# ---- vector_dot_reducer ----
### Placed cells, one color a class, vector_dot_reducer

The bar under the picture is 50 um long.
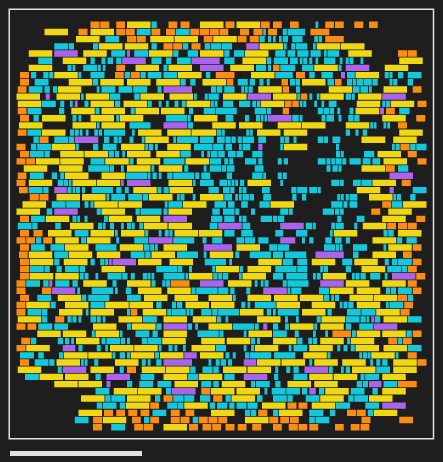
### Sequential cells grouped by signal name, vector_dot_reducer

The bar under the picture is 50 um long. Other sequential cells in the stronger gray, the rest of the logic in the fainter gray.
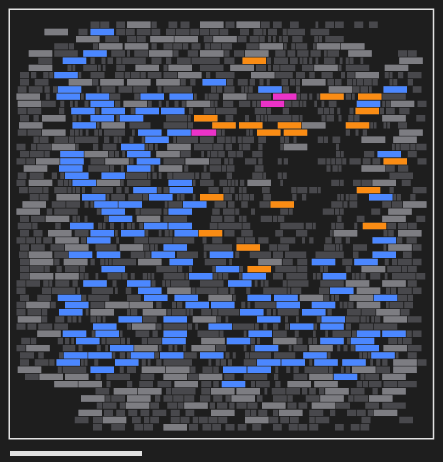
`src/rtl/vector_dot_reducer_pkg.sv`:
```
`default_nettype none
// ============================================================================
// Module  : vector_dot_reducer_pkg
// Brief   : Shared state encoding and width helpers for the dot-product path.
// Revision: 1.0 - initial release
// ============================================================================
package vector_dot_reducer_pkg;

    localparam logic [1:0] c_STATE_IDLE  = 2'd0;
    localparam logic [1:0] c_STATE_ACCUM = 2'd1;
    localparam logic [1:0] c_STATE_HOLD  = 2'd2;

    typedef enum logic [1:0] {
        ST_IDLE  = c_STATE_IDLE,
        ST_ACCUM = c_STATE_ACCUM,
        ST_HOLD  = c_STATE_HOLD
    } state_e;

    function automatic int clog2(input int value);
        int result;
        result = 0;
        for (int i = 0; i < 31; i++) begin
            if ((32'sd1 << i) < value) begin
                result = i + 1;
            end
        end
        return result;
    endfunction

    // The sum of VECTOR_SIZE full-scale elements must fit without wrapping.
    function automatic bit acc_width_ok(input int data_width, input int vector_size,
                                        input int acc_width);
        return acc_width >= (data_width + clog2(vector_size));
    endfunction

endpackage
`default_nettype wire

```
`src/rtl/vector_dot_reducer.sv`:
```
`default_nettype none
// ============================================================================
// Module  : vector_dot_reducer
// Brief   : Serially sums a captured product vector into a scalar presented on
//           a valid/ready output, with a one-entry pending buffer and sticky
//           overflow flag for vectors that cannot be absorbed.
// Revision: 1.0 - initial release
// ============================================================================
module vector_dot_reducer
    import vector_dot_reducer_pkg::*;
#(
    parameter int VECTOR_SIZE = 8,
    parameter int DATA_WIDTH  = 16,
    parameter int ACC_WIDTH   = 19
) (
    input  logic                              clk,
    input  logic                              rst_n,
    input  logic                              in_valid,
    input  logic [DATA_WIDTH*VECTOR_SIZE-1:0] in_vector,
    output logic [ACC_WIDTH-1:0]              out_sum,
    output logic                              out_valid,
    input  logic                              out_ready,
    output logic                              busy,
    output logic                              overflow,
    input  logic                              clear_overflow
);

    localparam int c_VEC_W = DATA_WIDTH * VECTOR_SIZE;
    localparam int c_IDX_W = (VECTOR_SIZE > 1) ? clog2(VECTOR_SIZE) : 1;
    localparam logic [c_IDX_W-1:0] c_IDX_LAST = c_IDX_W'(VECTOR_SIZE - 1);

    generate
        if (!acc_width_ok(DATA_WIDTH, VECTOR_SIZE, ACC_WIDTH)) begin : g_acc_width_check
            $error("ACC_WIDTH too narrow for DATA_WIDTH and VECTOR_SIZE");
        end
    endgenerate

    state_e                 r_state_q,     w_state_d;
    logic [c_VEC_W-1:0]     r_work_q,      w_work_d;
    logic [c_VEC_W-1:0]     r_pend_q,      w_pend_d;
    logic                   r_pend_vld_q,  w_pend_vld_d;
    logic [c_IDX_W-1:0]     r_idx_q,       w_idx_d;
    logic [ACC_WIDTH-1:0]   r_acc_q,       w_acc_d;
    logic [ACC_WIDTH-1:0]   r_out_sum_q,   w_out_sum_d;
    logic                   r_out_valid_q, w_out_valid_d;
    logic                   r_overflow_q,  w_overflow_d;

    logic [ACC_WIDTH-1:0]   w_elem_ext;
    logic [ACC_WIDTH-1:0]   w_acc_next;
    logic                   w_handshake;
    logic                   w_park;
    logic                   w_drop;

    always_comb begin
        w_state_d     = r_state_q;
        w_work_d      = r_work_q;
        w_pend_d      = r_pend_q;
        w_pend_vld_d  = r_pend_vld_q;
        w_idx_d       = r_idx_q;
        w_acc_d       = r_acc_q;
        w_out_sum_d   = r_out_sum_q;
        w_out_valid_d = r_out_valid_q;
        w_overflow_d  = r_overflow_q;
        w_park        = 1'b0;
        w_drop        = 1'b0;

        w_elem_ext  = ACC_WIDTH'(r_work_q[r_idx_q*DATA_WIDTH +: DATA_WIDTH]);
        w_acc_next  = r_acc_q + w_elem_ext;
        w_handshake = r_out_valid_q && out_ready;

        case (r_state_q)
            ST_IDLE: begin
                if (in_valid) begin
                    w_work_d  = in_vector;
                    w_idx_d   = '0;
                    w_acc_d   = '0;
                    w_state_d = ST_ACCUM;
                end
            end

            ST_ACCUM: begin
                w_park = in_valid;
                if (r_idx_q == c_IDX_LAST) begin
                    w_out_sum_d   = w_acc_next;
                    w_out_valid_d = 1'b1;
                    w_state_d     = ST_HOLD;
                end else begin
                    w_acc_d = w_acc_next;
                    w_idx_d = r_idx_q + c_IDX_W'(1);
                end
            end

            ST_HOLD: begin
                if (w_handshake) begin
                    w_out_valid_d = 1'b0;
                    w_idx_d       = '0;
                    w_acc_d       = '0;
                    if (r_pend_vld_q) begin
                        // Pending drains first; a same-cycle arrival refills the slot.
                        w_work_d     = r_pend_q;
                        w_pend_vld_d = in_valid;
                        if (in_valid) begin
                            w_pend_d = in_vector;
                        end
                        w_state_d = ST_ACCUM;
                    end else if (in_valid) begin
                        w_work_d  = in_vector;
                        w_state_d = ST_ACCUM;
                    end else begin
                        w_state_d = ST_IDLE;
                    end
                end else begin
                    w_park = in_valid;
                end
            end

            default: begin
                w_state_d = ST_IDLE;
            end
        endcase

        if (w_park) begin
            if (!r_pend_vld_q) begin
                w_pend_vld_d = 1'b1;
                w_pend_d     = in_vector;
            end else begin
                w_drop = 1'b1;
            end
        end

        if (w_drop) begin
            w_overflow_d = 1'b1;
        end else if (clear_overflow) begin
            w_overflow_d = 1'b0;
        end
    end

    always_ff @(posedge clk or negedge rst_n) begin
        if (!rst_n) begin
            r_state_q     <= ST_IDLE;
            r_work_q      <= '0;
            r_pend_q      <= '0;
            r_pend_vld_q  <= 1'b0;
            r_idx_q       <= '0;
            r_acc_q       <= '0;
            r_out_sum_q   <= '0;
            r_out_valid_q <= 1'b0;
            r_overflow_q  <= 1'b0;
        end else begin
            r_state_q     <= w_state_d;
            r_work_q      <= w_work_d;
            r_pend_q      <= w_pend_d;
            r_pend_vld_q  <= w_pend_vld_d;
            r_idx_q       <= w_idx_d;
            r_acc_q       <= w_acc_d;
            r_out_sum_q   <= w_out_sum_d;
            r_out_valid_q <= w_out_valid_d;
            r_overflow_q  <= w_overflow_d;
        end
    end

    assign out_sum   = r_out_sum_q;
    assign out_valid = r_out_valid_q;
    assign overflow  = r_overflow_q;
    assign busy      = (r_state_q != ST_IDLE) || r_pend_vld_q;

endmodule
`default_nettype wire

```
`config.mk`:
```
export PLATFORM = sky130hd
export DESIGN_NAME = vector_dot_reducer
export DESIGN_NICKNAME = d
export VERILOG_FILES = /design/src/rtl/vector_dot_reducer_pkg.sv /design/src/rtl/vector_dot_reducer.sv
export SDC_FILE = /design/constraint.sdc
export NUM_CORES = 1
export LEC_CHECK = 0
export CORE_AREA = 2 2 158 160
export DETAILED_ROUTE_END_ITERATION = 8
export DIE_AREA = 0 0 160 162
export HOLD_SLACK_MARGIN = 0.1
export MAX_ROUTING_LAYER = met4
export PLACE_DENSITY_LB_ADDON = 0.25
export SLEW_MARGIN = 10
export SYNTH_ARGS = -nofsm -noshare
export SYNTH_HDL_FRONTEND = slang
export SYNTH_SLANG_ARGS = --single-unit
```
`constraint.sdc`:
```
create_clock -name clk -period 5.1 [get_ports clk]
set_clock_uncertainty 0.05 [all_clocks]
set_input_delay 1.02 -clock clk [delete_from_list [all_inputs] [get_ports clk]]
set_output_delay 1.02 -clock clk [all_outputs]
set_load 0.01 [all_outputs]
```
==> impl_metrics.py <==
# Flow results
metrics = {
    "worst_setup_path": {
        "startpoint": "r_idx_q[0]",
        "cp-end-kind": "flop",
        "r2r_slack_ps": 1270,
        "worstReg2RegEnd": "out_sum[18]",
        "start_kind": "flop",
        "cp_top_family": "AND-OR/OR-AND gates",
        "rr_startpoint": "r_idx_q[0]",
    },
    "finish": {
        "design_area_um2": 17100,
        "n_fill_cell": 1753,
        "syn2layout_area_growth_pct": 18.7,
        "stdcell_count": 1655,
    },
    "global_route": {
        "track_usage_pct": 30.5,
        "globalRouteMet3Util_pct": 5.41,
        "antenna_found_initial": 0,
        "overflow": 0,
    },
    "outcome": {
        "status": "completed",
    },
    "clock_tree": {
        "cts_setup_buffers": 0,
        "holdBufCountCts": 0,
        "ctsResizeCount": 0,
        "htreeDepth": 1,
        "clock_latency_ps": 560,
    },
    "routing": {
        "maxUsedRoutingLayer": "met4",
        "via_per_inst": 6.17,
        "num_vias": 10214,
        "drt_drc_violations_left": 0,
        "post_drt_wl_per_cell_um": 22.8,
        "wl_met3_um": 2420,
        "first_pass_iters": 4,
        "final_antenna_net_count": 0,
    },
    "pwr": {
        "p_switching_w": 0.00408,
        "seq-power_w": 0.00433,
        "clkPwrFrac_pct": 20.9,
        "p_leak_nw": 7.19,
        "p_int_w": 0.00722,
        "powerClk_w": 0.00236,
        "power_frac_seq_pct": 38.3,
        "comb_power_share_pct": 40.7,
        "power_density_nw_per_um2": 662,
        "power-top-group": "combinational logic",
        "powerComb_w": 0.00461,
    },
    "worst_hold_path": {
        "holdCritPathClass": "input pin to async pin",
    },
    "job": {
        "drv_cap": 0,
        "warnings": 34,
    },
    "synth": {
        "synth.area.mux_share_pct": 19.9,
        "top_area_cell": "dfrtp_1",
        "async_reset_ff_share_pct": 100,
        "yosys_area_um2": 14400,
        "syn-instance-count": 1195,
        "synth-simple-area-share_pct": 6.13,
    },
    "placed_design": {
        "dp.cells": 1599,
    },
    "timing": {
        "max_freq_mhz": 261,
        "slew_headroom_pct": 34.5,
        "holdWs_ps": 344,
        "tightest_slew_ps": 982,
    },
    "floorplan": {
        "dieHeight_um": 162,
        "die_x_um": 160,
    },
}
Notes on 'Placed cells, one color a class' of vector_dot_reducer above:
color	class	cells	share of their area
cyan	all other logic	803	38%
orange	other buffers and delay cells	170	10%
purple	clock drivers and dummy loads	56	6.4%
yellow	flip-flops	302	45%

Notes on 'Sequential cells grouped by signal name' of vector_dot_reducer above:
color	netlist name	placed flops
orange	r_acc_q	19
blue	r_work_q	128
magenta	r_idx_q	3
not colored	152

==> kinds of logic (layout without fill, tap and decap cells) <==
group | after synthesis | after routing
AND-OR/OR-AND | 347 | 347
flip-flops | 302 | 302
adder cells (fa/ha/maj) | 24 | 24
AND/OR/NAND/NOR | 217 | 217
buffers and inverters | 104 | 240
XOR/XNOR | 13 | 13
multiplexers | 188 | 188
==> worst register-to-register path, cell delays in order (launching register included) <==
cell and delay [ps]:
dfrtp_2 790, buf_12 280, mux4_2 550, mux2_2 310, ha_1 420, nand2_1 140
a311oi_1 370, nand2_1 110, o21ai_2 280, a31oi_1 130, o31a_1 280
==> final cells by class <==
| type | instances | area, um2 | area share, % |
|---|---|---|---|
| flip-flops and latches | 302 | 7560 | 44.3 |
| clock buffers | 42 | 856 | 5.02 |
| multi-input cells | 789 | 6240 | 36.6 |
| inverters | 14 | 52.6 | 0.308 |
| well taps | 324 | 405 | 2.38 |
| clock inverters | 14 | 209 | 1.22 |
| repair buffers | 170 | 1740 | 10.2 |
==> sequential cells by signal, indices dropped and copies added (netlist names) <==
signal,cells
r_pend_q,128
r_work_q,128
out_sum,19
r_acc_q,19
r_idx_q,3
r_state_q,2
out_valid,1
overflow,1
r_pend_vld_q,1

# ---- serial_adder_flat ----
### Routing congestion map, serial_adder_flat

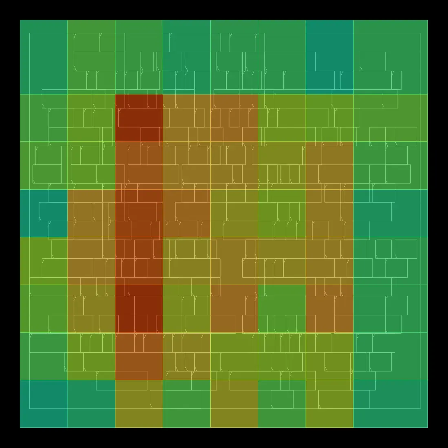
### Placed cells, one color a class, serial_adder_flat

The bar under the picture is 20 um long.
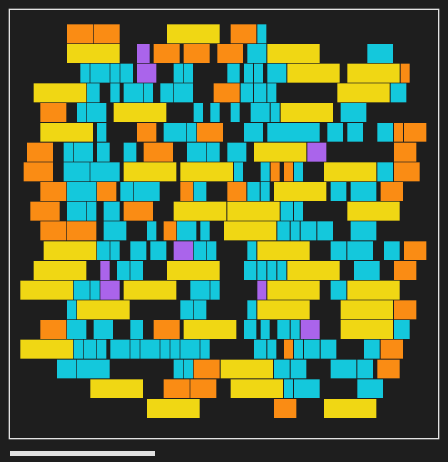
### config.mk
export PLATFORM = sky130hd
export DESIGN_NAME = serial_adder_flat
export DESIGN_NICKNAME = d
export VERILOG_FILES = /design/src/rtl/serial_adder_if.sv /design/src/rtl/serial_adder.sv /design/src/flat_wrapper.sv
export SDC_FILE = /design/constraint.sdc
export NUM_CORES = 1
export LEC_CHECK = 0
export CORE_UTILIZATION = 51
export DETAILED_ROUTE_END_ITERATION = 8
export GPL_TIMING_DRIVEN = 0
export PLACE_DENSITY = 0.77
export SYNTH_ARGS = -nofsm -noshare
export SYNTH_HDL_FRONTEND = slang
export SYNTH_SLANG_ARGS = --single-unit
### constraint.sdc
create_clock -name clk -period 1.73 [get_ports clk]
set_input_delay 0.2595 -clock clk [delete_from_list [all_inputs] [get_ports clk]]
set_output_delay 0.2595 -clock clk [all_outputs]
set_load 0.05 [all_outputs]
### src/rtl/serial_adder_if.sv
// Operand/result bundle for the bit-serial adder: start pulse with operands in,
// busy/done status and held sum/carry-out back.
interface serial_adder_if #(
    parameter int WIDTH = 8
);
    logic             start;
    logic [WIDTH-1:0] a;
    logic [WIDTH-1:0] b;
    logic             busy;
    logic             done;
    logic [WIDTH-1:0] sum;
    logic             cout;

    modport master (
        output start, a, b,
        input  busy, done, sum, cout
    );

    modport slave (
        input  start, a, b,
        output busy, done, sum, cout
    );
endinterface

### src/rtl/serial_adder.sv
// Bit-serial unsigned adder, LSB first with a registered carry; done strobes WIDTH+1 edges after accept.
// No backpressure: start is only honoured in IDLE and is dropped while RUN/DONE.
module serial_adder #(
    parameter int WIDTH = 8
) (
    input logic           clk,
    input logic           rst,
    serial_adder_if.slave bus
);
    localparam int             CW   = (WIDTH < 2) ? 1 : $clog2(WIDTH + 1);
    localparam logic [CW-1:0]  LAST = CW'(WIDTH - 1);

    typedef enum logic [1:0] {
        IDLE = 2'd0,
        RUN  = 2'd1,
        DONE = 2'd2
    } state_t;

    state_t           state_q;
    state_t           state_d;
    logic [WIDTH-1:0] opa_q;
    logic [WIDTH-1:0] opb_q;
    logic [WIDTH-1:0] psum_q;
    logic [WIDTH-1:0] psum_nxt;
    logic [WIDTH-1:0] sum_q;
    logic             carry_q;
    logic             cout_q;
    logic             bit_s;
    logic             carry_nxt;
    logic             last_bit;
    logic [CW-1:0]    cnt_q;

    always_comb begin
        bit_s     = opa_q[0] ^ opb_q[0] ^ carry_q;
        // Two half adders plus an OR: generate | (carry & propagate).
        carry_nxt = (opa_q[0] & opb_q[0]) | (carry_q & (opa_q[0] ^ opb_q[0]));
        psum_nxt  = (psum_q >> 1) | (WIDTH'(bit_s) << (WIDTH - 1));
        last_bit  = (cnt_q == LAST);

        state_d = state_q;
        case (state_q)
            IDLE:    if (bus.start) state_d = RUN;
            RUN:     if (last_bit)  state_d = DONE;
            DONE:    state_d = IDLE;
            default: state_d = IDLE;
        endcase
    end

    always_ff @(posedge clk) begin
        if (rst) begin
            state_q <= IDLE;
            opa_q   <= '0;
            opb_q   <= '0;
            psum_q  <= '0;
            carry_q <= 1'b0;
            cnt_q   <= '0;
            sum_q   <= '0;
            cout_q  <= 1'b0;
        end else begin
            state_q <= state_d;
            case (state_q)
                IDLE: begin
                    if (bus.start) begin
                        opa_q   <= bus.a;
                        opb_q   <= bus.b;
                        carry_q <= 1'b0;
                        cnt_q   <= '0;
                    end
                end
                RUN: begin
                    opa_q   <= opa_q >> 1;
                    opb_q   <= opb_q >> 1;
                    psum_q  <= psum_nxt;
                    carry_q <= carry_nxt;
                    cnt_q   <= cnt_q + CW'(1);
                    // Outputs only move on completion so partial sums never leak out.
                    if (last_bit) begin
                        sum_q  <= psum_nxt;
                        cout_q <= carry_nxt;
                    end
                end
                default: ;
            endcase
        end
    end

    assign bus.busy = (state_q == RUN);
    assign bus.done = (state_q == DONE);
    assign bus.sum  = sum_q;
    assign bus.cout = cout_q;
endmodule

### src/flat_wrapper.sv
// flat-port wrapper written by rule: the top's interface ports become plain ports
module serial_adder_flat 
#(
    parameter int WIDTH = 8
)
  (clk, rst, bus_start, bus_a, bus_b, bus_busy, bus_done, bus_sum, bus_cout);
  serial_adder_if #(.WIDTH(WIDTH)) bus_i ();
  input logic clk;
  input logic rst;
  input wire logic [$bits(bus_i.start)-1:0] bus_start;
  input wire logic [$bits(bus_i.a)-1:0] bus_a;
  input wire logic [$bits(bus_i.b)-1:0] bus_b;
  output wire logic [$bits(bus_i.busy)-1:0] bus_busy;
  output wire logic [$bits(bus_i.done)-1:0] bus_done;
  output wire logic [$bits(bus_i.sum)-1:0] bus_sum;
  output wire logic [$bits(bus_i.cout)-1:0] bus_cout;
  assign bus_i.start = bus_start;
  assign bus_i.a = bus_a;
  assign bus_i.b = bus_b;
  assign bus_busy = bus_i.busy;
  assign bus_done = bus_i.done;
  assign bus_sum = bus_i.sum;
  assign bus_cout = bus_i.cout;
  serial_adder #(.WIDTH(WIDTH)) u_core (.clk(clk), .rst(rst), .bus(bus_i));
endmodule
==> impl_metrics.py <==
# Flow results
metrics = {
    "outcome": {
        "status": "completed",
    },
    "synth": {
        "syn-cell-area_um2": 1660,
        "synth.net_count": 209,
        "synth_cell_types": 26,
        "avgSynthCellArea_um2": 8.82,
        "yosysTopAreaCellShare_pct": 47.1,
        "edf_count": 0,
        "synth-main-ff-cell": "dfxtp_1",
    },
    "floorplan": {
        "core_area_um2": 3080,
        "dieHeight_um": 59.0,
        "io_pins": 30,
        "die_x_um": 59.0,
        "row_count": 20,
    },
    "pwr": {
        "swShare_pct": 25.7,
        "comb_power_share_pct": 13.4,
        "powerComb_w": 0.000216,
    },
    "routing": {
        "first_pass_iters": 4,
    },
    "global_route": {
        "antenna_found_initial": 0,
        "overflow": 0,
        "grt_max_degree": 19,
    },
    "finish": {
        "clock_buffers": 7,
        "design_area_um2": 2040,
        "logic_area_um2": 779,
        "sh_comb_area_pct": 38.2,
        "seq_share_pct": 38.3,
        "clkCellAreaFrac_pct": 2.45,
    },
    "job": {
        "drv_cap": 0,
    },
    "worst_setup_path": {
        "critPathBufInv": 4,
        "cp-end-kind": "output pin",
        "arrival_ps": 1380,
        "crit_path_frequent_cell": "buf_6",
    },
    "clock_tree": {
        "clock_sink_count": 39,
        "ctsResizeCount": 18,
        "clk_pin_slew_ps": 110,
        "clock_latency_ps": 340,
    },
    "timing": {
        "post-route-period-util_pct": 94.9,
    },
}
About 'Routing congestion map' of serial_adder_flat:
met3 usage: 7.86%
busiest grt layer: met2

About 'Placed cells, one color a class' of serial_adder_flat:
color	class	cells	share of their area
orange	other buffers and delay cells	42	18%
yellow	flip-flops	39	39%
cyan	all other logic	135	40%
purple	clock drivers and dummy loads	8	2.5%

## flip-flops by register name (all words and copies together), names as in the netlist
register and count:
u_core.opa_q 8, u_core.bus.sum 8, u_core.cnt_q 4, u_core.psum_q 7, u_core.opb_q 8, u_core.bus.cout 1, u_core.carry_q 1, u_core.state_q 2
## metal layers
metal | share of wire, % | vias up | wire, um | track usage, %
li1 | - | 713 | - | -
met1 | 47 | 621 | 1500 | 24.7
met2 | 47 | 28 | 1520 | 39.3
met3 | 4.7 | 6 | 150 | 7.86
met4 | 1.6 | 0 | 52 | 9.18
met5 | 0 | - | 0 | 0
## final timing paths
check / startpoint / to / slack (ps) / cells past startpoint
setup / recovery: u_core.state_q[1] / bus_busy / 90 / 5
hold / removal: bus_b[4] / u_core.opb_q[4] / 460 / 3
setup reg to reg: u_core.cnt_q[0] / u_core.bus.sum[2] / 230 / 4
hold reg to reg: u_core.psum_q[1] / u_core.psum_q[1] / 470 / 2
## metrics by stage
stage / instances / hold slack [ps] / setup WS [ps]
floorplan: 188 / 401 / 335
global placement: 261 / 444 / -362
detailed placement: 261 / 454 / -382
CTS: 268 / 447 / 25.9
global route: 268 / 441 / 2.67
finish: 268 / 461 / 87.6

# ---- traffic_seq_ctrl_flat ----
### config.mk
export PLATFORM = sky130hd
export DESIGN_NAME = traffic_seq_ctrl_flat
export DESIGN_NICKNAME = d
export VERILOG_FILES = /design/src/rtl/traffic_seq_ctrl_if.sv /design/src/rtl/traffic_seq_ctrl.sv /design/src/flat_wrapper.sv
export SDC_FILE = /design/constraint.sdc
export NUM_CORES = 1
export LEC_CHECK = 0
export CORE_UTILIZATION = 47
export DETAILED_ROUTE_END_ITERATION = 16
export PLACE_DENSITY = 0.74
export SYNTH_ARGS = -nofsm -noshare
export SYNTH_HDL_FRONTEND = slang
export SYNTH_SLANG_ARGS = --single-unit
### constraint.sdc
create_clock -name clk -period 2 [get_ports clk]
set_input_delay 0.5 -clock clk [delete_from_list [all_inputs] [get_ports clk]]
set_output_delay 0.5 -clock clk [all_outputs]
set_load 0.01 [all_outputs]
### src/rtl/traffic_seq_ctrl_if.sv
// traffic_seq_ctrl_if
//   Groups the road/pedestrian inputs and the lamp outputs of the traffic
//   sequencer into one bundle.
//   Signals:
//     carns    car waiting on the north-south road (level)
//     carew    car waiting on the east-west road (level)
//     ped_req  pedestrian request (a one-cycle pulse is enough)
//     lights   {gns, yns, rns, gew, yew, rew}, 1 = lamp on
//     walk     pedestrian walk lamp
//     ped_pend a latched pedestrian request is awaiting service
//   Modports: master drives the requests, slave (the controller) drives lamps.
interface traffic_seq_ctrl_if;
    logic       carns;
    logic       carew;
    logic       ped_req;
    logic [5:0] lights;
    logic       walk;
    logic       ped_pend;

    modport master (
        output carns, carew, ped_req,
        input  lights, walk, ped_pend
    );

    modport slave (
        input  carns, carew, ped_req,
        output lights, walk, ped_pend
    );
endinterface

### src/rtl/traffic_seq_ctrl.sv
// traffic_seq_ctrl
//   Two-road intersection sequencer with a pedestrian crossing phase.
//   Moore FSM GNS/YNS/ARNS/GEW/YEW/AREW/WALK with a per-state dwell counter.
//   Ports:
//     clk  system clock, all state changes on the rising edge
//     rst  synchronous active-high reset
//     bus  traffic_seq_ctrl_if.slave: carns, carew, ped_req in;
//          lights, walk, ped_pend out
module traffic_seq_ctrl #(
    parameter int unsigned W      = 6,
    parameter int unsigned MIN_G  = 4,
    parameter int unsigned MAX_G  = 10,
    parameter int unsigned YEL    = 2,
    parameter int unsigned ALLRED = 1,
    parameter int unsigned WALK_T = 3
) (
    input  logic              clk,
    input  logic              rst,
    traffic_seq_ctrl_if.slave bus
);

    typedef enum logic [2:0] {
        S_GNS, S_YNS, S_ARNS, S_GEW, S_YEW, S_AREW, S_WALK
    } state_t;

    // Counter value seen in the last cycle of each fixed dwell.
    localparam logic [W-1:0] MIN_LAST  = W'(MIN_G - 1);
    localparam logic [W-1:0] MAX_LAST  = W'(MAX_G - 1);
    localparam logic [W-1:0] YEL_LAST  = W'(YEL - 1);
    localparam logic [W-1:0] AR_LAST   = W'(ALLRED - 1);
    localparam logic [W-1:0] WALK_LAST = W'(WALK_T - 1);

    state_t         state_q, state_d;
    logic [W-1:0]   cnt_q, cnt_d;
    logic           ped_pend_q, ped_pend_d;
    logic           last_ns_q, last_ns_d;   // 1 = NS was the last green before all-red

    // State register
    always_ff @(posedge clk) begin
        if (rst) begin
            state_q    <= S_GNS;
            cnt_q      <= '0;
            ped_pend_q <= 1'b0;
            last_ns_q  <= 1'b0;
        end else begin
            state_q    <= state_d;
            cnt_q      <= cnt_d;
            ped_pend_q <= ped_pend_d;
            last_ns_q  <= last_ns_d;
        end
    end

    // Next-state and dwell bookkeeping
    always_comb begin
        state_d = state_q;
        unique case (state_q)
            S_GNS:  if (cnt_q >= MIN_LAST && (bus.carew || ped_pend_q)) state_d = S_YNS;
            S_YNS:  if (cnt_q == YEL_LAST) state_d = S_ARNS;
            S_ARNS: if (cnt_q == AR_LAST)  state_d = ped_pend_q ? S_WALK : S_GEW;
            S_GEW:  if (cnt_q == MAX_LAST ||
                        (cnt_q >= MIN_LAST && (bus.carns || ped_pend_q || !bus.carew)))
                        state_d = S_YEW;
            S_YEW:  if (cnt_q == YEL_LAST) state_d = S_AREW;
            S_AREW: if (cnt_q == AR_LAST)  state_d = ped_pend_q ? S_WALK : S_GNS;
            S_WALK: if (cnt_q == WALK_LAST) state_d = last_ns_q ? S_GEW : S_GNS;
            default: state_d = S_GNS;
        endcase

        // Counter restarts at 0 in the first cycle of every state.
        if (state_d != state_q)
            cnt_d = '0;
        else if (cnt_q == '1)
            cnt_d = cnt_q;
        else
            cnt_d = cnt_q + W'(1);

        // Entering WALK serves the request; a request on that same edge is absorbed.
        if (state_d == S_WALK && state_q != S_WALK)
            ped_pend_d = 1'b0;
        else
            ped_pend_d = ped_pend_q | bus.ped_req;

        last_ns_d = last_ns_q;
        if (state_d == S_ARNS && state_q != S_ARNS) last_ns_d = 1'b1;
        if (state_d == S_AREW && state_q != S_AREW) last_ns_d = 1'b0;
    end

    // Moore output decode
    always_comb begin
        bus.lights   = 6'b001001;
        bus.walk     = 1'b0;
        bus.ped_pend = ped_pend_q;
        unique case (state_q)
            S_GNS:   bus.lights = 6'b100001;
            S_YNS:   bus.lights = 6'b010001;
            S_GEW:   bus.lights = 6'b001100;
            S_YEW:   bus.lights = 6'b001010;
            S_WALK:  bus.walk   = 1'b1;
            default: bus.lights = 6'b001001;
        endcase
    end

endmodule
### src/flat_wrapper.sv
// flat-port wrapper written by rule: the top's interface ports become plain ports
module traffic_seq_ctrl_flat 
#(
    parameter int unsigned W      = 6,
    parameter int unsigned MIN_G  = 4,
    parameter int unsigned MAX_G  = 10,
    parameter int unsigned YEL    = 2,
    parameter int unsigned ALLRED = 1,
    parameter int unsigned WALK_T = 3
)
  (clk, rst, bus_carns, bus_carew, bus_ped_req, bus_lights, bus_walk, bus_ped_pend);
  traffic_seq_ctrl_if bus_i ();
  input  logic clk;
  input  logic rst;
  input wire logic [$bits(bus_i.carns)-1:0] bus_carns;
  input wire logic [$bits(bus_i.carew)-1:0] bus_carew;
  input wire logic [$bits(bus_i.ped_req)-1:0] bus_ped_req;
  output wire logic [$bits(bus_i.lights)-1:0] bus_lights;
  output wire logic [$bits(bus_i.walk)-1:0] bus_walk;
  output wire logic [$bits(bus_i.ped_pend)-1:0] bus_ped_pend;
  assign bus_i.carns = bus_carns;
  assign bus_i.carew = bus_carew;
  assign bus_i.ped_req = bus_ped_req;
  assign bus_lights = bus_i.lights;
  assign bus_walk = bus_i.walk;
  assign bus_ped_pend = bus_i.ped_pend;
  traffic_seq_ctrl #(.W(W), .MIN_G(MIN_G), .MAX_G(MAX_G), .YEL(YEL), .ALLRED(ALLRED), .WALK_T(WALK_T)) u_core (.clk(clk), .rst(rst), .bus(bus_i));
endmodule
==> impl_metrics.py <==
# Flow results
metrics = {
    "timing": {
        "setup_slack_ps": -41.5,
        "tightest_slew_ps": 411,
        "hold_viol": 0,
        "max_freq_mhz": 490,
        "setup_viol": 5,
        "slew_headroom_pct": 72.6,
        "skew_ps": 4.34,
    },
    "worst_setup_path": {
        "crit_fanout": 5,
        "cp-end-kind": "flop",
        "startpoint": "u_core.cnt_q[2]",
        "r2r_cells": 7,
        "r2r_slack_ps": -40,
    },
    "finish": {
        "drive_gt1_share_pct": 35.5,
        "n_fill_cell": 116,
        "design_area_um2": 1220,
        "final_cell_mix": "buf_4, nor2_1, inv_1, dfxtp_1, nand2_1",
        "fin_util_pct": 76.8,
    },
    "outcome": {
        "status": "finished with violations",
        "violations": "negative setup slack",
    },
    "clock_tree": {
        "cts_tree": "built",
        "cts_root_buffer": "clkbuf_4",
        "cts_setup_buffers": 3,
        "holdBufCountCts": 0,
        "clock_latency_ps": 280,
        "clk_pin_slew_ps": 80,
    },
    "floorplan": {
        "die_x_um": 44.3,
        "io_pins": 13,
        "dieArea_um2": 1960,
    },
    "synth": {
        "top_area_cell": "dfxtp_1",
        "yosysCellCount": 103,
        "most_common_cell": "nor2_1",
        "yosysTopAreaCellShare_pct": 26.2,
    },
    "global_route": {
        "overflow": 0,
        "grt_pass1_wl_um": 3750,
        "busiest_layer": "met2",
        "grt_pass1_vias": 842,
        "track_usage_pct": 26.4,
    },
    "pwr": {
        "p_leak_nw": 0.536,
    },
    "routing": {
        "via_per_inst": 5.52,
        "final_antenna_net_count": 0,
        "wl_met3_um": 117,
        "post_drt_wl_per_cell_um": 14.4,
    },
    "placed_design": {
        "gp_congestion": 0.883,
        "dp.cells": 154,
        "dp_hpwl_um": 1730,
    },
    "worst_hold_path": {
        "min_path_cells": 2,
        "holdCritPathClass": "flop to flop",
    },
    "job": {
        "drv_cap": 0,
    },
}
-- report_power, final --
part	leakage, nW	internal [W]	switching (W)
registers	0.0911	0.000253	0.0000307
logic	0.430	0.000295	0.000317
clock network	0.0150	0.0000775	0.0000881
total	0.536	0.000626	0.000436
-- cell type report --
class | count | area share (%)
Multi-Input combinational cell | 80 | 51.3
Timing Repair Buffer | 35 | 23.3
Sequential cell | 11 | 18.3
Inverter | 8 | 2.45
Tap cell | 24 | 2.45
Clock buffer | 4 | 2.15
-- cells by family after synthesis --
| family | after synthesis | share of synthesized area (%) |
|---|---|---|
| AOI/OAI and AO/OA | 25 | 25.0 |
| buffers and inverters | 12 | 6.39 |
| xor gates and xnor gates | 3 | 4.01 |
| DFF | 11 | 26.2 |
| adders and majority gates | 4 | 5.94 |
| and+or+nand+nor | 48 | 32.5 |
-- critical path, delay by kind of cell (launching register included) --
family,cells,cell delay (ps)
AOI/OAI and AO/OA,4,800
and+or+nand+nor,2,620
DFF,1,350
buffers and inverters,1,160
-- flip-flops by register name (all words and copies together) (netlist names) --
signal	flops
u_core.bus.ped_pend	1
u_core.cnt_q	6
u_core.last_ns_q	1
u_core.state_q	3
### Sequential cells grouped by signal name, traffic_seq_ctrl_flat

The bar under the picture is 10 um long. Other sequential cells in the stronger gray, the rest of the logic in the fainter gray.
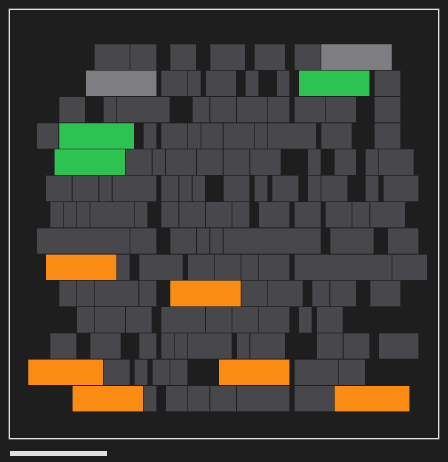
color	netlist name	placed flops
orange	u_core.cnt_q	6
green	u_core.state_q	3
not colored	2

### Placed cells, one color a class, traffic_seq_ctrl_flat

The bar under the picture is 10 um long.
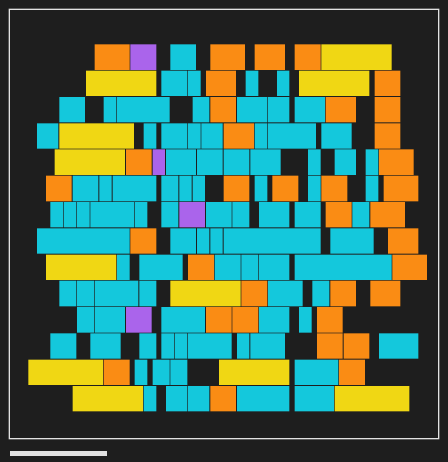
color	class	cells	share of their area
purple	clock drivers and dummy loads	4	2.2%
yellow	flip-flops	11	19%
orange	other buffers and delay cells	35	24%
cyan	all other logic	88	55%


# ---- ssm_modmul_param_flat ----
--- config.mk ---
export PLATFORM = sky130hd
export DESIGN_NAME = ssm_modmul_param_flat
export DESIGN_NICKNAME = d
export VERILOG_FILES = /design/src/rtl/ssm_modmul_param_if.sv /design/src/rtl/ssm_modmul_param.sv /design/src/flat_wrapper.sv
export SDC_FILE = /design/constraint.sdc
export NUM_CORES = 1
export LEC_CHECK = 0
export ABC_AREA = 1
export CORE_UTILIZATION = 35
export CTS_CLUSTER_DIAMETER = 150
export CTS_CLUSTER_SIZE = 40
export DETAILED_ROUTE_END_ITERATION = 6
export MAX_ROUTING_LAYER = met4
export SLEW_MARGIN = 5
export SYNTH_ARGS = -nofsm -noshare
export SYNTH_HDL_FRONTEND = slang
export SYNTH_SLANG_ARGS = --single-unit
--- constraint.sdc ---
create_clock -name clk -period 3.65 [get_ports clk]
set_clock_uncertainty 0.1 [all_clocks]
set_input_delay 1.095 -clock clk [delete_from_list [all_inputs] [get_ports clk]]
set_output_delay 1.095 -clock clk [all_outputs]
set_load 0.02 [all_outputs]
--- src/rtl/ssm_modmul_param_if.sv ---
// Request/result bundle for the modular multiplier: operands in, status and product out.
interface ssm_modmul_param_if #(parameter int W = 16);
  logic         start;
  logic [W-1:0] a;
  logic [W-1:0] b;
  logic [W-1:0] n;
  logic         ready;
  logic         busy;
  logic         done;
  logic [W-1:0] p;

  modport master (output start, a, b, n, input ready, busy, done, p);
  modport slave  (input start, a, b, n, output ready, busy, done, p);
endinterface

--- src/rtl/ssm_modmul_param.sv ---
// Radix-2 right-to-left interleaved modular multiplier, p = (a*b) mod n.
// Optional macro SSM_MODMUL_EARLY_EXIT_EN: finish as soon as the remaining multiplier bits are zero.
//
// state | meaning
// IDLE  | ready, waiting for start
// ADD   | P += A when current multiplier bit is set
// RED_P | reduce P below N
// SHA   | A doubles
// RED_A | reduce A below N, advance multiplier bit and counter
// DONE  | result presented on p, one-cycle done
module ssm_modmul_param #(
  parameter int W = 16
) (
  input  logic clk,
  input  logic rst,
  ssm_modmul_param_if.slave bus
);

  localparam int CW = $clog2(W);

  typedef enum logic [2:0] {
    IDLE  = 3'd0,
    ADD   = 3'd1,
    RED_P = 3'd2,
    SHA   = 3'd3,
    RED_A = 3'd4,
    DONE  = 3'd5
  } state_t;

  state_t state, state_nxt;

  // A and P carry one extra bit so P+A and 2A never wrap before reduction
  logic [W:0]    a_q;
  logic [W:0]    p_q;
  logic [W-1:0]  b_q;
  logic [W-1:0]  n_q;
  logic [W-1:0]  p_out;
  logic [CW-1:0] cnt;

  logic [W:0]    n_ext;
  logic [W-1:0]  b_shr;
  logic          last_iter;
  logic          n_trivial;
  logic          ready_c;
  logic          busy_c;
  logic          done_c;

  assign n_ext     = {1'b0, n_q};
  assign b_shr     = b_q >> 1;
  assign n_trivial = (n_q[W-1:1] == '0);

  always_comb begin
    last_iter = (cnt == CW'(W - 1));
`ifdef SSM_MODMUL_EARLY_EXIT_EN
    if (b_shr == '0) begin
      last_iter = 1'b1;
    end
`endif
  end

  always_ff @(posedge clk or posedge rst) begin
    if (rst) begin
      state <= IDLE;
    end else begin
      state <= state_nxt;
    end
  end

  always_comb begin
    state_nxt = state;
    ready_c   = 1'b0;
    busy_c    = 1'b0;
    done_c    = 1'b0;
    case (state)
      IDLE: begin
        ready_c = 1'b1;
        if (bus.start) begin
          state_nxt = ADD;
        end
      end
      ADD: begin
        busy_c    = 1'b1;
        state_nxt = RED_P;
      end
      RED_P: begin
        busy_c    = 1'b1;
        state_nxt = SHA;
      end
      SHA: begin
        busy_c    = 1'b1;
        state_nxt = RED_A;
      end
      RED_A: begin
        busy_c    = 1'b1;
        state_nxt = last_iter ? DONE : ADD;
      end
      DONE: begin
        done_c    = 1'b1;
        state_nxt = IDLE;
      end
      default: begin
        state_nxt = IDLE;
      end
    endcase
  end

  always_ff @(posedge clk or posedge rst) begin
    if (rst) begin
      a_q   <= '0;
      b_q   <= '0;
      n_q   <= '0;
      p_q   <= '0;
      cnt   <= '0;
      p_out <= '0;
    end else begin
      case (state)
        IDLE: begin
          if (bus.start) begin
            a_q <= {1'b0, bus.a};
            b_q <= bus.b;
            n_q <= bus.n;
            p_q <= '0;
            cnt <= '0;
          end
        end
        ADD: begin
          if (b_q[0]) begin
            p_q <= p_q + a_q;
          end
        end
        RED_P: begin
          if (p_q >= n_ext) begin
            p_q <= p_q - n_ext;
          end
        end
        SHA: begin
          a_q <= {a_q[W-1:0], 1'b0};
        end
        RED_A: begin
          if (a_q >= n_ext) begin
            a_q <= a_q - n_ext;
          end
          b_q <= b_shr;
          cnt <= cnt + 1'b1;
          // latch the result on the way into DONE so p is valid alongside done
          if (last_iter) begin
            p_out <= n_trivial ? '0 : p_q[W-1:0];
          end
        end
        default: begin
        end
      endcase
    end
  end

  assign bus.ready = ready_c;
  assign bus.busy  = busy_c;
  assign bus.done  = done_c;
  assign bus.p     = p_out;

endmodule

--- src/flat_wrapper.sv ---
// flat-port wrapper written by rule: the top's interface ports become plain ports
module ssm_modmul_param_flat 
#(
  parameter int W = 16
)
  (clk, rst, bus_start, bus_a, bus_b, bus_n, bus_ready, bus_busy, bus_done, bus_p);
  ssm_modmul_param_if #(.W(W)) bus_i ();
  input  logic clk;
  input  logic rst;
  input wire logic [$bits(bus_i.start)-1:0] bus_start;
  input wire logic [$bits(bus_i.a)-1:0] bus_a;
  input wire logic [$bits(bus_i.b)-1:0] bus_b;
  input wire logic [$bits(bus_i.n)-1:0] bus_n;
  output wire logic [$bits(bus_i.ready)-1:0] bus_ready;
  output wire logic [$bits(bus_i.busy)-1:0] bus_busy;
  output wire logic [$bits(bus_i.done)-1:0] bus_done;
  output wire logic [$bits(bus_i.p)-1:0] bus_p;
  assign bus_i.start = bus_start;
  assign bus_i.a = bus_a;
  assign bus_i.b = bus_b;
  assign bus_i.n = bus_n;
  assign bus_ready = bus_i.ready;
  assign bus_busy = bus_i.busy;
  assign bus_done = bus_i.done;
  assign bus_p = bus_i.p;
  ssm_modmul_param #(.W(W)) u_core (.clk(clk), .rst(rst), .bus(bus_i));
endmodule
### Placed cells, one color a class, ssm_modmul_param_flat

The bar under the picture is 50 um long.
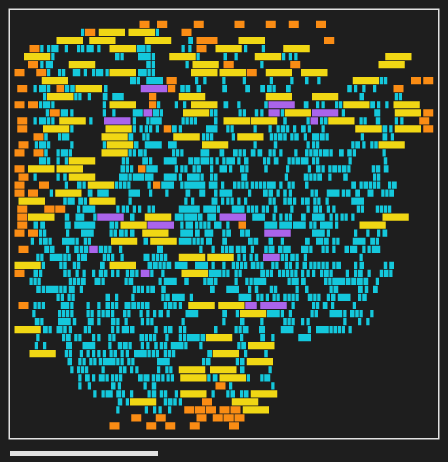
color	class	cells	share of their area
orange	other buffers and delay cells	78	9.5%
purple	clock drivers and dummy loads	16	3.7%
cyan	all other logic	1005	59%
yellow	flip-flops	89	27%

==> impl_metrics.py <==
# Flow results
metrics = {
    "synth": {
        "syn-instance-count": 1116,
        "synth-main-ff-cell": "dfrtp_1",
        "synth_flops": 89,
        "synth.net_count": 1219,
        "ys_warn_count": 0,
        "avgSynthCellArea_um2": 6.41,
        "ys_top_cells_by_count": "nand2_1, inv_1, nand3_1",
        "yosysTopAreaCellShare_pct": 31.1,
        "top_area_cell": "dfrtp_1",
        "yosys_area_um2": 7150,
    },
    "finish": {
        "logic_area_um2": 4200,
        "non_clock_buffer_count": 78,
        "stdcell_count": 1453,
        "clkCellAreaFrac_pct": 3.53,
        "clock_buffers": 9,
        "ff_count": 89,
        "layout_top_cell": "nand2_1",
        "diodes": 0,
        "n_fill_cell": 2112,
        "syn2layout_area_growth_pct": 17.9,
        "fin_util_pct": 42.8,
        "final_cell_mix": "nand2_1, inv_1, nand3_1, dfrtp_1, nor2_1",
        "dominant_cells": "logic gates",
        "seq_share_pct": 26.4,
    },
    "placed_design": {
        "port_buffers": 69,
        "pre_cts_slack_ps": 612,
        "dp_hpwl_um": 16700,
    },
    "routing": {
        "first_pass_iters": 5,
        "post_drt_wl_per_cell_um": 14.5,
        "drt_drc_violations_left": 0,
    },
    "outcome": {
        "status": "completed",
    },
    "pwr": {
        "powerComb_w": 0.00530,
        "total_power_w": 0.00805,
        "p_switching_w": 0.00437,
        "p_leak_nw": 4.62,
        "ir_drop_uv": 466,
        "comb_power_share_pct": 65.8,
        "powerClk_w": 0.000950,
        "p_int_w": 0.00368,
    },
    "worst_setup_path": {
        "rr_startpoint": "u_core.n_q[1]",
        "arrival_ps": 2230,
        "slowest_delay_ps": 660,
        "crit_path_frequent_cell": "nor2_1",
        "critPathBufInv": 2,
        "cp-end-kind": "output pin",
        "cp_top_family": "buffers and inverters",
        "start_kind": "flop",
        "cp_cell_sequence": "nor2_4 > nor2_1 > nor2_1 > inv_1 > o21ai_0 > clkdlybuf4s50_1",
        "worstPathRequired_ps": 2450,
    },
    "timing": {
        "tns_ps": 0,
        "rsz0062_at_grt": "false",
        "setup_slack_ps": 223,
        "max_freq_mhz": 292,
        "hold_viol": 0,
        "slew_headroom_pct": 49.0,
        "post-route-period-util_pct": 93.9,
    },
    "global_route": {
        "grt_max_degree": 57,
    },
    "worst_hold_path": {
        "min_path_cells": 2,
        "min_to": "u_core.bus.p[4]",
    },
    "floorplan": {
        "dieHeight_um": 145,
        "die_x_um": 145,
        "fp_util_pct": 36.3,
        "io_pins": 70,
    },
    "clock_tree": {
        "clock_path_buffers": 2,
        "cts_setup_buffers": 0,
        "holdBufCountCts": 0,
        "ctsResizeCount": 0,
    },
}
-- worst max-delay path by stage --
stage / startpoint / endpoint / slack, ps / cells after the start
after detailed placement: u_core.state[0] / bus_busy / 610 / 6
after CTS: u_core.state[0] / bus_busy / 200 / 6
after global routing: u_core.state[0] / bus_busy / 80 / 6
final: u_core.state[0] / bus_busy / 220 / 6
after floorplan: rst / u_core.a_q[0] / 150 / 1
after global placement: u_core.state[0] / bus_busy / 620 / 6
-- per-layer routing --
layer  vias to the layer above  GRT usage (%)  routed length (um)
li1                       3656              -                   -
met4                         0           6.70                 497
met1                      3170           26.6                9500
met3                        30           2.96                 955
met5                         -              -                   0
met2                       171           35.7               10100
-- cells by family (layout without fill, tap and decap cells) --
logic type | Yosys count | in the layout | share of synthesized area [%]
xor+xnor | 10 | 10 | 1.22
fa+ha+maj | 52 | 52 | 9.41
flops | 89 | 89 | 31.1
compound gates | 103 | 103 | 8.25
buf+inv | 184 | 256 | 10.3
mux | 1 | 1 | 0.157
simple gates | 677 | 677 | 39.6
-- registers in the layout, summed over array words and instances (netlist names) --
name and flops:
u_core.a_q 17, u_core.p_q 17, u_core.b_q 16, u_core.bus.p 16, u_core.n_q 16, u_core.cnt 4, u_core.state 3

# ---- button_menu_ctrl_flat ----
--- config.mk ---
export PLATFORM = sky130hd
export DESIGN_NAME = button_menu_ctrl_flat
export DESIGN_NICKNAME = d
export VERILOG_FILES = /design/src/rtl/btn_ctrl_pkg.sv /design/src/rtl/button_menu_ctrl_if.sv /design/src/rtl/btn_debounce.sv /design/src/rtl/button_menu_ctrl.sv /design/src/flat_wrapper.sv
export SDC_FILE = /design/constraint.sdc
export NUM_CORES = 1
export LEC_CHECK = 0
export CORE_ASPECT_RATIO = 1.1
export CORE_MARGIN = 3
export CORE_UTILIZATION = 56
export CTS_BUF_LIST = sky130_fd_sc_hd__clkbuf_4 sky130_fd_sc_hd__clkbuf_8 sky130_fd_sc_hd__clkbuf_16
export DETAILED_ROUTE_END_ITERATION = 10
export GPL_ROUTABILITY_DRIVEN = 0
export HOLD_SLACK_MARGIN = 0.12
export PLACE_DENSITY = 0.87
export SETUP_SLACK_MARGIN = 0.3
export SKIP_LAST_GASP = 1
export SLEW_MARGIN = 15
export SYNTH_ARGS = -nofsm -noshare
export SYNTH_HDL_FRONTEND = slang
export SYNTH_SLANG_ARGS = --single-unit
--- constraint.sdc ---
create_clock -name clk -period 4.5 [get_ports clk]
set_input_delay 0.9 -clock clk [delete_from_list [all_inputs] [get_ports clk]]
set_output_delay 0.9 -clock clk [all_outputs]
set_load 0.1 [all_outputs]
--- src/rtl/btn_ctrl_pkg.sv ---
// Shared types and constants for the on-screen button menu controller.
package btn_ctrl_pkg;

   typedef enum logic [1:0] {
      IDLE    = 2'd0,
      PRESS   = 2'd1,
      HOLD    = 2'd2,
      RELEASE = 2'd3
   } menu_state_t;

   // Front-face travel equals the drawn shadow inset, in pixels.
   localparam logic [2:0] MAX_OFFSET = 3'd4;

endpackage

--- src/rtl/button_menu_ctrl_if.sv ---
// Bundle of frame tick, raw push-buttons and menu outputs shared by the
// controller (slave) and whatever drives it (master).
interface button_menu_ctrl_if #(
   parameter int N_BTN = 4
);
   import btn_ctrl_pkg::*;

   localparam int SEL_W = $clog2(N_BTN);

   // No valid/ready here: frame_tick and select_pulse are single-cycle strobes
   // with no back-pressure; raw buttons are asynchronous levels; all outputs
   // are registered and change only on the rising edge of clk.
   logic             frame_tick;
   logic             btn_left_raw;
   logic             btn_right_raw;
   logic             btn_sel_raw;
   logic [SEL_W-1:0] sel_idx;
   logic [2:0]       press_offset;
   logic             pressing;
   logic             select_pulse;
   logic [SEL_W-1:0] select_idx;
   menu_state_t      state;

   modport master (
      output frame_tick, btn_left_raw, btn_right_raw, btn_sel_raw,
      input  sel_idx, press_offset, pressing, select_pulse, select_idx, state
   );

   modport slave (
      input  frame_tick, btn_left_raw, btn_right_raw, btn_sel_raw,
      output sel_idx, press_offset, pressing, select_pulse, select_idx, state
   );

endinterface

--- src/rtl/btn_debounce.sv ---
// Per-button conditioning: 2-flop synchronizer, optional stability filter
// (BTN_DEBOUNCE_EN) and a one-cycle rising-edge event.
module btn_debounce #(
   parameter int DEB_CYCLES = 500000
) (
   input  logic clk,
   input  logic rst,
   input  logic raw,
   output logic rise
);

   if (DEB_CYCLES < 1) begin : g_param_check
      $error("btn_debounce: DEB_CYCLES must be at least 1");
   end

   logic [1:0] sync;
   logic [1:0] valid;
   logic       armed;
   logic       level;
   logic       level_d;

   // armed stays low until the synchronized input has really been seen low,
   // so a button held across reset cannot produce an event.
   always_ff @(posedge clk) begin
      if (rst) begin
         sync    <= 2'b00;
         valid   <= 2'b00;
         armed   <= 1'b0;
         level_d <= 1'b0;
      end else begin
         sync    <= {sync[0], raw};
         valid   <= {valid[0], 1'b1};
         armed   <= armed | (valid[1] & ~sync[1]);
         level_d <= level;
      end
   end

`ifdef BTN_DEBOUNCE_EN
   localparam int CNT_W = $clog2(DEB_CYCLES + 1);
   logic [CNT_W-1:0] cnt;

   always_ff @(posedge clk) begin
      if (rst) begin
         level <= 1'b0;
         cnt   <= '0;
      end else if (sync[1] == level) begin
         cnt <= '0;
      end else if (cnt == CNT_W'(DEB_CYCLES - 1)) begin
         level <= sync[1];
         cnt   <= '0;
      end else begin
         cnt <= cnt + 1'b1;
      end
   end
`else
   assign level = sync[1];
`endif

   assign rise = level & ~level_d & armed;

endmodule

--- src/rtl/button_menu_ctrl.sv ---
// Button menu controller: left/right move the highlight, select plays a
// press/hold/release animation and confirms. Optional: BTN_DEBOUNCE_EN.
module button_menu_ctrl
   import btn_ctrl_pkg::*;
#(
   parameter int N_BTN       = 4,
   parameter int DEB_CYCLES  = 500000,
   parameter int HOLD_FRAMES = 8
) (
   input logic              clk,
   input logic              rst,
   button_menu_ctrl_if.slave bus
);

   localparam int SEL_W = $clog2(N_BTN);
   localparam int FC_W  = $clog2(HOLD_FRAMES + 1);

   if (N_BTN < 2 || N_BTN > 16 || HOLD_FRAMES < 1) begin : g_param_check
      $error("button_menu_ctrl: parameter out of range");
   end

   logic left_ev, right_ev, sel_ev;

   btn_debounce #(.DEB_CYCLES(DEB_CYCLES)) u_left (
      .clk(clk), .rst(rst), .raw(bus.btn_left_raw), .rise(left_ev));
   btn_debounce #(.DEB_CYCLES(DEB_CYCLES)) u_right (
      .clk(clk), .rst(rst), .raw(bus.btn_right_raw), .rise(right_ev));
   btn_debounce #(.DEB_CYCLES(DEB_CYCLES)) u_sel (
      .clk(clk), .rst(rst), .raw(bus.btn_sel_raw), .rise(sel_ev));

   menu_state_t      state, state_n;
   logic [SEL_W-1:0] sel_q, sel_n, seli_q, seli_n;
   logic [2:0]       off_q, off_n;
   logic [FC_W-1:0]  fcnt_q, fcnt_n;
   logic             pulse_q, pulse_n;
   logic             pressing_q;

   always_ff @(posedge clk) begin
      if (rst) begin
         state      <= IDLE;
         sel_q      <= '0;
         seli_q     <= '0;
         off_q      <= '0;
         fcnt_q     <= '0;
         pulse_q    <= 1'b0;
         pressing_q <= 1'b0;
      end else begin
         state      <= state_n;
         sel_q      <= sel_n;
         seli_q     <= seli_n;
         off_q      <= off_n;
         fcnt_q     <= fcnt_n;
         pulse_q    <= pulse_n;
         pressing_q <= (state_n != IDLE);
      end
   end

   // Events are consumed only in IDLE; elsewhere they fall on the floor.
   always_comb begin
      state_n = state;
      sel_n   = sel_q;
      seli_n  = seli_q;
      off_n   = off_q;
      fcnt_n  = fcnt_q;
      pulse_n = 1'b0;
      case (state)
         IDLE: begin
            if (sel_ev) begin
               seli_n  = sel_q;
               state_n = PRESS;
            end else if (left_ev && !right_ev) begin
               sel_n = (sel_q == '0) ? SEL_W'(N_BTN - 1) : sel_q - 1'b1;
            end else if (right_ev && !left_ev) begin
               sel_n = (sel_q == SEL_W'(N_BTN - 1)) ? '0 : sel_q + 1'b1;
            end
         end
         PRESS: begin
            if (bus.frame_tick) begin
               if (off_q >= MAX_OFFSET - 3'd1) begin
                  off_n   = MAX_OFFSET;
                  fcnt_n  = '0;
                  state_n = HOLD;
               end else begin
                  off_n = off_q + 3'd1;
               end
            end
         end
         HOLD: begin
            if (bus.frame_tick) begin
               if (fcnt_q == FC_W'(HOLD_FRAMES - 1)) begin
                  fcnt_n  = '0;
                  pulse_n = 1'b1;
                  state_n = RELEASE;
               end else begin
                  fcnt_n = fcnt_q + 1'b1;
               end
            end
         end
         RELEASE: begin
            if (bus.frame_tick) begin
               if (off_q <= 3'd1) begin
                  off_n   = '0;
                  state_n = IDLE;
               end else begin
                  off_n = off_q - 3'd1;
               end
            end
         end
         default: state_n = IDLE;
      endcase
   end

   assign bus.sel_idx      = sel_q;
   assign bus.select_idx   = seli_q;
   assign bus.press_offset = off_q;
   assign bus.pressing     = pressing_q;
   assign bus.select_pulse = pulse_q;
   assign bus.state        = state;

endmodule

--- src/flat_wrapper.sv ---
// flat-port wrapper written by rule: the top's interface ports become plain ports
module button_menu_ctrl_flat import btn_ctrl_pkg::*;
#(
   parameter int N_BTN       = 4,
   parameter int DEB_CYCLES  = 500000,
   parameter int HOLD_FRAMES = 8
)
  (clk, rst, bus_frame_tick, bus_btn_left_raw, bus_btn_right_raw, bus_btn_sel_raw, bus_sel_idx, bus_press_offset, bus_pressing, bus_select_pulse, bus_select_idx, bus_state);
  button_menu_ctrl_if #(.N_BTN(N_BTN)) bus_i ();
  input logic clk;
  input logic rst;
  input wire logic [$bits(bus_i.frame_tick)-1:0] bus_frame_tick;
  input wire logic [$bits(bus_i.btn_left_raw)-1:0] bus_btn_left_raw;
  input wire logic [$bits(bus_i.btn_right_raw)-1:0] bus_btn_right_raw;
  input wire logic [$bits(bus_i.btn_sel_raw)-1:0] bus_btn_sel_raw;
  output wire logic [$bits(bus_i.sel_idx)-1:0] bus_sel_idx;
  output wire logic [$bits(bus_i.press_offset)-1:0] bus_press_offset;
  output wire logic [$bits(bus_i.pressing)-1:0] bus_pressing;
  output wire logic [$bits(bus_i.select_pulse)-1:0] bus_select_pulse;
  output wire logic [$bits(bus_i.select_idx)-1:0] bus_select_idx;
  output wire logic [$bits(bus_i.state)-1:0] bus_state;
  assign bus_i.frame_tick = bus_frame_tick;
  assign bus_i.btn_left_raw = bus_btn_left_raw;
  assign bus_i.btn_right_raw = bus_btn_right_raw;
  assign bus_i.btn_sel_raw = bus_btn_sel_raw;
  assign bus_sel_idx = bus_i.sel_idx;
  assign bus_press_offset = bus_i.press_offset;
  assign bus_pressing = bus_i.pressing;
  assign bus_select_pulse = bus_i.select_pulse;
  assign bus_select_idx = bus_i.select_idx;
  assign bus_state = bus_i.state;
  button_menu_ctrl #(.N_BTN(N_BTN), .DEB_CYCLES(DEB_CYCLES), .HOLD_FRAMES(HOLD_FRAMES)) u_core (.clk(clk), .rst(rst), .bus(bus_i));
endmodule
==> impl_metrics.py <==
# Flow results
metrics = {
    "outcome": {
        "status": "completed",
    },
    "worst_setup_path": {
        "crit_fanout": 13,
        "critPathSlowestCell": "clkdlybuf4s50_1",
        "cp-end-kind": "output pin",
        "arrival_ps": 2120,
    },
    "finish": {
        "logic_gates": 89,
        "design_area_um2": 1470,
        "layout_top_cell": "dfxtp_1",
    },
    "synth": {
        "yosysCellCount": 131,
        "synth.area.mux_share_pct": 0.918,
        "edf_count": 0,
        "syn-instance-count": 131,
    },
    "timing": {
        "fin_crit_ps": 3020,
    },
    "job": {
        "warnings": 29,
    },
    "clock_tree": {
        "clk_pin_slew_ps": 100,
        "cts_tree": "built",
    },
    "worst_hold_path": {
        "worstHoldStart": "u_core.u_sel.valid[0]",
        "min_to": "u_core.u_left.valid[1]",
    },
    "routing": {
        "num_vias": 995,
    },
}
==> registers in the layout (all words and copies together), names as in the netlist, 2 cells and up <==
name and flops:
u_core.bus.press_offset 3, u_core.u_sel.sync 2, u_core.u_right.sync 2, u_core.bus.select_idx 2, u_core.bus.state 2, u_core.bus.sel_idx 2
u_core.u_left.sync 2, u_core.fcnt_q 4
==> routing by layer <==
metal / up-vias / share of wire, % / global-route usage, % / routed length [um]
met5: - / 0 / 0 / 0
met4: 0 / 2.6 / 9.87 / 58
met3: 8 / 4.9 / 9.12 / 108
met2: 22 / 47 / 30.2 / 1040
met1: 466 / 45 / 20.4 / 1010
li1: 499 / - / - / -
==> where the power goes <==
group           total, W  switching (W)  internal (W)
clock network   0.000159      0.0000986     0.0000602
logic          0.0000363      0.0000226     0.0000137
registers       0.000268     0.00000448      0.000264
total           0.000464       0.000126      0.000338
==> worst max path at each step <==
stage	end	cells past startpoint	slack, ps
after floorplan	u_core.bus.pressing	6	2100
after global placement	bus_state[1]	1	1870
after detailed placement	bus_state[1]	1	1850
after CTS	bus_state[1]	1	1470
after global routing	bus_state[1]	1	1420
final	bus_state[1]	1	1480
### Routing congestion map, button_menu_ctrl_flat

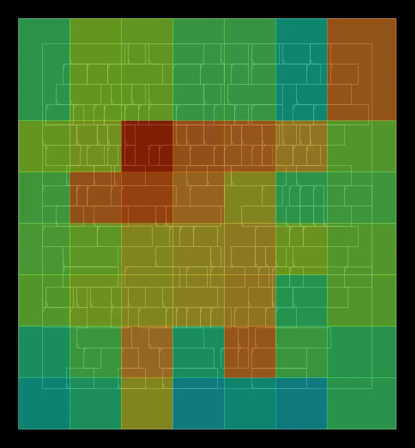
WL/cell: 12.3 um
Total Routing Usage GR: 18.6%

### Logic cells by family, button_menu_ctrl_flat

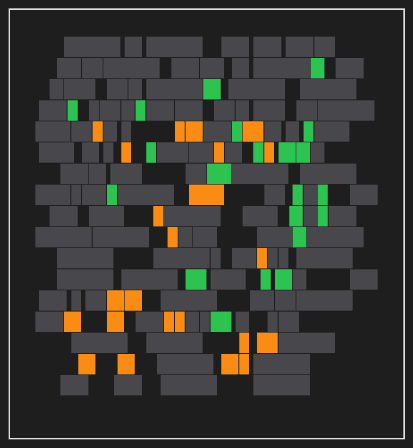
color	family	cells	most used
green	NAND gates	21	nand2_1
orange	NOR gates	23	nor2_1

### Sequential cells grouped by signal name, button_menu_ctrl_flat

The bar under the picture is 20 um long. Other sequential cells in the stronger gray, the rest of the logic in the fainter gray.
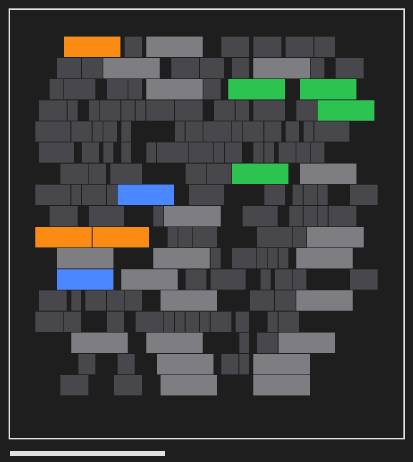
color	netlist name	placed flops
orange	u_core.bus.press_offset	3
blue	u_core.u_sel.sync	2
green	u_core.fcnt_q	4
not colored	20


# ---- button_step_reader ----
<file path="src/rtl/button_step_reader_pkg.sv">
// Board constants and shared types for the push-button step reader.
package button_step_reader_pkg;

  localparam int unsigned CLK_HZ = 12000000;

  typedef enum logic [1:0] {
    RELEASED   = 2'd0,
    PRESS_WAIT = 2'd1,
    PRESSED    = 2'd2,
    REL_WAIT   = 2'd3
  } btn_state_t;

  function automatic logic [3:0] led_onehot(input logic [1:0] idx);
    return 4'b0001 << idx;
  endfunction

endpackage

</file>
<file path="src/rtl/btn_debounce.sv">
// Two-flop synchroniser plus debounce FSM producing a clean level and
// one-cycle press/release pulses.
module btn_debounce
  import button_step_reader_pkg::*;
#(
  parameter int unsigned DEBOUNCE_CYCLES = CLK_HZ / 50,
  parameter bit          ACTIVE_LOW      = 1'b1
) (
  input  logic       clk,
  input  logic       rst_n,
  input  logic       btn_raw,
  output btn_state_t state,
  output logic       accept_press,
  output logic       accept_release,
  output logic       btn_level,
  output logic       press_pulse,
  output logic       release_pulse
);

  localparam int unsigned DW      = $clog2(DEBOUNCE_CYCLES);
  localparam logic [DW-1:0] DEB_MAX = DW'(DEBOUNCE_CYCLES - 1);
  localparam logic       IDLE_LVL = ACTIVE_LOW;

  logic          s1, s2;
  logic          sync_p;
  logic          at_max;
  logic [DW-1:0] cnt;

  assign sync_p = s2 ^ IDLE_LVL;
  assign at_max = (cnt == DEB_MAX);
  // Exported so the top can step the index in the same cycle the pulse rises.
  assign accept_press   = (state == PRESS_WAIT) && sync_p && at_max;
  assign accept_release = (state == REL_WAIT) && !sync_p && at_max;

  always_ff @(posedge clk) begin
    if (!rst_n) begin
      s1            <= IDLE_LVL;
      s2            <= IDLE_LVL;
      state         <= RELEASED;
      cnt           <= '0;
      btn_level     <= 1'b0;
      press_pulse   <= 1'b0;
      release_pulse <= 1'b0;
    end else begin
      s1            <= btn_raw;
      s2            <= s1;
      press_pulse   <= 1'b0;
      release_pulse <= 1'b0;
      case (state)
        RELEASED: begin
          if (sync_p) begin
            state <= PRESS_WAIT;
            cnt   <= '0;
          end
        end
        PRESS_WAIT: begin
          if (!sync_p) begin
            state <= RELEASED;
            cnt   <= '0;
          end else if (accept_press) begin
            state       <= PRESSED;
            cnt         <= '0;
            btn_level   <= 1'b1;
            press_pulse <= 1'b1;
          end else begin
            cnt <= cnt + DW'(1);
          end
        end
        PRESSED: begin
          if (!sync_p) begin
            state <= REL_WAIT;
            cnt   <= '0;
          end
        end
        REL_WAIT: begin
          if (sync_p) begin
            state <= PRESSED;
            cnt   <= '0;
          end else if (accept_release) begin
            state         <= RELEASED;
            cnt           <= '0;
            btn_level     <= 1'b0;
            release_pulse <= 1'b1;
          end else begin
            cnt <= cnt + DW'(1);
          end
        end
        default: begin
          state <= RELEASED;
          cnt   <= '0;
        end
      endcase
    end
  end

endmodule

</file>
<file path="src/rtl/button_step_reader.sv">
// Debounced push-button stepping a one-hot LED index, with long-press
// detection and auto-repeat while held.
module button_step_reader
  import button_step_reader_pkg::*;
#(
  parameter int unsigned DEBOUNCE_CYCLES = CLK_HZ / 50,
  parameter int unsigned LONG_CYCLES     = CLK_HZ,
  parameter int unsigned REPEAT_CYCLES   = CLK_HZ / 4,
  parameter bit          ACTIVE_LOW      = 1'b1
) (
  input  logic       clk,
  input  logic       rst_n,
  input  logic       btn_raw,
  output logic       btn_level,
  output logic       press_pulse,
  output logic       release_pulse,
  output logic       long_pulse,
  output logic [1:0] step_idx,
  output logic       LED1,
  output logic       LED2,
  output logic       LED3,
  output logic       LED4,
  output logic       LED5
);

  localparam int unsigned HW = $clog2(LONG_CYCLES);
  localparam int unsigned RW = $clog2(REPEAT_CYCLES);
  localparam logic [HW-1:0] HOLD_MAX  = HW'(LONG_CYCLES - 1);
  localparam logic [HW-1:0] HOLD_LAST = HW'(LONG_CYCLES - 2);
  localparam logic [RW-1:0] REP_MAX   = RW'(REPEAT_CYCLES - 1);

  btn_state_t    state;
  logic          accept_press;
  logic          accept_release;
  logic [HW-1:0] hold;
  logic [RW-1:0] rep;
  logic          rep_tick;
  logic [1:0]    step_next;
  logic [3:0]    leds;

  btn_debounce #(
    .DEBOUNCE_CYCLES(DEBOUNCE_CYCLES),
    .ACTIVE_LOW     (ACTIVE_LOW)
  ) u_debounce (
    .clk           (clk),
    .rst_n         (rst_n),
    .btn_raw       (btn_raw),
    .state         (state),
    .accept_press  (accept_press),
    .accept_release(accept_release),
    .btn_level     (btn_level),
    .press_pulse   (press_pulse),
    .release_pulse (release_pulse)
  );

  always_comb begin
    rep_tick  = (state == PRESSED) && (hold == HOLD_MAX) && (rep == REP_MAX);
    step_next = step_idx + {1'b0, (accept_press || rep_tick)};
  end

  // Hold/repeat timing advances only in PRESSED, so REL_WAIT bounces pause it.
  always_ff @(posedge clk) begin
    if (!rst_n) begin
      hold       <= '0;
      rep        <= '0;
      long_pulse <= 1'b0;
      step_idx   <= '0;
      leds       <= 4'b0001;
    end else begin
      long_pulse <= 1'b0;
      if (accept_release || state == RELEASED) begin
        hold <= '0;
        rep  <= '0;
      end else if (state == PRESSED) begin
        if (hold != HOLD_MAX) begin
          hold <= hold + HW'(1);
          if (hold == HOLD_LAST) long_pulse <= 1'b1;
        end else if (rep == REP_MAX) begin
          rep <= '0;
        end else begin
          rep <= rep + RW'(1);
        end
      end
      step_idx <= step_next;
      leds     <= led_onehot(step_next);
    end
  end

  assign LED1 = leds[0];
  assign LED2 = leds[1];
  assign LED3 = leds[2];
  assign LED4 = leds[3];
  assign LED5 = btn_level;

endmodule

</file>
<file path="config.mk">
export PLATFORM = sky130hd
export DESIGN_NAME = button_step_reader
export DESIGN_NICKNAME = d
export VERILOG_FILES = /design/src/rtl/button_step_reader_pkg.sv /design/src/rtl/btn_debounce.sv /design/src/rtl/button_step_reader.sv
export SDC_FILE = /design/constraint.sdc
export NUM_CORES = 1
export LEC_CHECK = 0
export CAP_MARGIN = 0
export CORE_AREA = 5 5 96 98
export CTS_BUF_LIST = sky130_fd_sc_hd__clkbuf_8
export DETAILED_ROUTE_END_ITERATION = 6
export DIE_AREA = 0 0 101 103
export HOLD_SLACK_MARGIN = 0.15
export REMOVE_ABC_BUFFERS = 1
export SLEW_MARGIN = 20
export SYNTH_ARGS = -nofsm -noshare
export SYNTH_HDL_FRONTEND = slang
export SYNTH_SLANG_ARGS = --single-unit
</file>
<file path="constraint.sdc">
create_clock -name clk -period 6.15 [get_ports clk]
set_input_delay 1.845 -clock clk [delete_from_list [all_inputs] [get_ports clk]]
set_output_delay 1.845 -clock clk [all_outputs]
set_load 0.02 [all_outputs]
</file>
### Sequential cells grouped by signal name, button_step_reader

The bar under the picture is 20 um long. Other sequential cells in the stronger gray, the rest of the logic in the fainter gray.
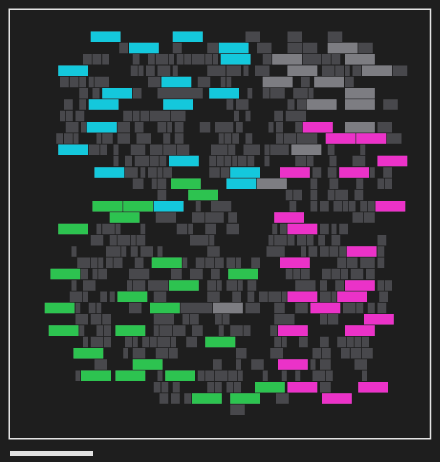
color	netlist name	placed flops
cyan	u_debounce.cnt	18
green	hold	24
magenta	rep	22
not colored	14

### Routing congestion map, button_step_reader

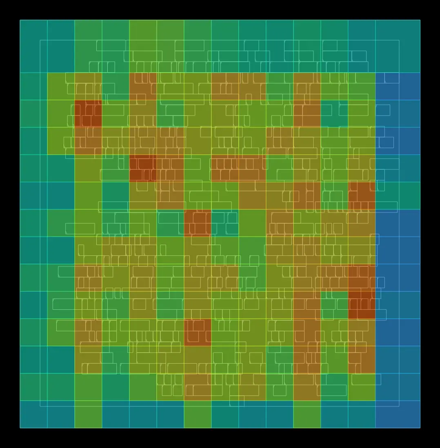
Total Routing Usage GR: 16.2%
met3 usage: 2.91%
global-route met1 utilization: 22.0%

### Placed cells, one color a class, button_step_reader

The bar under the picture is 20 um long.
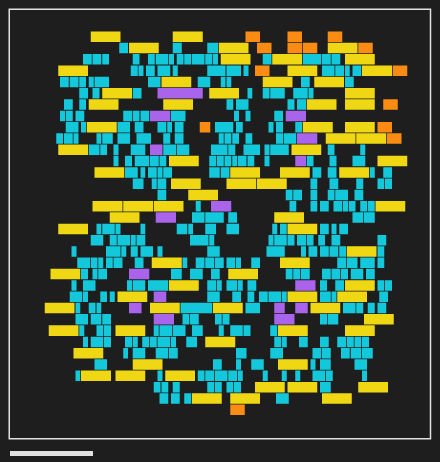
color	class	cells	share of their area
purple	clock drivers and dummy loads	16	5.0%
yellow	flip-flops	78	39%
cyan	all other logic	351	53%
orange	other buffers and delay cells	14	3.4%

==> impl_metrics.py <==
# Flow results
metrics = {
    "outcome": {
        "status": "completed",
    },
    "synth": {
        "edf_count": 0,
        "async_reset_ff_share_pct": 0,
        "ys_warn_count": 0,
        "synth_seq_share_pct": 40.8,
        "syn-cell-area_um2": 3830,
        "synth-simple-area-share_pct": 32.5,
        "synth-main-ff-cell": "dfxtp_1",
        "ys_top_cells_by_count": "dfxtp_1, nor2_1, a21oi_1",
        "syn-instance-count": 449,
    },
    "finish": {
        "fin_util_pct": 50.0,
        "logic_area_um2": 2120,
        "nNetsFinal": 462,
        "design_area_um2": 4190,
        "stdcell_count": 567,
    },
    "routing": {
        "via_per_inst": 5.79,
        "totalWireLength_um": 7860,
        "final_antenna_net_count": 0,
        "drt_drc_violations_left": 0,
    },
    "worst_setup_path": {
        "cp_cell_sequence": "clkdlybuf4s50_1 > clkinv_1 > nor2_1 > o211ai_2 > a21oi_1",
        "worstPathRequired_ps": 6420,
        "arrival_ps": 3780,
        "critPathSlowestCell": "clkdlybuf4s50_1",
        "setup.worst_path.class": "input pin to flop",
        "rr_startpoint": "u_debounce.cnt[7]",
        "slowest_delay_ps": 610,
        "cp-end-kind": "flop",
    },
    "floorplan": {
        "row_count": 34,
        "dieHeight_um": 103,
        "dieArea_um2": 10400,
        "core_area_um2": 8380,
        "die_x_um": 101,
        "fp_util_pct": 45.7,
    },
    "timing": {
        "fin_crit_ps": 3510,
        "hold_viol": 0,
        "skew_ps": 13.4,
        "post-route-period-util_pct": 57.1,
        "slew_headroom_pct": 40.7,
        "tightest_slew_ps": 886,
        "max_freq_mhz": 285,
    },
    "worst_hold_path": {
        "holdCritPathClass": "flop to flop",
        "min_to": "u_debounce.s2",
    },
    "clock_tree": {
        "cts_tree": "built",
        "cts_root_buffer": "clkbuf_8",
        "clock_path_buffers": 2,
        "holdBufCountCts": 0,
        "clock_latency_ps": 350,
        "ctsResizeCount": 0,
    },
    "job": {
        "warnings": 26,
        "drv_cap": 0,
    },
    "global_route": {
        "busiest_layer": "met2",
        "overflow": 0,
        "grt_pass1_wl_um": 13800,
        "grt_max_degree": 27,
    },
    "pwr": {
        "ir_drop_uv": 80.4,
        "swShare_pct": 23.5,
        "power-top-group": "sequential cells",
        "clkPwrFrac_pct": 42.8,
        "p_leak_nw": 1.21,
        "power_frac_seq_pct": 55.2,
        "p_switching_w": 0.000217,
    },
    "placed_design": {
        "gp_congestion": 0.821,
        "post_dp_cell_area_um2": 3990,
        "dp_hpwl_um": 5430,
    },
}
## flip-flops by register name, summed over array words and instances, names as in the netlist, named ones only
register and flops:
rep 22, u_debounce.s2 1, u_debounce.press_pulse 1, hold 24, u_debounce.cnt 18, u_debounce.s1 1
step_idx 2, u_debounce.state 1, u_debounce.btn_level 1, u_debounce.release_pulse 1, long_pulse 1, leds 4
## per-stage QoR
step                hold slack, ps  total power [W]
floorplan                      386         0.000531
global placement               410         0.000539
detailed placement             413         0.000539
CTS                            429         0.000935
global route                   449         0.000959
finish                         424         0.000922
## critical path, delay by kind of cell
family                 cells  cell delay [ps]
AND/OR/NAND/NOR            1              320
buffers and inverters      2              920
AND-OR/OR-AND              2              680
## layer usage
| metal | share of wire (%) | up-vias |
|---|---|---|
| li1 | - | 1671 |
| met1 | 50 | 1548 |
| met2 | 46 | 55 |
| met3 | 3.0 | 8 |
| met4 | 1.2 | 0 |
| met5 | 0 | - |
## layout make-up
type                            instances  share of cell area [%]
Clock buffer                            9                    2.96
Clock inverter                          7                    1.91
Timing Repair Buffer                   14                    3.29
Sequential cell                        78                    37.3
Multi-Input combinational cell        342                    50.5
Tap cell                              108                    3.23
Inverter                                9                   0.806

# ---- reg_status_file ----
### Routed metal, one color a layer, reg_status_file

The bar under the picture is 100 um long. Only two layers are drawn.
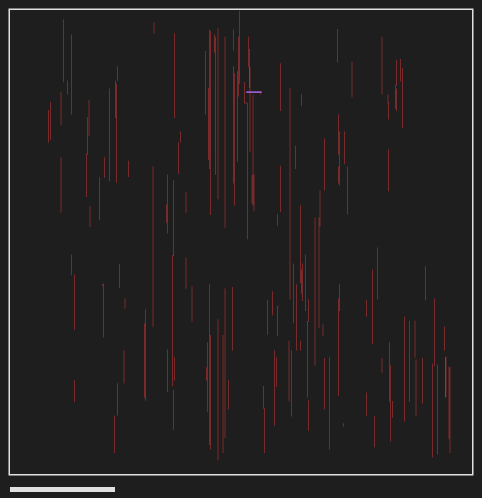
### Routing congestion map, reg_status_file

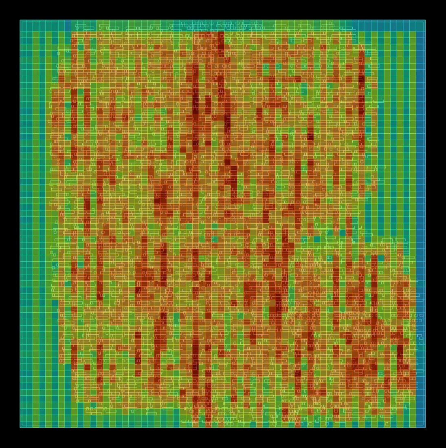
### Sequential cells grouped by signal name, reg_status_file

The bar under the picture is 100 um long. Other cells in gray.
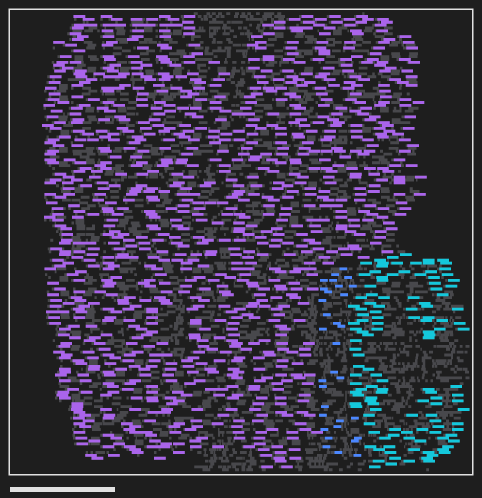
===== config.mk =====
export PLATFORM = sky130hd
export DESIGN_NAME = reg_status_file
export DESIGN_NICKNAME = d
export VERILOG_FILES = /design/src/rtl/reg_status_file.sv
export SDC_FILE = /design/constraint.sdc
export NUM_CORES = 2
export LEC_CHECK = 0
export ABC_CLOCK_PERIOD_IN_PS = 7700
export CAP_MARGIN = 25
export CORE_AREA = 2 2 436 438
export DETAILED_ROUTE_END_ITERATION = 10
export DIE_AREA = 0 0 438 440
export PLACE_DENSITY = 0.46
export SYNTH_ARGS = -nofsm -noshare
export SYNTH_HDL_FRONTEND = slang
export SYNTH_SLANG_ARGS = --single-unit

===== constraint.sdc =====
create_clock -name clk -period 7.7 [get_ports clk]
set_input_delay 0.77 -clock clk [delete_from_list [all_inputs] [get_ports clk]]
set_output_delay 0.77 -clock clk [all_outputs]
set_load 0.005 [all_outputs]

===== src/rtl/reg_status_file.sv =====
// Register status file for a ROB-based out-of-order core: committed values plus
// per-register rename state (busy + producing ROB tag), with commit-to-decode forwarding.
module reg_status_file #(
    parameter int ROB_BIT = 4,
    parameter int REG_NUM = 32
) (
    input  logic               clk,
    input  logic               rst,
    input  logic               rdy,
    input  logic               rob_rb_ena,
    input  logic [4:0]         id_src1,
    input  logic [4:0]         id_src2,
    output logic               id_src1_busy,
    output logic               id_src2_busy,
    output logic [ROB_BIT-1:0] id_src1_tag,
    output logic [ROB_BIT-1:0] id_src2_tag,
    output logic [31:0]        id_val1,
    output logic [31:0]        id_val2,
    input  logic               id_valid,
    input  logic [4:0]         id_dest,
    input  logic [ROB_BIT-1:0] id_rob_idx,
    input  logic               reg_wr_ena,
    input  logic [4:0]         reg_wr_rd,
    input  logic [31:0]        reg_wr_val,
    input  logic [ROB_BIT-1:0] reg_wr_idx
);

    typedef struct packed {
        logic               busy;
        logic [ROB_BIT-1:0] tag;
        logic [31:0]        val;
    } rd_port_t;

    logic [31:0]        val_q  [REG_NUM];
    logic               busy_q [REG_NUM];
    logic [ROB_BIT-1:0] tag_q  [REG_NUM];

    logic commit_en;
    logic commit_match;
    logic issue_en;

    // x0 and indices beyond REG_NUM are never written or renamed.
    assign commit_en    = reg_wr_ena && (reg_wr_rd != 5'd0) && (int'(reg_wr_rd) < REG_NUM);
    assign commit_match = commit_en && (tag_q[reg_wr_rd] == reg_wr_idx);
    assign issue_en     = id_valid && (id_dest != 5'd0) && (int'(id_dest) < REG_NUM) && !rob_rb_ena;

    // A commit in flight is visible to decode in the same cycle; busy only drops
    // when the committing slot is still the register's latest producer.
    function automatic rd_port_t read_src(input logic [4:0] src);
        rd_port_t r;
        r = '0;
        if (src != 5'd0 && int'(src) < REG_NUM) begin
            r.busy = busy_q[src];
            r.tag  = tag_q[src];
            r.val  = val_q[src];
            if (reg_wr_ena && reg_wr_rd == src) begin
                r.val = reg_wr_val;
                if (tag_q[src] == reg_wr_idx) begin
                    r.busy = 1'b0;
                    r.tag  = '0;
                end
            end
        end
        return r;
    endfunction

    assign {id_src1_busy, id_src1_tag, id_val1} = read_src(id_src1);
    assign {id_src2_busy, id_src2_tag, id_val2} = read_src(id_src2);

    always_ff @(posedge clk) begin
        if (rst) begin
            for (int i = 0; i < REG_NUM; i++) begin
                val_q[i]  <= '0;
                busy_q[i] <= 1'b0;
                tag_q[i]  <= '0;
            end
        end else if (rdy) begin
            if (rob_rb_ena) begin
                for (int i = 0; i < REG_NUM; i++) begin
                    busy_q[i] <= 1'b0;
                    tag_q[i]  <= '0;
                end
            end else begin
                if (commit_match) begin
                    busy_q[reg_wr_rd] <= 1'b0;
                    tag_q[reg_wr_rd]  <= '0;
                end
                // Placed after the commit clear so a same-register rename wins.
                if (issue_en) begin
                    busy_q[id_dest] <= 1'b1;
                    tag_q[id_dest]  <= id_rob_idx;
                end
            end
            if (commit_en) begin
                val_q[reg_wr_rd] <= reg_wr_val;
            end
        end
    end

endmodule


==> impl_metrics.py <==
# Flow results
metrics = {
    "synth": {
        "synth_seq_share_pct": 53.7,
        "synth_flops": 1184,
        "yosysCellCount": 4291,
        "yosys_area_um2": 65600,
        "yosysTopAreaCellShare_pct": 52.7,
        "ys_top_cells_by_count": "edfxtp_1, and2_1, mux4_2",
        "syn-cell-area_um2": 65600,
        "edf_count": 1152,
        "synth_cell_types": 52,
        "top_cells_by_area": "edfxtp_1, mux4_2, and2_1",
        "avgSynthCellArea_um2": 15.3,
        "async_reset_ff_share_pct": 0,
    },
    "pwr": {
        "ir_drop_uv": 238,
    },
    "floorplan": {
        "core_area_um2": 189000,
        "row_count": 160,
        "fp_util_pct": 34.8,
        "dieArea_um2": 193000,
        "dieHeight_um": 440,
        "die_x_um": 438,
    },
    "routing": {
        "maxUsedRoutingLayer": "met5",
        "via_per_inst": 5.78,
        "first_pass_iters": 5,
        "wl_met2_um": 122000,
        "final_antenna_net_count": 0,
        "totalWireLength_um": 246000,
        "wl_met3_um": 12900,
    },
    "finish": {
        "final_cell_mix": "edfxtp_1, and2_1, mux4_2, buf_4, mux2i_1",
        "drive_gt1_share_pct": 26.1,
        "logic_area_um2": 28700,
        "ff_count": 1184,
        "seq_area_um2": 35200,
        "non_clock_buffer_count": 310,
        "logic_gates": 2685,
        "buf_share_pct": 3.95,
        "syn2layout_area_growth_pct": 13.4,
        "n_fill_cell": 17262,
        "nNetsFinal": 4395,
        "dominant_cells": "registers",
    },
    "worst_setup_path": {
        "startpoint": "id_src1[2]",
        "crit_path_end": "id_val1[18]",
        "rr_startpoint": "tag_q[14][3]",
        "r2r_cells": 8,
    },
    "worst_hold_path": {
        "min_path_cells": 1,
        "worstHoldStart": "busy_q[0]",
    },
    "clock_tree": {
        "ctsResizeCount": 0,
        "clock_sink_count": 1184,
        "clock_latency_ps": 800,
        "clock_path_buffers": 3,
        "clk_pin_slew_ps": 60,
        "holdBufCountCts": 0,
    },
    "timing": {
        "setup_viol": 0,
        "tightest_slew_ps": 1130,
        "hold_viol": 0,
        "drv_slew": 0,
        "skew_ps": 23.2,
        "tns_ps": 0,
        "max_freq_mhz": 179,
    },
    "global_route": {
        "met2_usage_pct": 43.1,
        "grt_pass1_vias": 41075,
        "antenna_found_initial": 10,
        "grtUsageMet1_pct": 33.8,
        "track_usage_pct": 25.4,
    },
    "placed_design": {
        "gp_congestion": 0.838,
        "post_dp_cell_area_um2": 70000,
        "dp.cells": 6694,
    },
    "job": {
        "warnings": 30,
    },
    "outcome": {
        "status": "completed",
    },
}
## Picture notes: 'Routed metal, one color a layer' of reg_status_file
color	layer	wire length
purple	met5	12.9 um
red	met4	7970 um

## Picture notes: 'Routing congestion map' of reg_status_file
WL/cell: 35.4 um
met3 usage: 3.33%
busiest grt layer: met2

## Picture notes: 'Sequential cells grouped by signal name' of reg_status_file
color	netlist name	placed flops
purple	val_q	1024
cyan	tag_q	128
blue	busy_q	32

stage by stage:
step / total power (W) / setup slack [ps] / hold slack (ps) / util [%]
floorplan: 0.00893 / 4060 / 443 / -
global placement: 0.00995 / 2110 / 463 / 37.0
detailed placement: 0.00997 / 2160 / 486 / 37.1
CTS: 0.0164 / 2160 / 497 / 39.4
global route: 0.0168 / 2040 / 507 / 39.4
finish: 0.0163 / 2120 / 501 / 39.4
worst max-delay path, stage by stage:
cell and delay [ps]:
buf_4 340, buf_12 430, xor2_1 130, nor4_1 490, nand3_4 780, a211oi_1 1050, clkdlybuf4s50_1 660
power breakdown:
| part | total [W] | switching (W) | internal, W |
|---|---|---|---|
| Combinational | 0.00224 | 0.00125 | 0.000987 |
| Sequential | 0.00760 | 0.000190 | 0.00741 |
| Clock | 0.00649 | 0.00280 | 0.00370 |
sequential cells by signal, summed over array words and instances, names as in the netlist:
| signal | count |
|---|---|
| tag_q | 128 |
| val_q | 1024 |
| busy_q | 32 |
cell families after synthesis:
family / share of synthesized area (%)
AND-OR/OR-AND: 2.70
other: 0.00572
buffers and inverters: 3.19
flip-flops: 53.7
multiplexers: 26.5
AND/OR/NAND/NOR: 13.6
XOR/XNOR: 0.267

# ---- alu_seq_ctrl_flat ----
==> src/rtl/alu_seq_pkg.sv <==
// alu_seq_pkg: opcodes, FSM states and op-class helpers
// shared by the ALU command sequencer files.
package alu_seq_pkg;

   localparam logic [3:0] OP_ADD  = 4'b1111;
   localparam logic [3:0] OP_SUB  = 4'b1110;
   localparam logic [3:0] OP_INC  = 4'b1101;
   localparam logic [3:0] OP_DEC  = 4'b1100;
   localparam logic [3:0] OP_AND  = 4'b0111;
   localparam logic [3:0] OP_OR   = 4'b0110;
   localparam logic [3:0] OP_NOT  = 4'b0101;
   localparam logic [3:0] OP_XOR  = 4'b0100;
   localparam logic [3:0] OP_LOAD = 4'b0000;
   localparam logic [3:0] OP_CLC  = 4'b0001;

   typedef enum logic [1:0] {
      IDLE,
      ISSUE,
      CAPTURE,
      RESP
   } state_t;

   function automatic logic is_alu_op(input logic [3:0] op);
      return op[2];
   endfunction

   function automatic logic is_arith_op(input logic [3:0] op);
      return op[3] & op[2];
   endfunction

   function automatic logic is_chain_op(input logic [3:0] op);
      return (op == OP_ADD) || (op == OP_SUB);
   endfunction

endpackage

==> src/rtl/alu_seq_ctrl_if.sv <==
// alu_seq_ctrl_if: command and result valid/ready channels
// of the ALU sequencer; master = producer/consumer side.
interface alu_seq_ctrl_if;

   logic       cmd_valid;
   logic       cmd_ready;
   logic [3:0] cmd_op;
   logic [7:0] cmd_data;
   logic       res_valid;
   logic       res_ready;
   logic [7:0] res_data;
   logic       res_carry;
   logic       res_zero;

   modport master (
      output cmd_valid, cmd_op, cmd_data, res_ready,
      input  cmd_ready, res_valid, res_data, res_carry, res_zero
   );

   modport slave (
      input  cmd_valid, cmd_op, cmd_data, res_ready,
      output cmd_ready, res_valid, res_data, res_carry, res_zero
   );

endinterface

==> src/rtl/alu_seq_flags.sv <==
// alu_seq_flags: accumulator, carry and zero registers,
// updated from the ALU in CAPTURE or by local ops at accept.
module alu_seq_flags
   import alu_seq_pkg::*;
(
   input  logic       clk,
   input  logic       rst_n,
   input  logic       apply,
   input  logic [3:0] local_op,
   input  logic [7:0] data,
   input  logic       capture,
   input  logic       cap_arith,
   input  logic [7:0] alu_out,
   input  logic       alu_cout,
   output logic [7:0] acc,
   output logic       carry,
   output logic       zero
);

   // ALU capture has priority; local ops act on the accept edge
   always_ff @(posedge clk) begin
      if (!rst_n) begin
         acc   <= 8'h00;
         carry <= 1'b0;
         zero  <= 1'b1;
      end else if (capture) begin
         acc   <= alu_out;
         carry <= cap_arith & alu_cout;
         zero  <= (alu_out == 8'h00);
      end else if (apply) begin
         unique case (1'b1)
            (local_op == OP_LOAD): begin
               acc  <= data;
               zero <= (data == 8'h00);
            end
            (local_op == OP_CLC): carry <= 1'b0;
            default: ;
         endcase
      end
   end

endmodule

==> src/rtl/alu_seq_ctrl.sv <==
// alu_seq_ctrl: accumulator command sequencer around the ALU.
// Option ALU_SEQ_CARRY_CHAIN_EN feeds carry to cin on ADD/SUB.
module alu_seq_ctrl
   import alu_seq_pkg::*;
#(
   parameter int CNT_W = 16
) (
   input  logic             clk,
   input  logic             rst_n,
   alu_seq_ctrl_if.slave    bus,
   output logic [7:0]       alu_a,
   output logic [7:0]       alu_b,
   output logic             alu_cin,
   output logic             alu_en,
   output logic [3:0]       alu_opcode,
   input  logic [7:0]       alu_out,
   input  logic             alu_cout,
   output logic [CNT_W-1:0] ops_count
);

   state_t     state;
   state_t     next;
   logic       live;
   logic       take;
   logic       give;
   logic       busy;
   logic       cmd_fire;
   logic       res_fire;
   logic [7:0] b_q;
   logic [3:0] op_q;
   logic [7:0] acc;
   logic       carry;
   logic       zero;

   assign cmd_fire = bus.cmd_valid & take;
   assign res_fire = give & bus.res_ready;

   // state register; live keeps cmd_ready low during reset
   always_ff @(posedge clk) begin
      if (!rst_n) begin
         state <= IDLE;
         live  <= 1'b0;
      end else begin
         state <= next;
         live  <= 1'b1;
      end
   end

   // next-state decode
   always_comb begin
      next = state;
      unique case (state)
         IDLE: begin
            if (cmd_fire)
               next = is_alu_op(bus.cmd_op) ? ISSUE : RESP;
         end
         ISSUE:   next = CAPTURE;
         CAPTURE: next = RESP;
         RESP: begin
            if (bus.res_ready)
               next = IDLE;
         end
         default: next = IDLE;
      endcase
   end

   // handshake and ALU enable outputs from state
   always_comb begin
      take = 1'b0;
      give = 1'b0;
      busy = 1'b0;
      unique case (state)
         IDLE:    take = live;
         ISSUE:   busy = 1'b1;
         CAPTURE: busy = 1'b1;
         RESP:    give = 1'b1;
         default: ;
      endcase
   end

   // operand/opcode latch; holds last issued ALU op
   always_ff @(posedge clk) begin
      if (!rst_n) begin
         b_q  <= 8'h00;
         op_q <= 4'h0;
      end else if (cmd_fire && is_alu_op(bus.cmd_op)) begin
         b_q  <= bus.cmd_data;
         op_q <= bus.cmd_op;
      end
   end

   // completed result handshakes, wrapping
   always_ff @(posedge clk) begin
      if (!rst_n)
         ops_count <= '0;
      else if (res_fire)
         ops_count <= ops_count + {{(CNT_W-1){1'b0}}, 1'b1};
   end

   alu_seq_flags u_flags (
      .clk       (clk),
      .rst_n     (rst_n),
      .apply     (cmd_fire & ~is_alu_op(bus.cmd_op)),
      .local_op  (bus.cmd_op),
      .data      (bus.cmd_data),
      .capture   (state == CAPTURE),
      .cap_arith (is_arith_op(op_q)),
      .alu_out   (alu_out),
      .alu_cout  (alu_cout),
      .acc       (acc),
      .carry     (carry),
      .zero      (zero)
   );

   assign bus.cmd_ready = take;
   assign bus.res_valid = give;
   assign bus.res_data  = acc;
   assign bus.res_carry = carry;
   assign bus.res_zero  = zero;

   assign alu_a      = acc;
   assign alu_b      = b_q;
   assign alu_en     = busy;
   assign alu_opcode = op_q;

`ifdef ALU_SEQ_CARRY_CHAIN_EN
   assign alu_cin = busy & is_chain_op(op_q) & carry;
`else
   assign alu_cin = 1'b0;
`endif

endmodule

==> src/flat_wrapper.sv <==
// flat-port wrapper written by rule: the top's interface ports become plain ports
module alu_seq_ctrl_flat import alu_seq_pkg::*;
#(
   parameter int CNT_W = 16
)
  (clk, rst_n, alu_a, alu_b, alu_cin, alu_en, alu_opcode, alu_out, alu_cout, ops_count, bus_cmd_valid, bus_cmd_op, bus_cmd_data, bus_res_ready, bus_cmd_ready, bus_res_valid, bus_res_data, bus_res_carry, bus_res_zero);
  alu_seq_ctrl_if bus_i ();
  input  logic clk;
  input  logic rst_n;
  output logic [7:0] alu_a;
  output logic [7:0] alu_b;
  output logic alu_cin;
  output logic alu_en;
  output logic [3:0] alu_opcode;
  input  logic [7:0] alu_out;
  input  logic alu_cout;
  output logic [CNT_W-1:0] ops_count;
  input wire logic [$bits(bus_i.cmd_valid)-1:0] bus_cmd_valid;
  input wire logic [$bits(bus_i.cmd_op)-1:0] bus_cmd_op;
  input wire logic [$bits(bus_i.cmd_data)-1:0] bus_cmd_data;
  input wire logic [$bits(bus_i.res_ready)-1:0] bus_res_ready;
  output wire logic [$bits(bus_i.cmd_ready)-1:0] bus_cmd_ready;
  output wire logic [$bits(bus_i.res_valid)-1:0] bus_res_valid;
  output wire logic [$bits(bus_i.res_data)-1:0] bus_res_data;
  output wire logic [$bits(bus_i.res_carry)-1:0] bus_res_carry;
  output wire logic [$bits(bus_i.res_zero)-1:0] bus_res_zero;
  assign bus_i.cmd_valid = bus_cmd_valid;
  assign bus_i.cmd_op = bus_cmd_op;
  assign bus_i.cmd_data = bus_cmd_data;
  assign bus_i.res_ready = bus_res_ready;
  assign bus_cmd_ready = bus_i.cmd_ready;
  assign bus_res_valid = bus_i.res_valid;
  assign bus_res_data = bus_i.res_data;
  assign bus_res_carry = bus_i.res_carry;
  assign bus_res_zero = bus_i.res_zero;
  alu_seq_ctrl #(.CNT_W(CNT_W)) u_core (.clk(clk), .rst_n(rst_n), .bus(bus_i), .alu_a(alu_a), .alu_b(alu_b), .alu_cin(alu_cin), .alu_en(alu_en), .alu_opcode(alu_opcode), .alu_out(alu_out), .alu_cout(alu_cout), .ops_count(ops_count));
endmodule
==> config.mk <==
export PLATFORM = sky130hd
export DESIGN_NAME = alu_seq_ctrl_flat
export DESIGN_NICKNAME = d
export VERILOG_FILES = /design/src/rtl/alu_seq_pkg.sv /design/src/rtl/alu_seq_ctrl_if.sv /design/src/rtl/alu_seq_flags.sv /design/src/rtl/alu_seq_ctrl.sv /design/src/flat_wrapper.sv
export SDC_FILE = /design/constraint.sdc
export NUM_CORES = 1
export LEC_CHECK = 0
export CAP_MARGIN = 30
export CORE_MARGIN = 5
export CORE_UTILIZATION = 46
export CTS_BUF_LIST = sky130_fd_sc_hd__clkbuf_4
export DETAILED_ROUTE_END_ITERATION = 16
export PLACE_DENSITY = 0.94
export SETUP_SLACK_MARGIN = 0.15
export SYNTH_ARGS = -nofsm -noshare
export SYNTH_HDL_FRONTEND = slang
export SYNTH_HIERARCHICAL = 1
export SYNTH_SLANG_ARGS = --single-unit
==> constraint.sdc <==
create_clock -name clk -period 2.4 [get_ports clk]
set_clock_uncertainty 0.05 [all_clocks]
set_input_delay 0.72 -clock clk [delete_from_list [all_inputs] [get_ports clk]]
set_output_delay 0.72 -clock clk [all_outputs]
set_load 0.03 [all_outputs]
==> impl_metrics.py <==
# Flow results
metrics = {
    "timing": {
        "slew_headroom_pct": 43.5,
        "max_freq_mhz": 457,
        "drv_slew": 0,
        "rsz0062_at_grt": "true",
        "tns_ps": 0,
        "tightest_slew_ps": 847,
        "setup_viol": 0,
    },
    "synth": {
        "top_cells_by_area": "dfxtp_1, nand2_1, a211oi_2",
        "syn-cell-area_um2": 2070,
        "yosys_area_um2": 2070,
        "async_reset_ff_share_pct": 0,
        "yosysTopAreaCellShare_pct": 39.7,
        "edf_count": 0,
        "synth-main-ff-cell": "dfxtp_1",
        "avgSynthCellArea_um2": 9.44,
        "ys_sh_adder_pct": 3.02,
        "syn-instance-count": 219,
    },
    "routing": {
        "post_drt_wl_per_cell_um": 15.7,
        "via_per_inst": 5.29,
    },
    "clock_tree": {
        "cts_tree": "built",
        "holdBufCountCts": 0,
        "clock_latency_ps": 350,
        "ctsResizeCount": 14,
    },
    "job": {
        "warnings": 31,
    },
    "pwr": {
        "ir_drop_uv": 607,
    },
    "finish": {
        "design_area_um2": 2880,
        "stdcell_count": 339,
        "largest_reg_flops": 16,
        "logic_area_um2": 1070,
        "seq_area_um2": 821,
        "top_register": "u_core/ops_count",
    },
    "placed_design": {
        "port_buffers": 73,
        "post_dp_cell_area_um2": 2790,
    },
    "worst_setup_path": {
        "cp-end-kind": "output pin",
        "critPathSlowestCell": "clkdlybuf4s50_1",
        "crit_fanout": 3,
        "critPathBufInv": 1,
    },
    "global_route": {
        "grt_pass1_wl_um": 8710,
        "track_usage_pct": 18.0,
    },
    "floorplan": {
        "io_pins": 75,
        "row_count": 24,
        "dieArea_um2": 5940,
    },
    "outcome": {
        "status": "completed",
    },
}
path summary, 6_finish.rpt:
check / depth (start not counted) / slack, ps / end / start
max reg2reg: 5 / 390 / u_core/u_flags/zero / u_core/state[0]
min reg2reg: 2 / 420 / u_core/alu_b[6] / u_core/alu_b[6]
max: 1 / 210 / bus_res_data[2] / u_core/u_flags/acc[2]
min: 2 / 420 / u_core/alu_b[6] / u_core/alu_b[6]
area by class of cell:
| class | instances | share of cell area (%) |
|---|---|---|
| clock buffer | 5 | 1.30 |
| multi-input combinational | 151 | 37.2 |
| tap | 52 | 2.26 |
| clock inverter | 2 | 1.22 |
| sequential | 41 | 28.5 |
| inverter | 7 | 1.39 |
| timing repair buffer | 81 | 28.1 |
metal layers:
layer | vias to the layer above | track usage, % | share of wire [%]
li1 | 889 | - | -
met1 | 829 | 20.7 | 41
met2 | 64 | 30.7 | 51
met3 | 11 | 6.21 | 5.9
met4 | 0 | 6.53 | 2.0
met5 | - | 0 | 0
where the power goes:
part	switching [W]	internal, W
Sequential	0.0000670	0.000768
Combinational	0.000645	0.000449
Clock	0.000219	0.000212
Total	0.000931	0.00143
### Placed cells, one color a class, alu_seq_ctrl_flat

The bar under the picture is 20 um long.
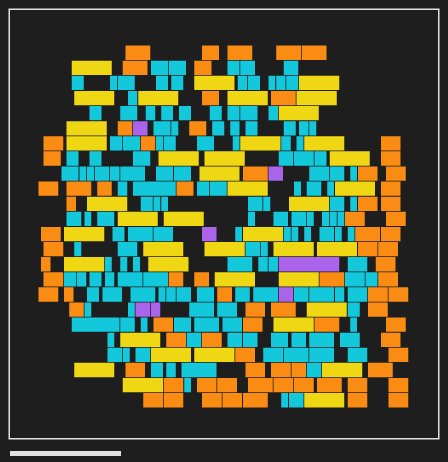
color	class	cells	share of their area
cyan	all other logic	158	39%
purple	clock drivers and dummy loads	7	2.6%
orange	other buffers and delay cells	81	29%
yellow	flip-flops	41	29%

### Sequential cells grouped by signal name, alu_seq_ctrl_flat

The bar under the picture is 20 um long. Other sequential cells in the stronger gray, the rest of the logic in the fainter gray.
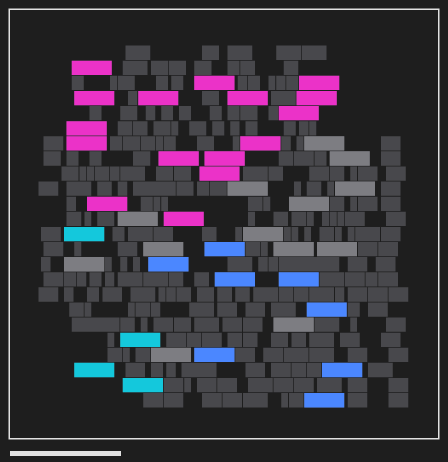
color	netlist name	placed flops
magenta	u_core/ops_count	16
cyan	u_core/alu_opcode	4
blue	u_core/u_flags/acc	8


# ---- fifo_write_arbiter_flat ----
### Routing congestion map, fifo_write_arbiter_flat

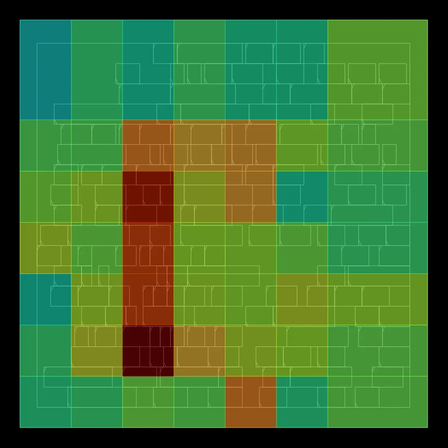
### Routed metal, one color a layer, fifo_write_arbiter_flat

The bar under the picture is 20 um long. Only two layers are drawn.
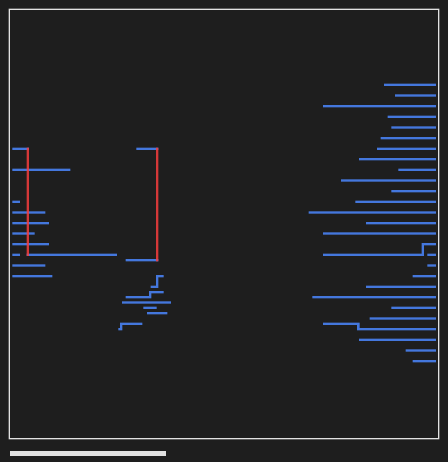
### Sequential cells grouped by signal name, fifo_write_arbiter_flat

The bar under the picture is 20 um long. Other sequential cells in the stronger gray, the rest of the logic in the fainter gray.
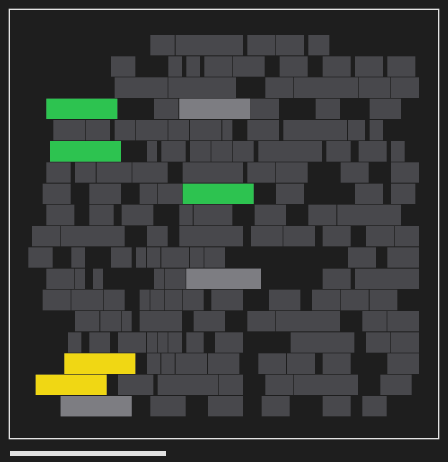
<file path="src/rtl/fifo_write_arbiter_pkg.sv">
// Shared definitions for the FIFO write arbiter slice.
//   state_t  : arbiter FSM states (IDLE / BUSY)
//   id_width : width of a requester index, never below 1 bit
package fifo_arb_pkg;

    typedef enum logic {
        IDLE = 1'b0,
        BUSY = 1'b1
    } state_t;

    function automatic int unsigned id_width(input int unsigned n);
        return (n > 1) ? $clog2(n) : 1;
    endfunction

endpackage

</file>
<file path="src/rtl/fifo_write_arbiter_if.sv">
// Bundle between NUM_REQ producers, the write arbiter and the FIFO write port.
//   req_valid/req_data/req_last : producer beats (requester i at [i*DATA_WIDTH +: DATA_WIDTH])
//   req_ready                   : per-requester accept, one-hot or zero
//   fifo_full                   : FIFO full flag
//   fifo_w_en/fifo_data_in      : FIFO write port
// modport slave  : the arbiter
// modport master : producers + FIFO (environment side)
interface fifo_write_arbiter_if #(
    parameter int unsigned NUM_REQ    = 4,
    parameter int unsigned DATA_WIDTH = 8
) ();
    logic [NUM_REQ-1:0]            req_valid;
    logic [NUM_REQ*DATA_WIDTH-1:0] req_data;
    logic [NUM_REQ-1:0]            req_last;
    logic [NUM_REQ-1:0]            req_ready;
    logic                          fifo_full;
    logic                          fifo_w_en;
    logic [DATA_WIDTH-1:0]         fifo_data_in;

    modport slave (
        input  req_valid, req_data, req_last, fifo_full,
        output req_ready, fifo_w_en, fifo_data_in
    );

    modport master (
        output req_valid, req_data, req_last, fifo_full,
        input  req_ready, fifo_w_en, fifo_data_in
    );
endinterface

</file>
<file path="src/rtl/fifo_write_arbiter_rr_picker.sv">
// Combinational round-robin picker.
//   req    : request vector
//   rr_ptr : highest-priority index for this pick
//   found  : any request set
//   idx    : first set index scanning rr_ptr, rr_ptr+1, ... modulo NUM_REQ
module rr_picker
    import fifo_arb_pkg::*;
#(
    parameter int unsigned NUM_REQ = 4,
    parameter int unsigned ID_W    = id_width(NUM_REQ)
) (
    input  logic [NUM_REQ-1:0] req,
    input  logic [ID_W-1:0]    rr_ptr,
    output logic               found,
    output logic [ID_W-1:0]    idx
);
    logic [2*NUM_REQ-1:0] doubled;
    logic [NUM_REQ-1:0]   rotated;
    int unsigned          pos;

    // Rotate so rr_ptr lands at bit 0, then take the lowest set bit and
    // map it back to an absolute index.
    always_comb begin
        doubled = {req, req} >> rr_ptr;
        rotated = doubled[NUM_REQ-1:0];
        found   = 1'b0;
        idx     = '0;
        pos     = 0;
        for (int unsigned i = 0; i < NUM_REQ; i++) begin
            if (!found && rotated[i]) begin
                found = 1'b1;
                pos   = 32'(rr_ptr) + i;
                if (pos >= NUM_REQ) begin
                    pos = pos - NUM_REQ;
                end
                idx = ID_W'(pos);
            end
        end
    end
endmodule

</file>
<file path="src/rtl/fifo_write_arbiter.sv">
// Round-robin arbiter sharing one FIFO write port between NUM_REQ producers.
// A grant lasts until the owner's last beat or MAX_BURST beats; every release
// passes through one IDLE cycle.
//   clk, rst     : clock, asynchronous active-high reset
//   bus          : producer + FIFO bundle (slave side)
//   grant_active : high while a grant is held (BUSY)
//   grant_id     : current or most recent owner
module fifo_write_arbiter
    import fifo_arb_pkg::*;
#(
    parameter int unsigned NUM_REQ    = 4,
    parameter int unsigned DATA_WIDTH = 8,
    parameter int unsigned MAX_BURST  = 4,
    localparam int unsigned ID_W      = id_width(NUM_REQ)
) (
    input  logic                 clk,
    input  logic                 rst,
    fifo_write_arbiter_if.slave  bus,
    output logic                 grant_active,
    output logic [ID_W-1:0]      grant_id
);
    localparam int unsigned   BCW       = $clog2(MAX_BURST + 1);
    localparam logic [BCW-1:0] LAST_BEAT = BCW'(MAX_BURST - 1);

    state_t          state, state_next;
    logic [ID_W-1:0] owner, owner_next;
    logic [ID_W-1:0] rr_ptr, rr_next;
    logic [BCW-1:0]  beat_cnt, cnt_next;
    logic            found;
    logic [ID_W-1:0] pick;
    logic            wen;

    rr_picker #(
        .NUM_REQ (NUM_REQ),
        .ID_W    (ID_W)
    ) u_picker (
        .req    (bus.req_valid),
        .rr_ptr (rr_ptr),
        .found  (found),
        .idx    (pick)
    );

    always_comb begin
        state_next       = state;
        owner_next       = owner;
        rr_next          = rr_ptr;
        cnt_next         = beat_cnt;
        wen              = 1'b0;
        bus.req_ready    = '0;
        bus.fifo_w_en    = 1'b0;
        bus.fifo_data_in = '0;
        case (state)
            IDLE: begin
                if (found) begin
                    state_next = BUSY;
                    owner_next = pick;
                    rr_next    = (pick == ID_W'(NUM_REQ - 1)) ? '0 : pick + ID_W'(1);
                    cnt_next   = '0;
                end
            end
            BUSY: begin
                wen                 = bus.req_valid[owner] & ~bus.fifo_full;
                bus.req_ready[owner] = ~bus.fifo_full;
                bus.fifo_w_en       = wen;
                bus.fifo_data_in    = bus.req_data[owner*DATA_WIDTH +: DATA_WIDTH];
                if (wen) begin
                    cnt_next = beat_cnt + BCW'(1);
                    // last and burst limit on the same beat give one release
                    if (bus.req_last[owner] || (beat_cnt == LAST_BEAT)) begin
                        state_next = IDLE;
                    end
                end
            end
            default: state_next = IDLE;
        endcase
    end

    always_ff @(posedge clk or posedge rst) begin
        if (rst) begin
            state    <= IDLE;
            owner    <= '0;
            rr_ptr   <= '0;
            beat_cnt <= '0;
        end else begin
            state    <= state_next;
            owner    <= owner_next;
            rr_ptr   <= rr_next;
            beat_cnt <= cnt_next;
        end
    end

    assign grant_active = (state == BUSY);
    assign grant_id     = owner;
endmodule

</file>
<file path="src/flat_wrapper.sv">
// flat-port wrapper written by rule: the top's interface ports become plain ports
module fifo_write_arbiter_flat import fifo_arb_pkg::*;
#(
    parameter int unsigned NUM_REQ    = 4,
    parameter int unsigned DATA_WIDTH = 8,
    parameter int unsigned MAX_BURST  = 4,
    localparam int unsigned ID_W      = id_width(NUM_REQ)
)
  (clk, rst, grant_active, grant_id, bus_req_valid, bus_req_data, bus_req_last, bus_fifo_full, bus_req_ready, bus_fifo_w_en, bus_fifo_data_in);
  fifo_write_arbiter_if #(.NUM_REQ(NUM_REQ), .DATA_WIDTH(DATA_WIDTH)) bus_i ();
  input  logic clk;
  input  logic rst;
  output logic grant_active;
  output logic [ID_W-1:0] grant_id;
  input wire logic [$bits(bus_i.req_valid)-1:0] bus_req_valid;
  input wire logic [$bits(bus_i.req_data)-1:0] bus_req_data;
  input wire logic [$bits(bus_i.req_last)-1:0] bus_req_last;
  input wire logic [$bits(bus_i.fifo_full)-1:0] bus_fifo_full;
  output wire logic [$bits(bus_i.req_ready)-1:0] bus_req_ready;
  output wire logic [$bits(bus_i.fifo_w_en)-1:0] bus_fifo_w_en;
  output wire logic [$bits(bus_i.fifo_data_in)-1:0] bus_fifo_data_in;
  assign bus_i.req_valid = bus_req_valid;
  assign bus_i.req_data = bus_req_data;
  assign bus_i.req_last = bus_req_last;
  assign bus_i.fifo_full = bus_fifo_full;
  assign bus_req_ready = bus_i.req_ready;
  assign bus_fifo_w_en = bus_i.fifo_w_en;
  assign bus_fifo_data_in = bus_i.fifo_data_in;
  fifo_write_arbiter #(.NUM_REQ(NUM_REQ), .DATA_WIDTH(DATA_WIDTH), .MAX_BURST(MAX_BURST)) u_core (.clk(clk), .rst(rst), .bus(bus_i), .grant_active(grant_active), .grant_id(grant_id));
endmodule
</file>
<file path="config.mk">
export PLATFORM = sky130hd
export DESIGN_NAME = fifo_write_arbiter_flat
export DESIGN_NICKNAME = d
export VERILOG_FILES = /design/src/rtl/fifo_write_arbiter_pkg.sv /design/src/rtl/fifo_write_arbiter_if.sv /design/src/rtl/fifo_write_arbiter_rr_picker.sv /design/src/rtl/fifo_write_arbiter.sv /design/src/flat_wrapper.sv
export SDC_FILE = /design/constraint.sdc
export NUM_CORES = 1
export LEC_CHECK = 0
export ABC_CLOCK_PERIOD_IN_PS = 1710
export CAP_MARGIN = 20
export CORE_MARGIN = 2
export CORE_UTILIZATION = 31
export CTS_CLUSTER_DIAMETER = 50
export DETAILED_ROUTE_END_ITERATION = 10
export HOLD_SLACK_MARGIN = 0.12
export PLACE_DENSITY = 0.77
export SYNTH_ARGS = -nofsm -noshare
export SYNTH_HDL_FRONTEND = slang
export SYNTH_SLANG_ARGS = --single-unit
</file>
<file path="constraint.sdc">
create_clock -name clk -period 1.71 [get_ports clk]
set_clock_uncertainty 0.15 [all_clocks]
set_input_delay 0.342 -clock clk [delete_from_list [all_inputs] [get_ports clk]]
set_output_delay 0.342 -clock clk [all_outputs]
set_load 0.01 [all_outputs]
</file>
==> impl_metrics.py <==
# Flow results
metrics = {
    "outcome": {
        "status": "finished with violations",
        "violations": "negative setup slack",
    },
    "synth": {
        "async_reset_ff_share_pct": 100,
        "synth-main-ff-cell": "dfrtp_1",
        "synth.net_count": 117,
        "yosys_area_um2": 801,
        "ys_top_cells_by_count": "and2_1, dfrtp_1, a21oi_1, mux4_2, inv_1",
        "synthXorXnorAreaFrac_pct": 1.09,
        "synth_seq_share_pct": 25.0,
        "ys_warn_count": 0,
        "logic_family": "multiplexers",
        "ys_sh_adder_pct": 3.13,
        "top_area_cell": "dfrtp_1",
        "synth_flops": 8,
        "synth-simple-area-share_pct": 20.0,
    },
    "timing": {
        "slew_headroom_pct": 78.1,
        "setup_slack_ps": -438,
        "drv_slew": 0,
        "rsz0062_at_grt": "true",
        "setup_viol": 17,
        "tightest_slew_ps": 327,
    },
    "floorplan": {
        "core_area_um2": 2450,
        "tapCellCount": 30,
    },
    "worst_setup_path": {
        "start_kind": "flop",
        "rr_startpoint": "u_core.grant_id[0]",
        "startpoint": "u_core.grant_id[0]",
        "crit_path_frequent_cell": "buf_6",
        "worstPathRequired_ps": 1220,
        "cp_top_family": "multiplexers",
        "cp-end-kind": "output pin",
        "slowest_delay_ps": 470,
        "r2r_slack_ps": -230,
        "arrival_ps": 1660,
        "setup.worst_path.class": "flop to output pin",
        "critPathBufInv": 2,
    },
    "routing": {
        "post_drt_wl_per_cell_um": 14.7,
        "final_antenna_net_count": 0,
        "first_pass_iters": 4,
        "wl_met2_um": 1410,
        "wl_met3_um": 292,
        "drt_drc_violations_left": 0,
    },
    "pwr": {
        "clkPwrFrac_pct": 6.2,
        "p_leak_nw": 0.777,
        "power_frac_seq_pct": 16.1,
        "seq-power_w": 0.000392,
    },
    "finish": {
        "non_clock_buffer_count": 82,
        "inverters": 5,
        "syn2layout_area_growth_pct": 115,
        "seq_area_um2": 201,
        "clkCellAreaFrac_pct": 1.31,
        "logic_area_um2": 656,
        "drive_gt1_share_pct": 47.7,
        "top_register": "u_core.beat_cnt",
        "ff_count": 8,
        "sh_comb_area_pct": 38.1,
        "seq_share_pct": 11.7,
    },
    "placed_design": {
        "port_buffers": 58,
        "dp_hpwl_um": 2080,
        "post_dp_cell_area_um2": 1550,
        "dp.cells": 175,
    },
    "clock_tree": {
        "cts_root_buffer": "clkbuf_4",
        "clk_pin_slew_ps": 60,
        "clock_path_buffers": 2,
        "htreeDepth": 1,
        "cts_tree": "built",
        "holdBufCountCts": 0,
    },
    "global_route": {
        "overflow": 0,
        "grt_pass1_wl_um": 3960,
    },
}
About 'Routing congestion map' of fifo_write_arbiter_flat:
met2 GRT Util: 35.5%
global-route met1 utilization: 18.7%
Final Util: 70.1%
Total Routing Usage GR: 18.4%

About 'Routed metal, one color a layer' of fifo_write_arbiter_flat:
color	layer	wire length
red	met4	27.9 um
blue	met3	293 um

About 'Sequential cells grouped by signal name' of fifo_write_arbiter_flat:
color	netlist name	placed flops
green	u_core.beat_cnt	3
yellow	u_core.rr_ptr	2
not colored	3

## placed cells by master, fill, tap and decap left out
master	count
o21a_1	1
nor2_4	1
nand2_1	2
a311oi_2	1
or2_4	1
ha_1	2
o21bai_4	1
clkbuf_4	3
mux4_2	10
a21oi_1	4
dlymetal6s2s_1	3
dfrtp_2	1
buf_6	20
and2_1	2
clkbuf_2	1
buf_4	11
buf_2	6
and2_4	8
mux2_2	2
dlygate4sd2_1	4
nor2b_4	1
xnor2_1	1
clkdlybuf4s50_1	37
and4b_1	1
o21ai_0	2
nor4_4	2
nand2b_1	2
dfrtp_1	7
inv_1	5
mux2i_1	1
nor2_1	3
a22o_1	2
a21oi_2	2
o2bb2a_1	1
nor4b_4	2
## worst max path at each step
stage | to | slack (ps) | cells after the start
after floorplan | u_core.beat_cnt[0] | -130 | 5
final | bus_fifo_w_en | -440 | 5
after global placement | bus_fifo_w_en | -780 | 5
after CTS | bus_fifo_w_en | -450 | 5
after global routing | bus_fifo_w_en | -510 | 5
after detailed placement | bus_fifo_w_en | -800 | 5
## what timing repair did
item,4_1_cts,5_1_grt
setup endpoints to repair,24,22
buffers inserted,5,2
gates resized,91,18
pin swaps,14,7

# ---- reg_bank_param ----
### Sequential cells grouped by signal name, reg_bank_param

The bar under the picture is 50 um long. Other sequential cells in the stronger gray, the rest of the logic in the fainter gray.
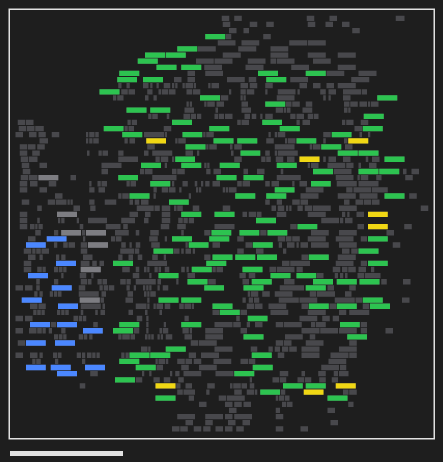
### Logic cells by family, reg_bank_param

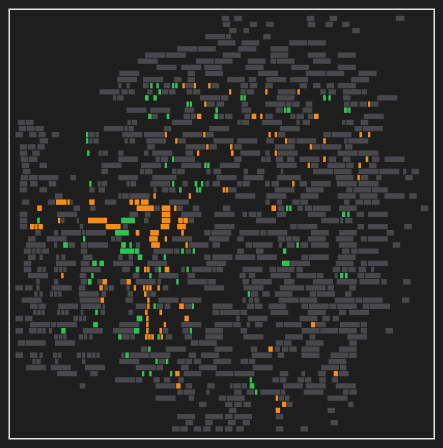
### Placed cells, one color a class, reg_bank_param

The bar under the picture is 50 um long.
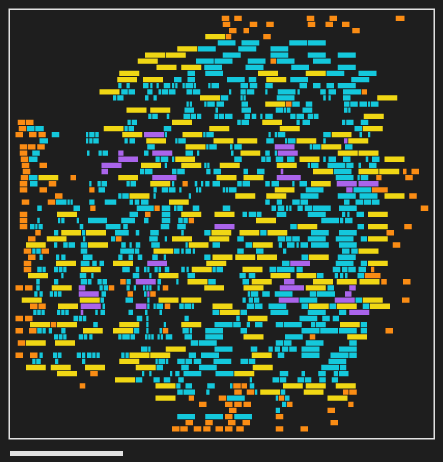
**config.mk**
```make
export PLATFORM = sky130hd
export DESIGN_NAME = reg_bank_param
export DESIGN_NICKNAME = d
export VERILOG_FILES = /design/src/rtl/rb_pkg.sv /design/src/rtl/rb_clear_seq.sv /design/src/rtl/reg_bank_param.sv
export SDC_FILE = /design/constraint.sdc
export NUM_CORES = 1
export LEC_CHECK = 0
export CORE_AREA = 2 2 186 188
export CTS_CLUSTER_DIAMETER = 60
export CTS_CLUSTER_SIZE = 16
export DETAILED_ROUTE_END_ITERATION = 16
export DIE_AREA = 0 0 188 190
export GPL_ROUTABILITY_DRIVEN = 0
export PLACE_DENSITY_LB_ADDON = 0.15
export SKIP_CTS_REPAIR_TIMING = 1
export SLEW_MARGIN = 0
export SYNTH_ARGS = -nofsm -noshare
export SYNTH_HDL_FRONTEND = slang
export SYNTH_HIERARCHICAL = 1
export SYNTH_SLANG_ARGS = --single-unit
```
**constraint.sdc**
```tcl
create_clock -name clk -period 5.2 [get_ports clk]
set_input_delay 1.04 -clock clk [delete_from_list [all_inputs] [get_ports clk]]
set_output_delay 1.04 -clock clk [all_outputs]
set_load 0.01 [all_outputs]
```
**src/rtl/rb_pkg.sv**
```systemverilog
// Shared encodings for the parametrised register bank: write-source select codes and clear FSM states.
`timescale 1ns/1ps
package rb_pkg;

  localparam logic [2:0] SRC_INA   = 3'd0;
  localparam logic [2:0] SRC_INB   = 3'd1;
  localparam logic [2:0] SRC_CONST = 3'd2;
  localparam logic [2:0] SRC_ALU   = 3'd3;
  localparam logic [2:0] SRC_MOVE  = 3'd4;

  typedef enum logic [1:0] {
    ST_IDLE  = 2'd0,
    ST_CLEAR = 2'd1,
    ST_DONE  = 2'd2
  } clr_state_e;

  // Codes above SRC_MOVE are reserved and cause the write to be dropped.
  function automatic logic src_valid(input logic [2:0] sel);
    return (sel <= SRC_MOVE);
  endfunction

endpackage

```
**src/rtl/rb_clear_seq.sv**
```systemverilog
// Bulk-clear sequencer: walks the register index from 0 to NREGS-1, one register per cycle,
// then emits a single-cycle done pulse. Requests arriving while a clear is running are ignored.
`timescale 1ns/1ps
module rb_clear_seq
  import rb_pkg::*;
#(
  parameter  int NREGS  = 16,
  localparam int ADDR_W = $clog2(NREGS)
) (
  input  logic              clk,
  input  logic              reset,
  input  logic              clr_req,
  output logic              busy,
  output logic              clr_done,
  output logic              clr_en,
  output logic [ADDR_W-1:0] clr_addr
);

  clr_state_e        r_state;
  clr_state_e        w_state_nxt;
  logic [ADDR_W-1:0] r_cnt;
  logic [ADDR_W-1:0] w_cnt_nxt;

  always_ff @(posedge clk or negedge reset) begin
    if (!reset) begin
      r_state <= ST_IDLE;
      r_cnt   <= '0;
    end else begin
      r_state <= w_state_nxt;
      r_cnt   <= w_cnt_nxt;
    end
  end

  always_comb begin
    w_state_nxt = r_state;
    w_cnt_nxt   = r_cnt;
    case (r_state)
      ST_IDLE: begin
        if (clr_req) begin
          w_state_nxt = ST_CLEAR;
          w_cnt_nxt   = '0;
        end
      end
      ST_CLEAR: begin
        // NREGS is a power of two, so the counter wraps back to 0 on the last step.
        w_cnt_nxt = r_cnt + ADDR_W'(1);
        if (r_cnt == ADDR_W'(NREGS - 1)) begin
          w_state_nxt = ST_DONE;
        end
      end
      ST_DONE: begin
        w_state_nxt = ST_IDLE;
      end
      default: begin
        w_state_nxt = ST_IDLE;
        w_cnt_nxt   = '0;
      end
    endcase
  end

  assign busy     = (r_state == ST_CLEAR);
  assign clr_en   = (r_state == ST_CLEAR);
  assign clr_done = (r_state == ST_DONE);
  assign clr_addr = r_cnt;

endmodule

```
**src/rtl/reg_bank_param.sv**
```systemverilog
// Parametrised register bank: 5-source write port, two combinational read ports, r0 tap, dirty mask,
// sequential bulk clear (writes dropped while busy). RB_WR_BYPASS_EN enables same-cycle write forwarding.
`timescale 1ns/1ps
module reg_bank_param
  import rb_pkg::*;
#(
  parameter  int DATA_W = 8,
  parameter  int NREGS  = 16,
  localparam int ADDR_W = $clog2(NREGS)
) (
  input  logic              clk,
  input  logic              reset,
  input  logic              we,
  input  logic [ADDR_W-1:0] wr_addr,
  input  logic [2:0]        src_sel,
  input  logic [DATA_W-1:0] InA,
  input  logic [DATA_W-1:0] InB,
  input  logic [DATA_W-1:0] CUconst,
  input  logic [DATA_W-1:0] ALUout,
  input  logic [ADDR_W-1:0] mv_addr,
  input  logic [ADDR_W-1:0] rd_addr_a,
  input  logic [ADDR_W-1:0] rd_addr_b,
  output logic [DATA_W-1:0] ALUinA,
  output logic [DATA_W-1:0] ALUinB,
  output logic [DATA_W-1:0] Out,
  input  logic              clr_req,
  output logic              busy,
  output logic              clr_done,
  output logic [NREGS-1:0]  dirty,
  output logic              wr_drop
);

  logic [DATA_W-1:0] r_regs [NREGS];
  logic [NREGS-1:0]  r_dirty;
  logic              r_wr_drop;

  logic              w_busy;
  logic              w_clr_en;
  logic [ADDR_W-1:0] w_clr_addr;
  logic              w_wr_ok;
  logic [DATA_W-1:0] w_wr_dat;

  rb_clear_seq #(
    .NREGS(NREGS)
  ) u_clear_seq (
    .clk     (clk),
    .reset   (reset),
    .clr_req (clr_req),
    .busy    (w_busy),
    .clr_done(clr_done),
    .clr_en  (w_clr_en),
    .clr_addr(w_clr_addr)
  );

  assign w_wr_ok = we && !w_busy && src_valid(src_sel);

  always_comb begin
    w_wr_dat = '0;
    case (src_sel)
      SRC_INA:   w_wr_dat = InA;
      SRC_INB:   w_wr_dat = InB;
      SRC_CONST: w_wr_dat = CUconst;
      SRC_ALU:   w_wr_dat = ALUout;
      SRC_MOVE:  w_wr_dat = r_regs[mv_addr];
      default:   w_wr_dat = '0;
    endcase
  end

  // Clear and write never collide: writes are only accepted when the sequencer is not clearing.
  always_ff @(posedge clk or negedge reset) begin
    if (!reset) begin
      for (int i = 0; i < NREGS; i++) begin
        r_regs[i] <= '0;
      end
      r_dirty   <= '0;
      r_wr_drop <= 1'b0;
    end else begin
      r_wr_drop <= we && !w_wr_ok;
      if (w_clr_en) begin
        r_regs[w_clr_addr]  <= '0;
        r_dirty[w_clr_addr] <= 1'b0;
      end else if (w_wr_ok) begin
        r_regs[wr_addr]  <= w_wr_dat;
        r_dirty[wr_addr] <= 1'b1;
      end
    end
  end

`ifdef RB_WR_BYPASS_EN
  assign ALUinA = (w_wr_ok && (rd_addr_a == wr_addr)) ? w_wr_dat : r_regs[rd_addr_a];
  assign ALUinB = (w_wr_ok && (rd_addr_b == wr_addr)) ? w_wr_dat : r_regs[rd_addr_b];
  assign Out    = (w_wr_ok && (wr_addr == '0))        ? w_wr_dat : r_regs[0];
`else
  assign ALUinA = r_regs[rd_addr_a];
  assign ALUinB = r_regs[rd_addr_b];
  assign Out    = r_regs[0];
`endif

  assign busy    = w_busy;
  assign dirty   = r_dirty;
  assign wr_drop = r_wr_drop;

endmodule

```
==> impl_metrics.py <==
# Flow results
metrics = {
    "pwr": {
        "clkPwrFrac_pct": 33.4,
        "p_switching_w": 0.00141,
        "powerComb_w": 0.00117,
        "seq-power_w": 0.00147,
    },
    "placed_design": {
        "post_dp_cell_area_um2": 11400,
        "dp.cells": 1371,
        "dp_hpwl_um": 28100,
    },
    "finish": {
        "seq_area_um2": 3780,
        "sh_comb_area_pct": 48.3,
        "clkCellAreaFrac_pct": 5.08,
        "design_area_um2": 12000,
        "dominant_cells": "logic gates",
        "stdcell_count": 1403,
        "logic_area_um2": 5810,
        "logic_gates": 631,
        "buf_share_pct": 10.3,
        "ff_count": 151,
        "syn2layout_area_growth_pct": 19.9,
    },
    "timing": {
        "tightest_slew_ps": 1260,
        "drv_slew": 0,
        "rsz0062_at_grt": "false",
    },
    "synth": {
        "synth.area.mux_share_pct": 25.3,
        "synth.net_count": 913,
        "syn-instance-count": 857,
        "ys_sh_adder_pct": 0.125,
        "synth_cell_types": 70,
        "logic_family": "multiplexers",
    },
    "worst_hold_path": {
        "worstHoldStart": "r_regs[74]",
        "holdCritPathClass": "flop to flop",
    },
    "worst_setup_path": {
        "startpoint": "rd_addr_b[1]",
        "crit_path_end": "ALUinB[0]",
        "r2r_cells": 7,
    },
    "clock_tree": {
        "clock_path_buffers": 2,
        "clock_latency_ps": 430,
        "htreeDepth": 4,
    },
    "floorplan": {
        "io_pins": 98,
    },
    "global_route": {
        "busiest_layer": "met2",
        "grt_max_degree": 83,
        "track_usage_pct": 23.0,
    },
    "routing": {
        "num_vias": 8496,
        "final_antenna_net_count": 0,
    },
    "outcome": {
        "status": "completed",
    },
}
## Picture notes: 'Sequential cells grouped by signal name' of reg_bank_param
color	netlist name	placed flops
blue	dirty	16
green	r_regs	120
yellow	Out	8

## Picture notes: 'Logic cells by family' of reg_bank_param
color	family	cells	most used
green	NAND gates	87	nand2_1
orange	NOR gates	104	nor2_1

## Picture notes: 'Placed cells, one color a class' of reg_bank_param
color	class	cells	share of their area
purple	clock drivers and dummy loads	32	5.3%
orange	other buffers and delay cells	130	11%
cyan	all other logic	635	51%
yellow	flip-flops	151	33%

-- registers in the layout, indices dropped and copies added (netlist names) --
register              cells
Out                       8
u_clear_seq/r_state       2
dirty                    16
r_regs                  120
u_clear_seq/clr_addr      4
wr_drop                   1
-- synthesized netlist by cell type, types with 4 or more instances --
cell type	count	area (um2)
dfrtp_1	151	3780
mux4_2	84	1890
nor2_1	64	240
mux2i_1	59	591
nand2_1	59	221
a221o_1	48	480
o21ai_0	48	240
a22o_1	42	368
and3_1	22	138
buf_2	22	110
clkbuf_1	20	75.1
a21oi_1	17	85.1
nor2b_1	16	100
a22oi_1	15	113
a31oi_1	14	87.6
nand3_1	13	65.1
buf_4	12	90.1
o2bb2ai_1	10	87.6
buf_6	9	101
nor2_4	8	90.1
a211oi_1	7	52.6
a32oi_1	7	61.3
nand2b_1	7	43.8
a32o_1	6	60.1
buf_1	6	22.5
mux2_2	5	56.3
nor2_2	5	31.3
nor3_1	4	20.0
o21a_1	4	30.0
o21ai_1	4	20.0
o221ai_1	4	35.0
o31a_1	4	35.0
o31ai_1	4	30.0
o31ai_2	4	50.1


==> gallery <==
Routing congestion map.
picture 1
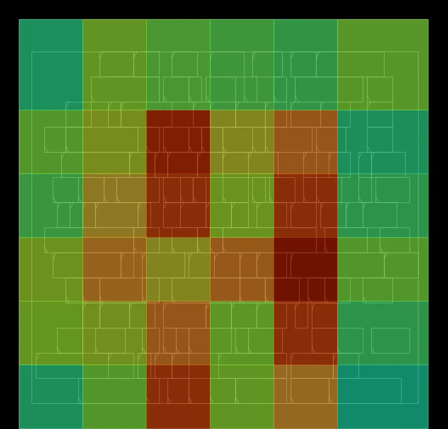
picture 2
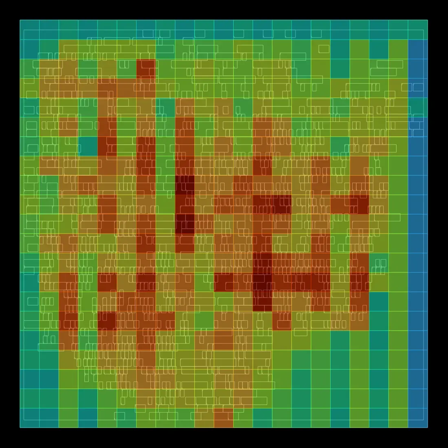
picture 3
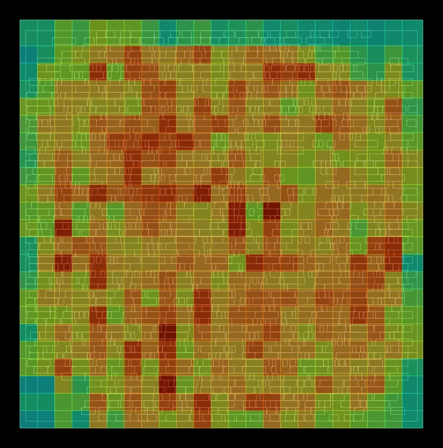
picture 4
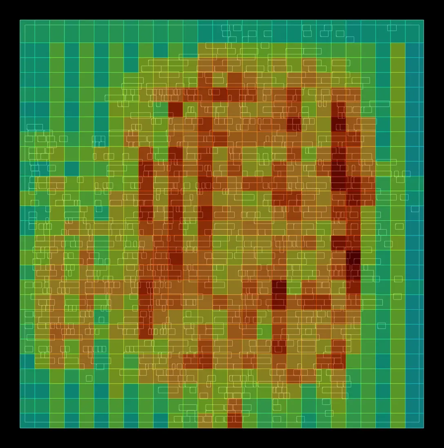
picture 5
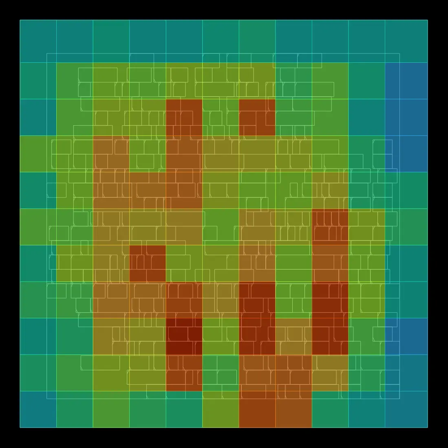
- lowest utilization: picture 4
- most wire per cell: picture 4
| from | picture |
|---|---|
| vector_dot_reducer | picture 3 |
| alu_seq_ctrl_flat | picture 5 |
| ssm_modmul_param_flat | picture 2 |
| reg_bank_param | picture 4 |
| traffic_seq_ctrl_flat | picture 1 |


==> screenshots <==
Logic cells by family.
shot_01.png
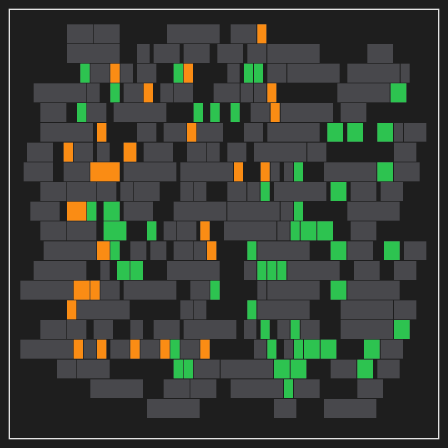
shot_02.png
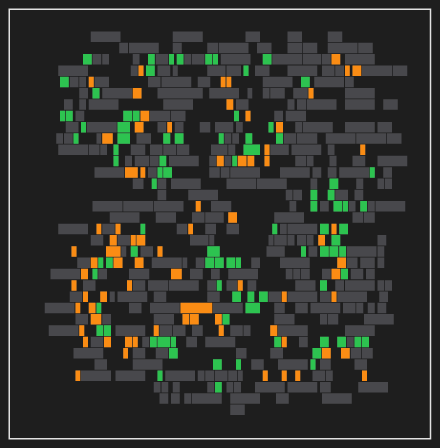
shot_03.png
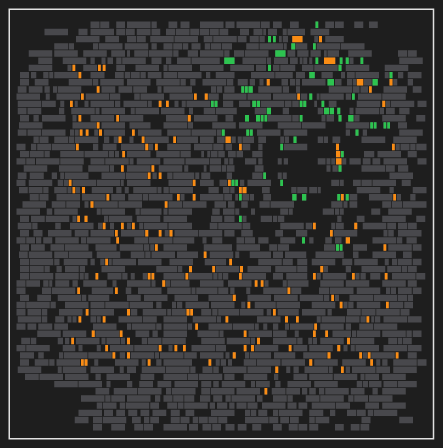
shot_04.png
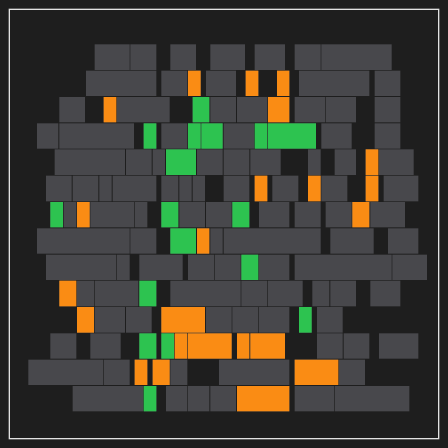
shot_05.png
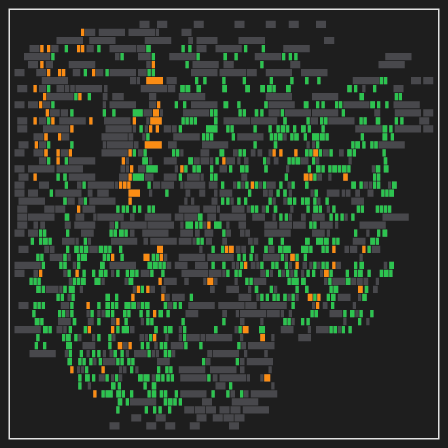
shot_06.png
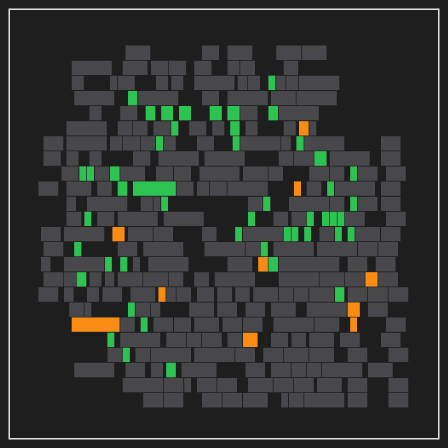
shot_01.png: serial_adder_flat
shot_05.png: ssm_modmul_param_flat
shot_04.png: traffic_seq_ctrl_flat
shot_02.png: button_step_reader
shot_06.png: alu_seq_ctrl_flat
shot_03.png: vector_dot_reducer
The one with the fewest cells is shot_04.png.

Key to shot_04.png:
color	family	cells	most used
orange	NOR gates	23	nor2_1
green	NAND gates	17	nand2_1

Power and IR drop assume default switching activity.
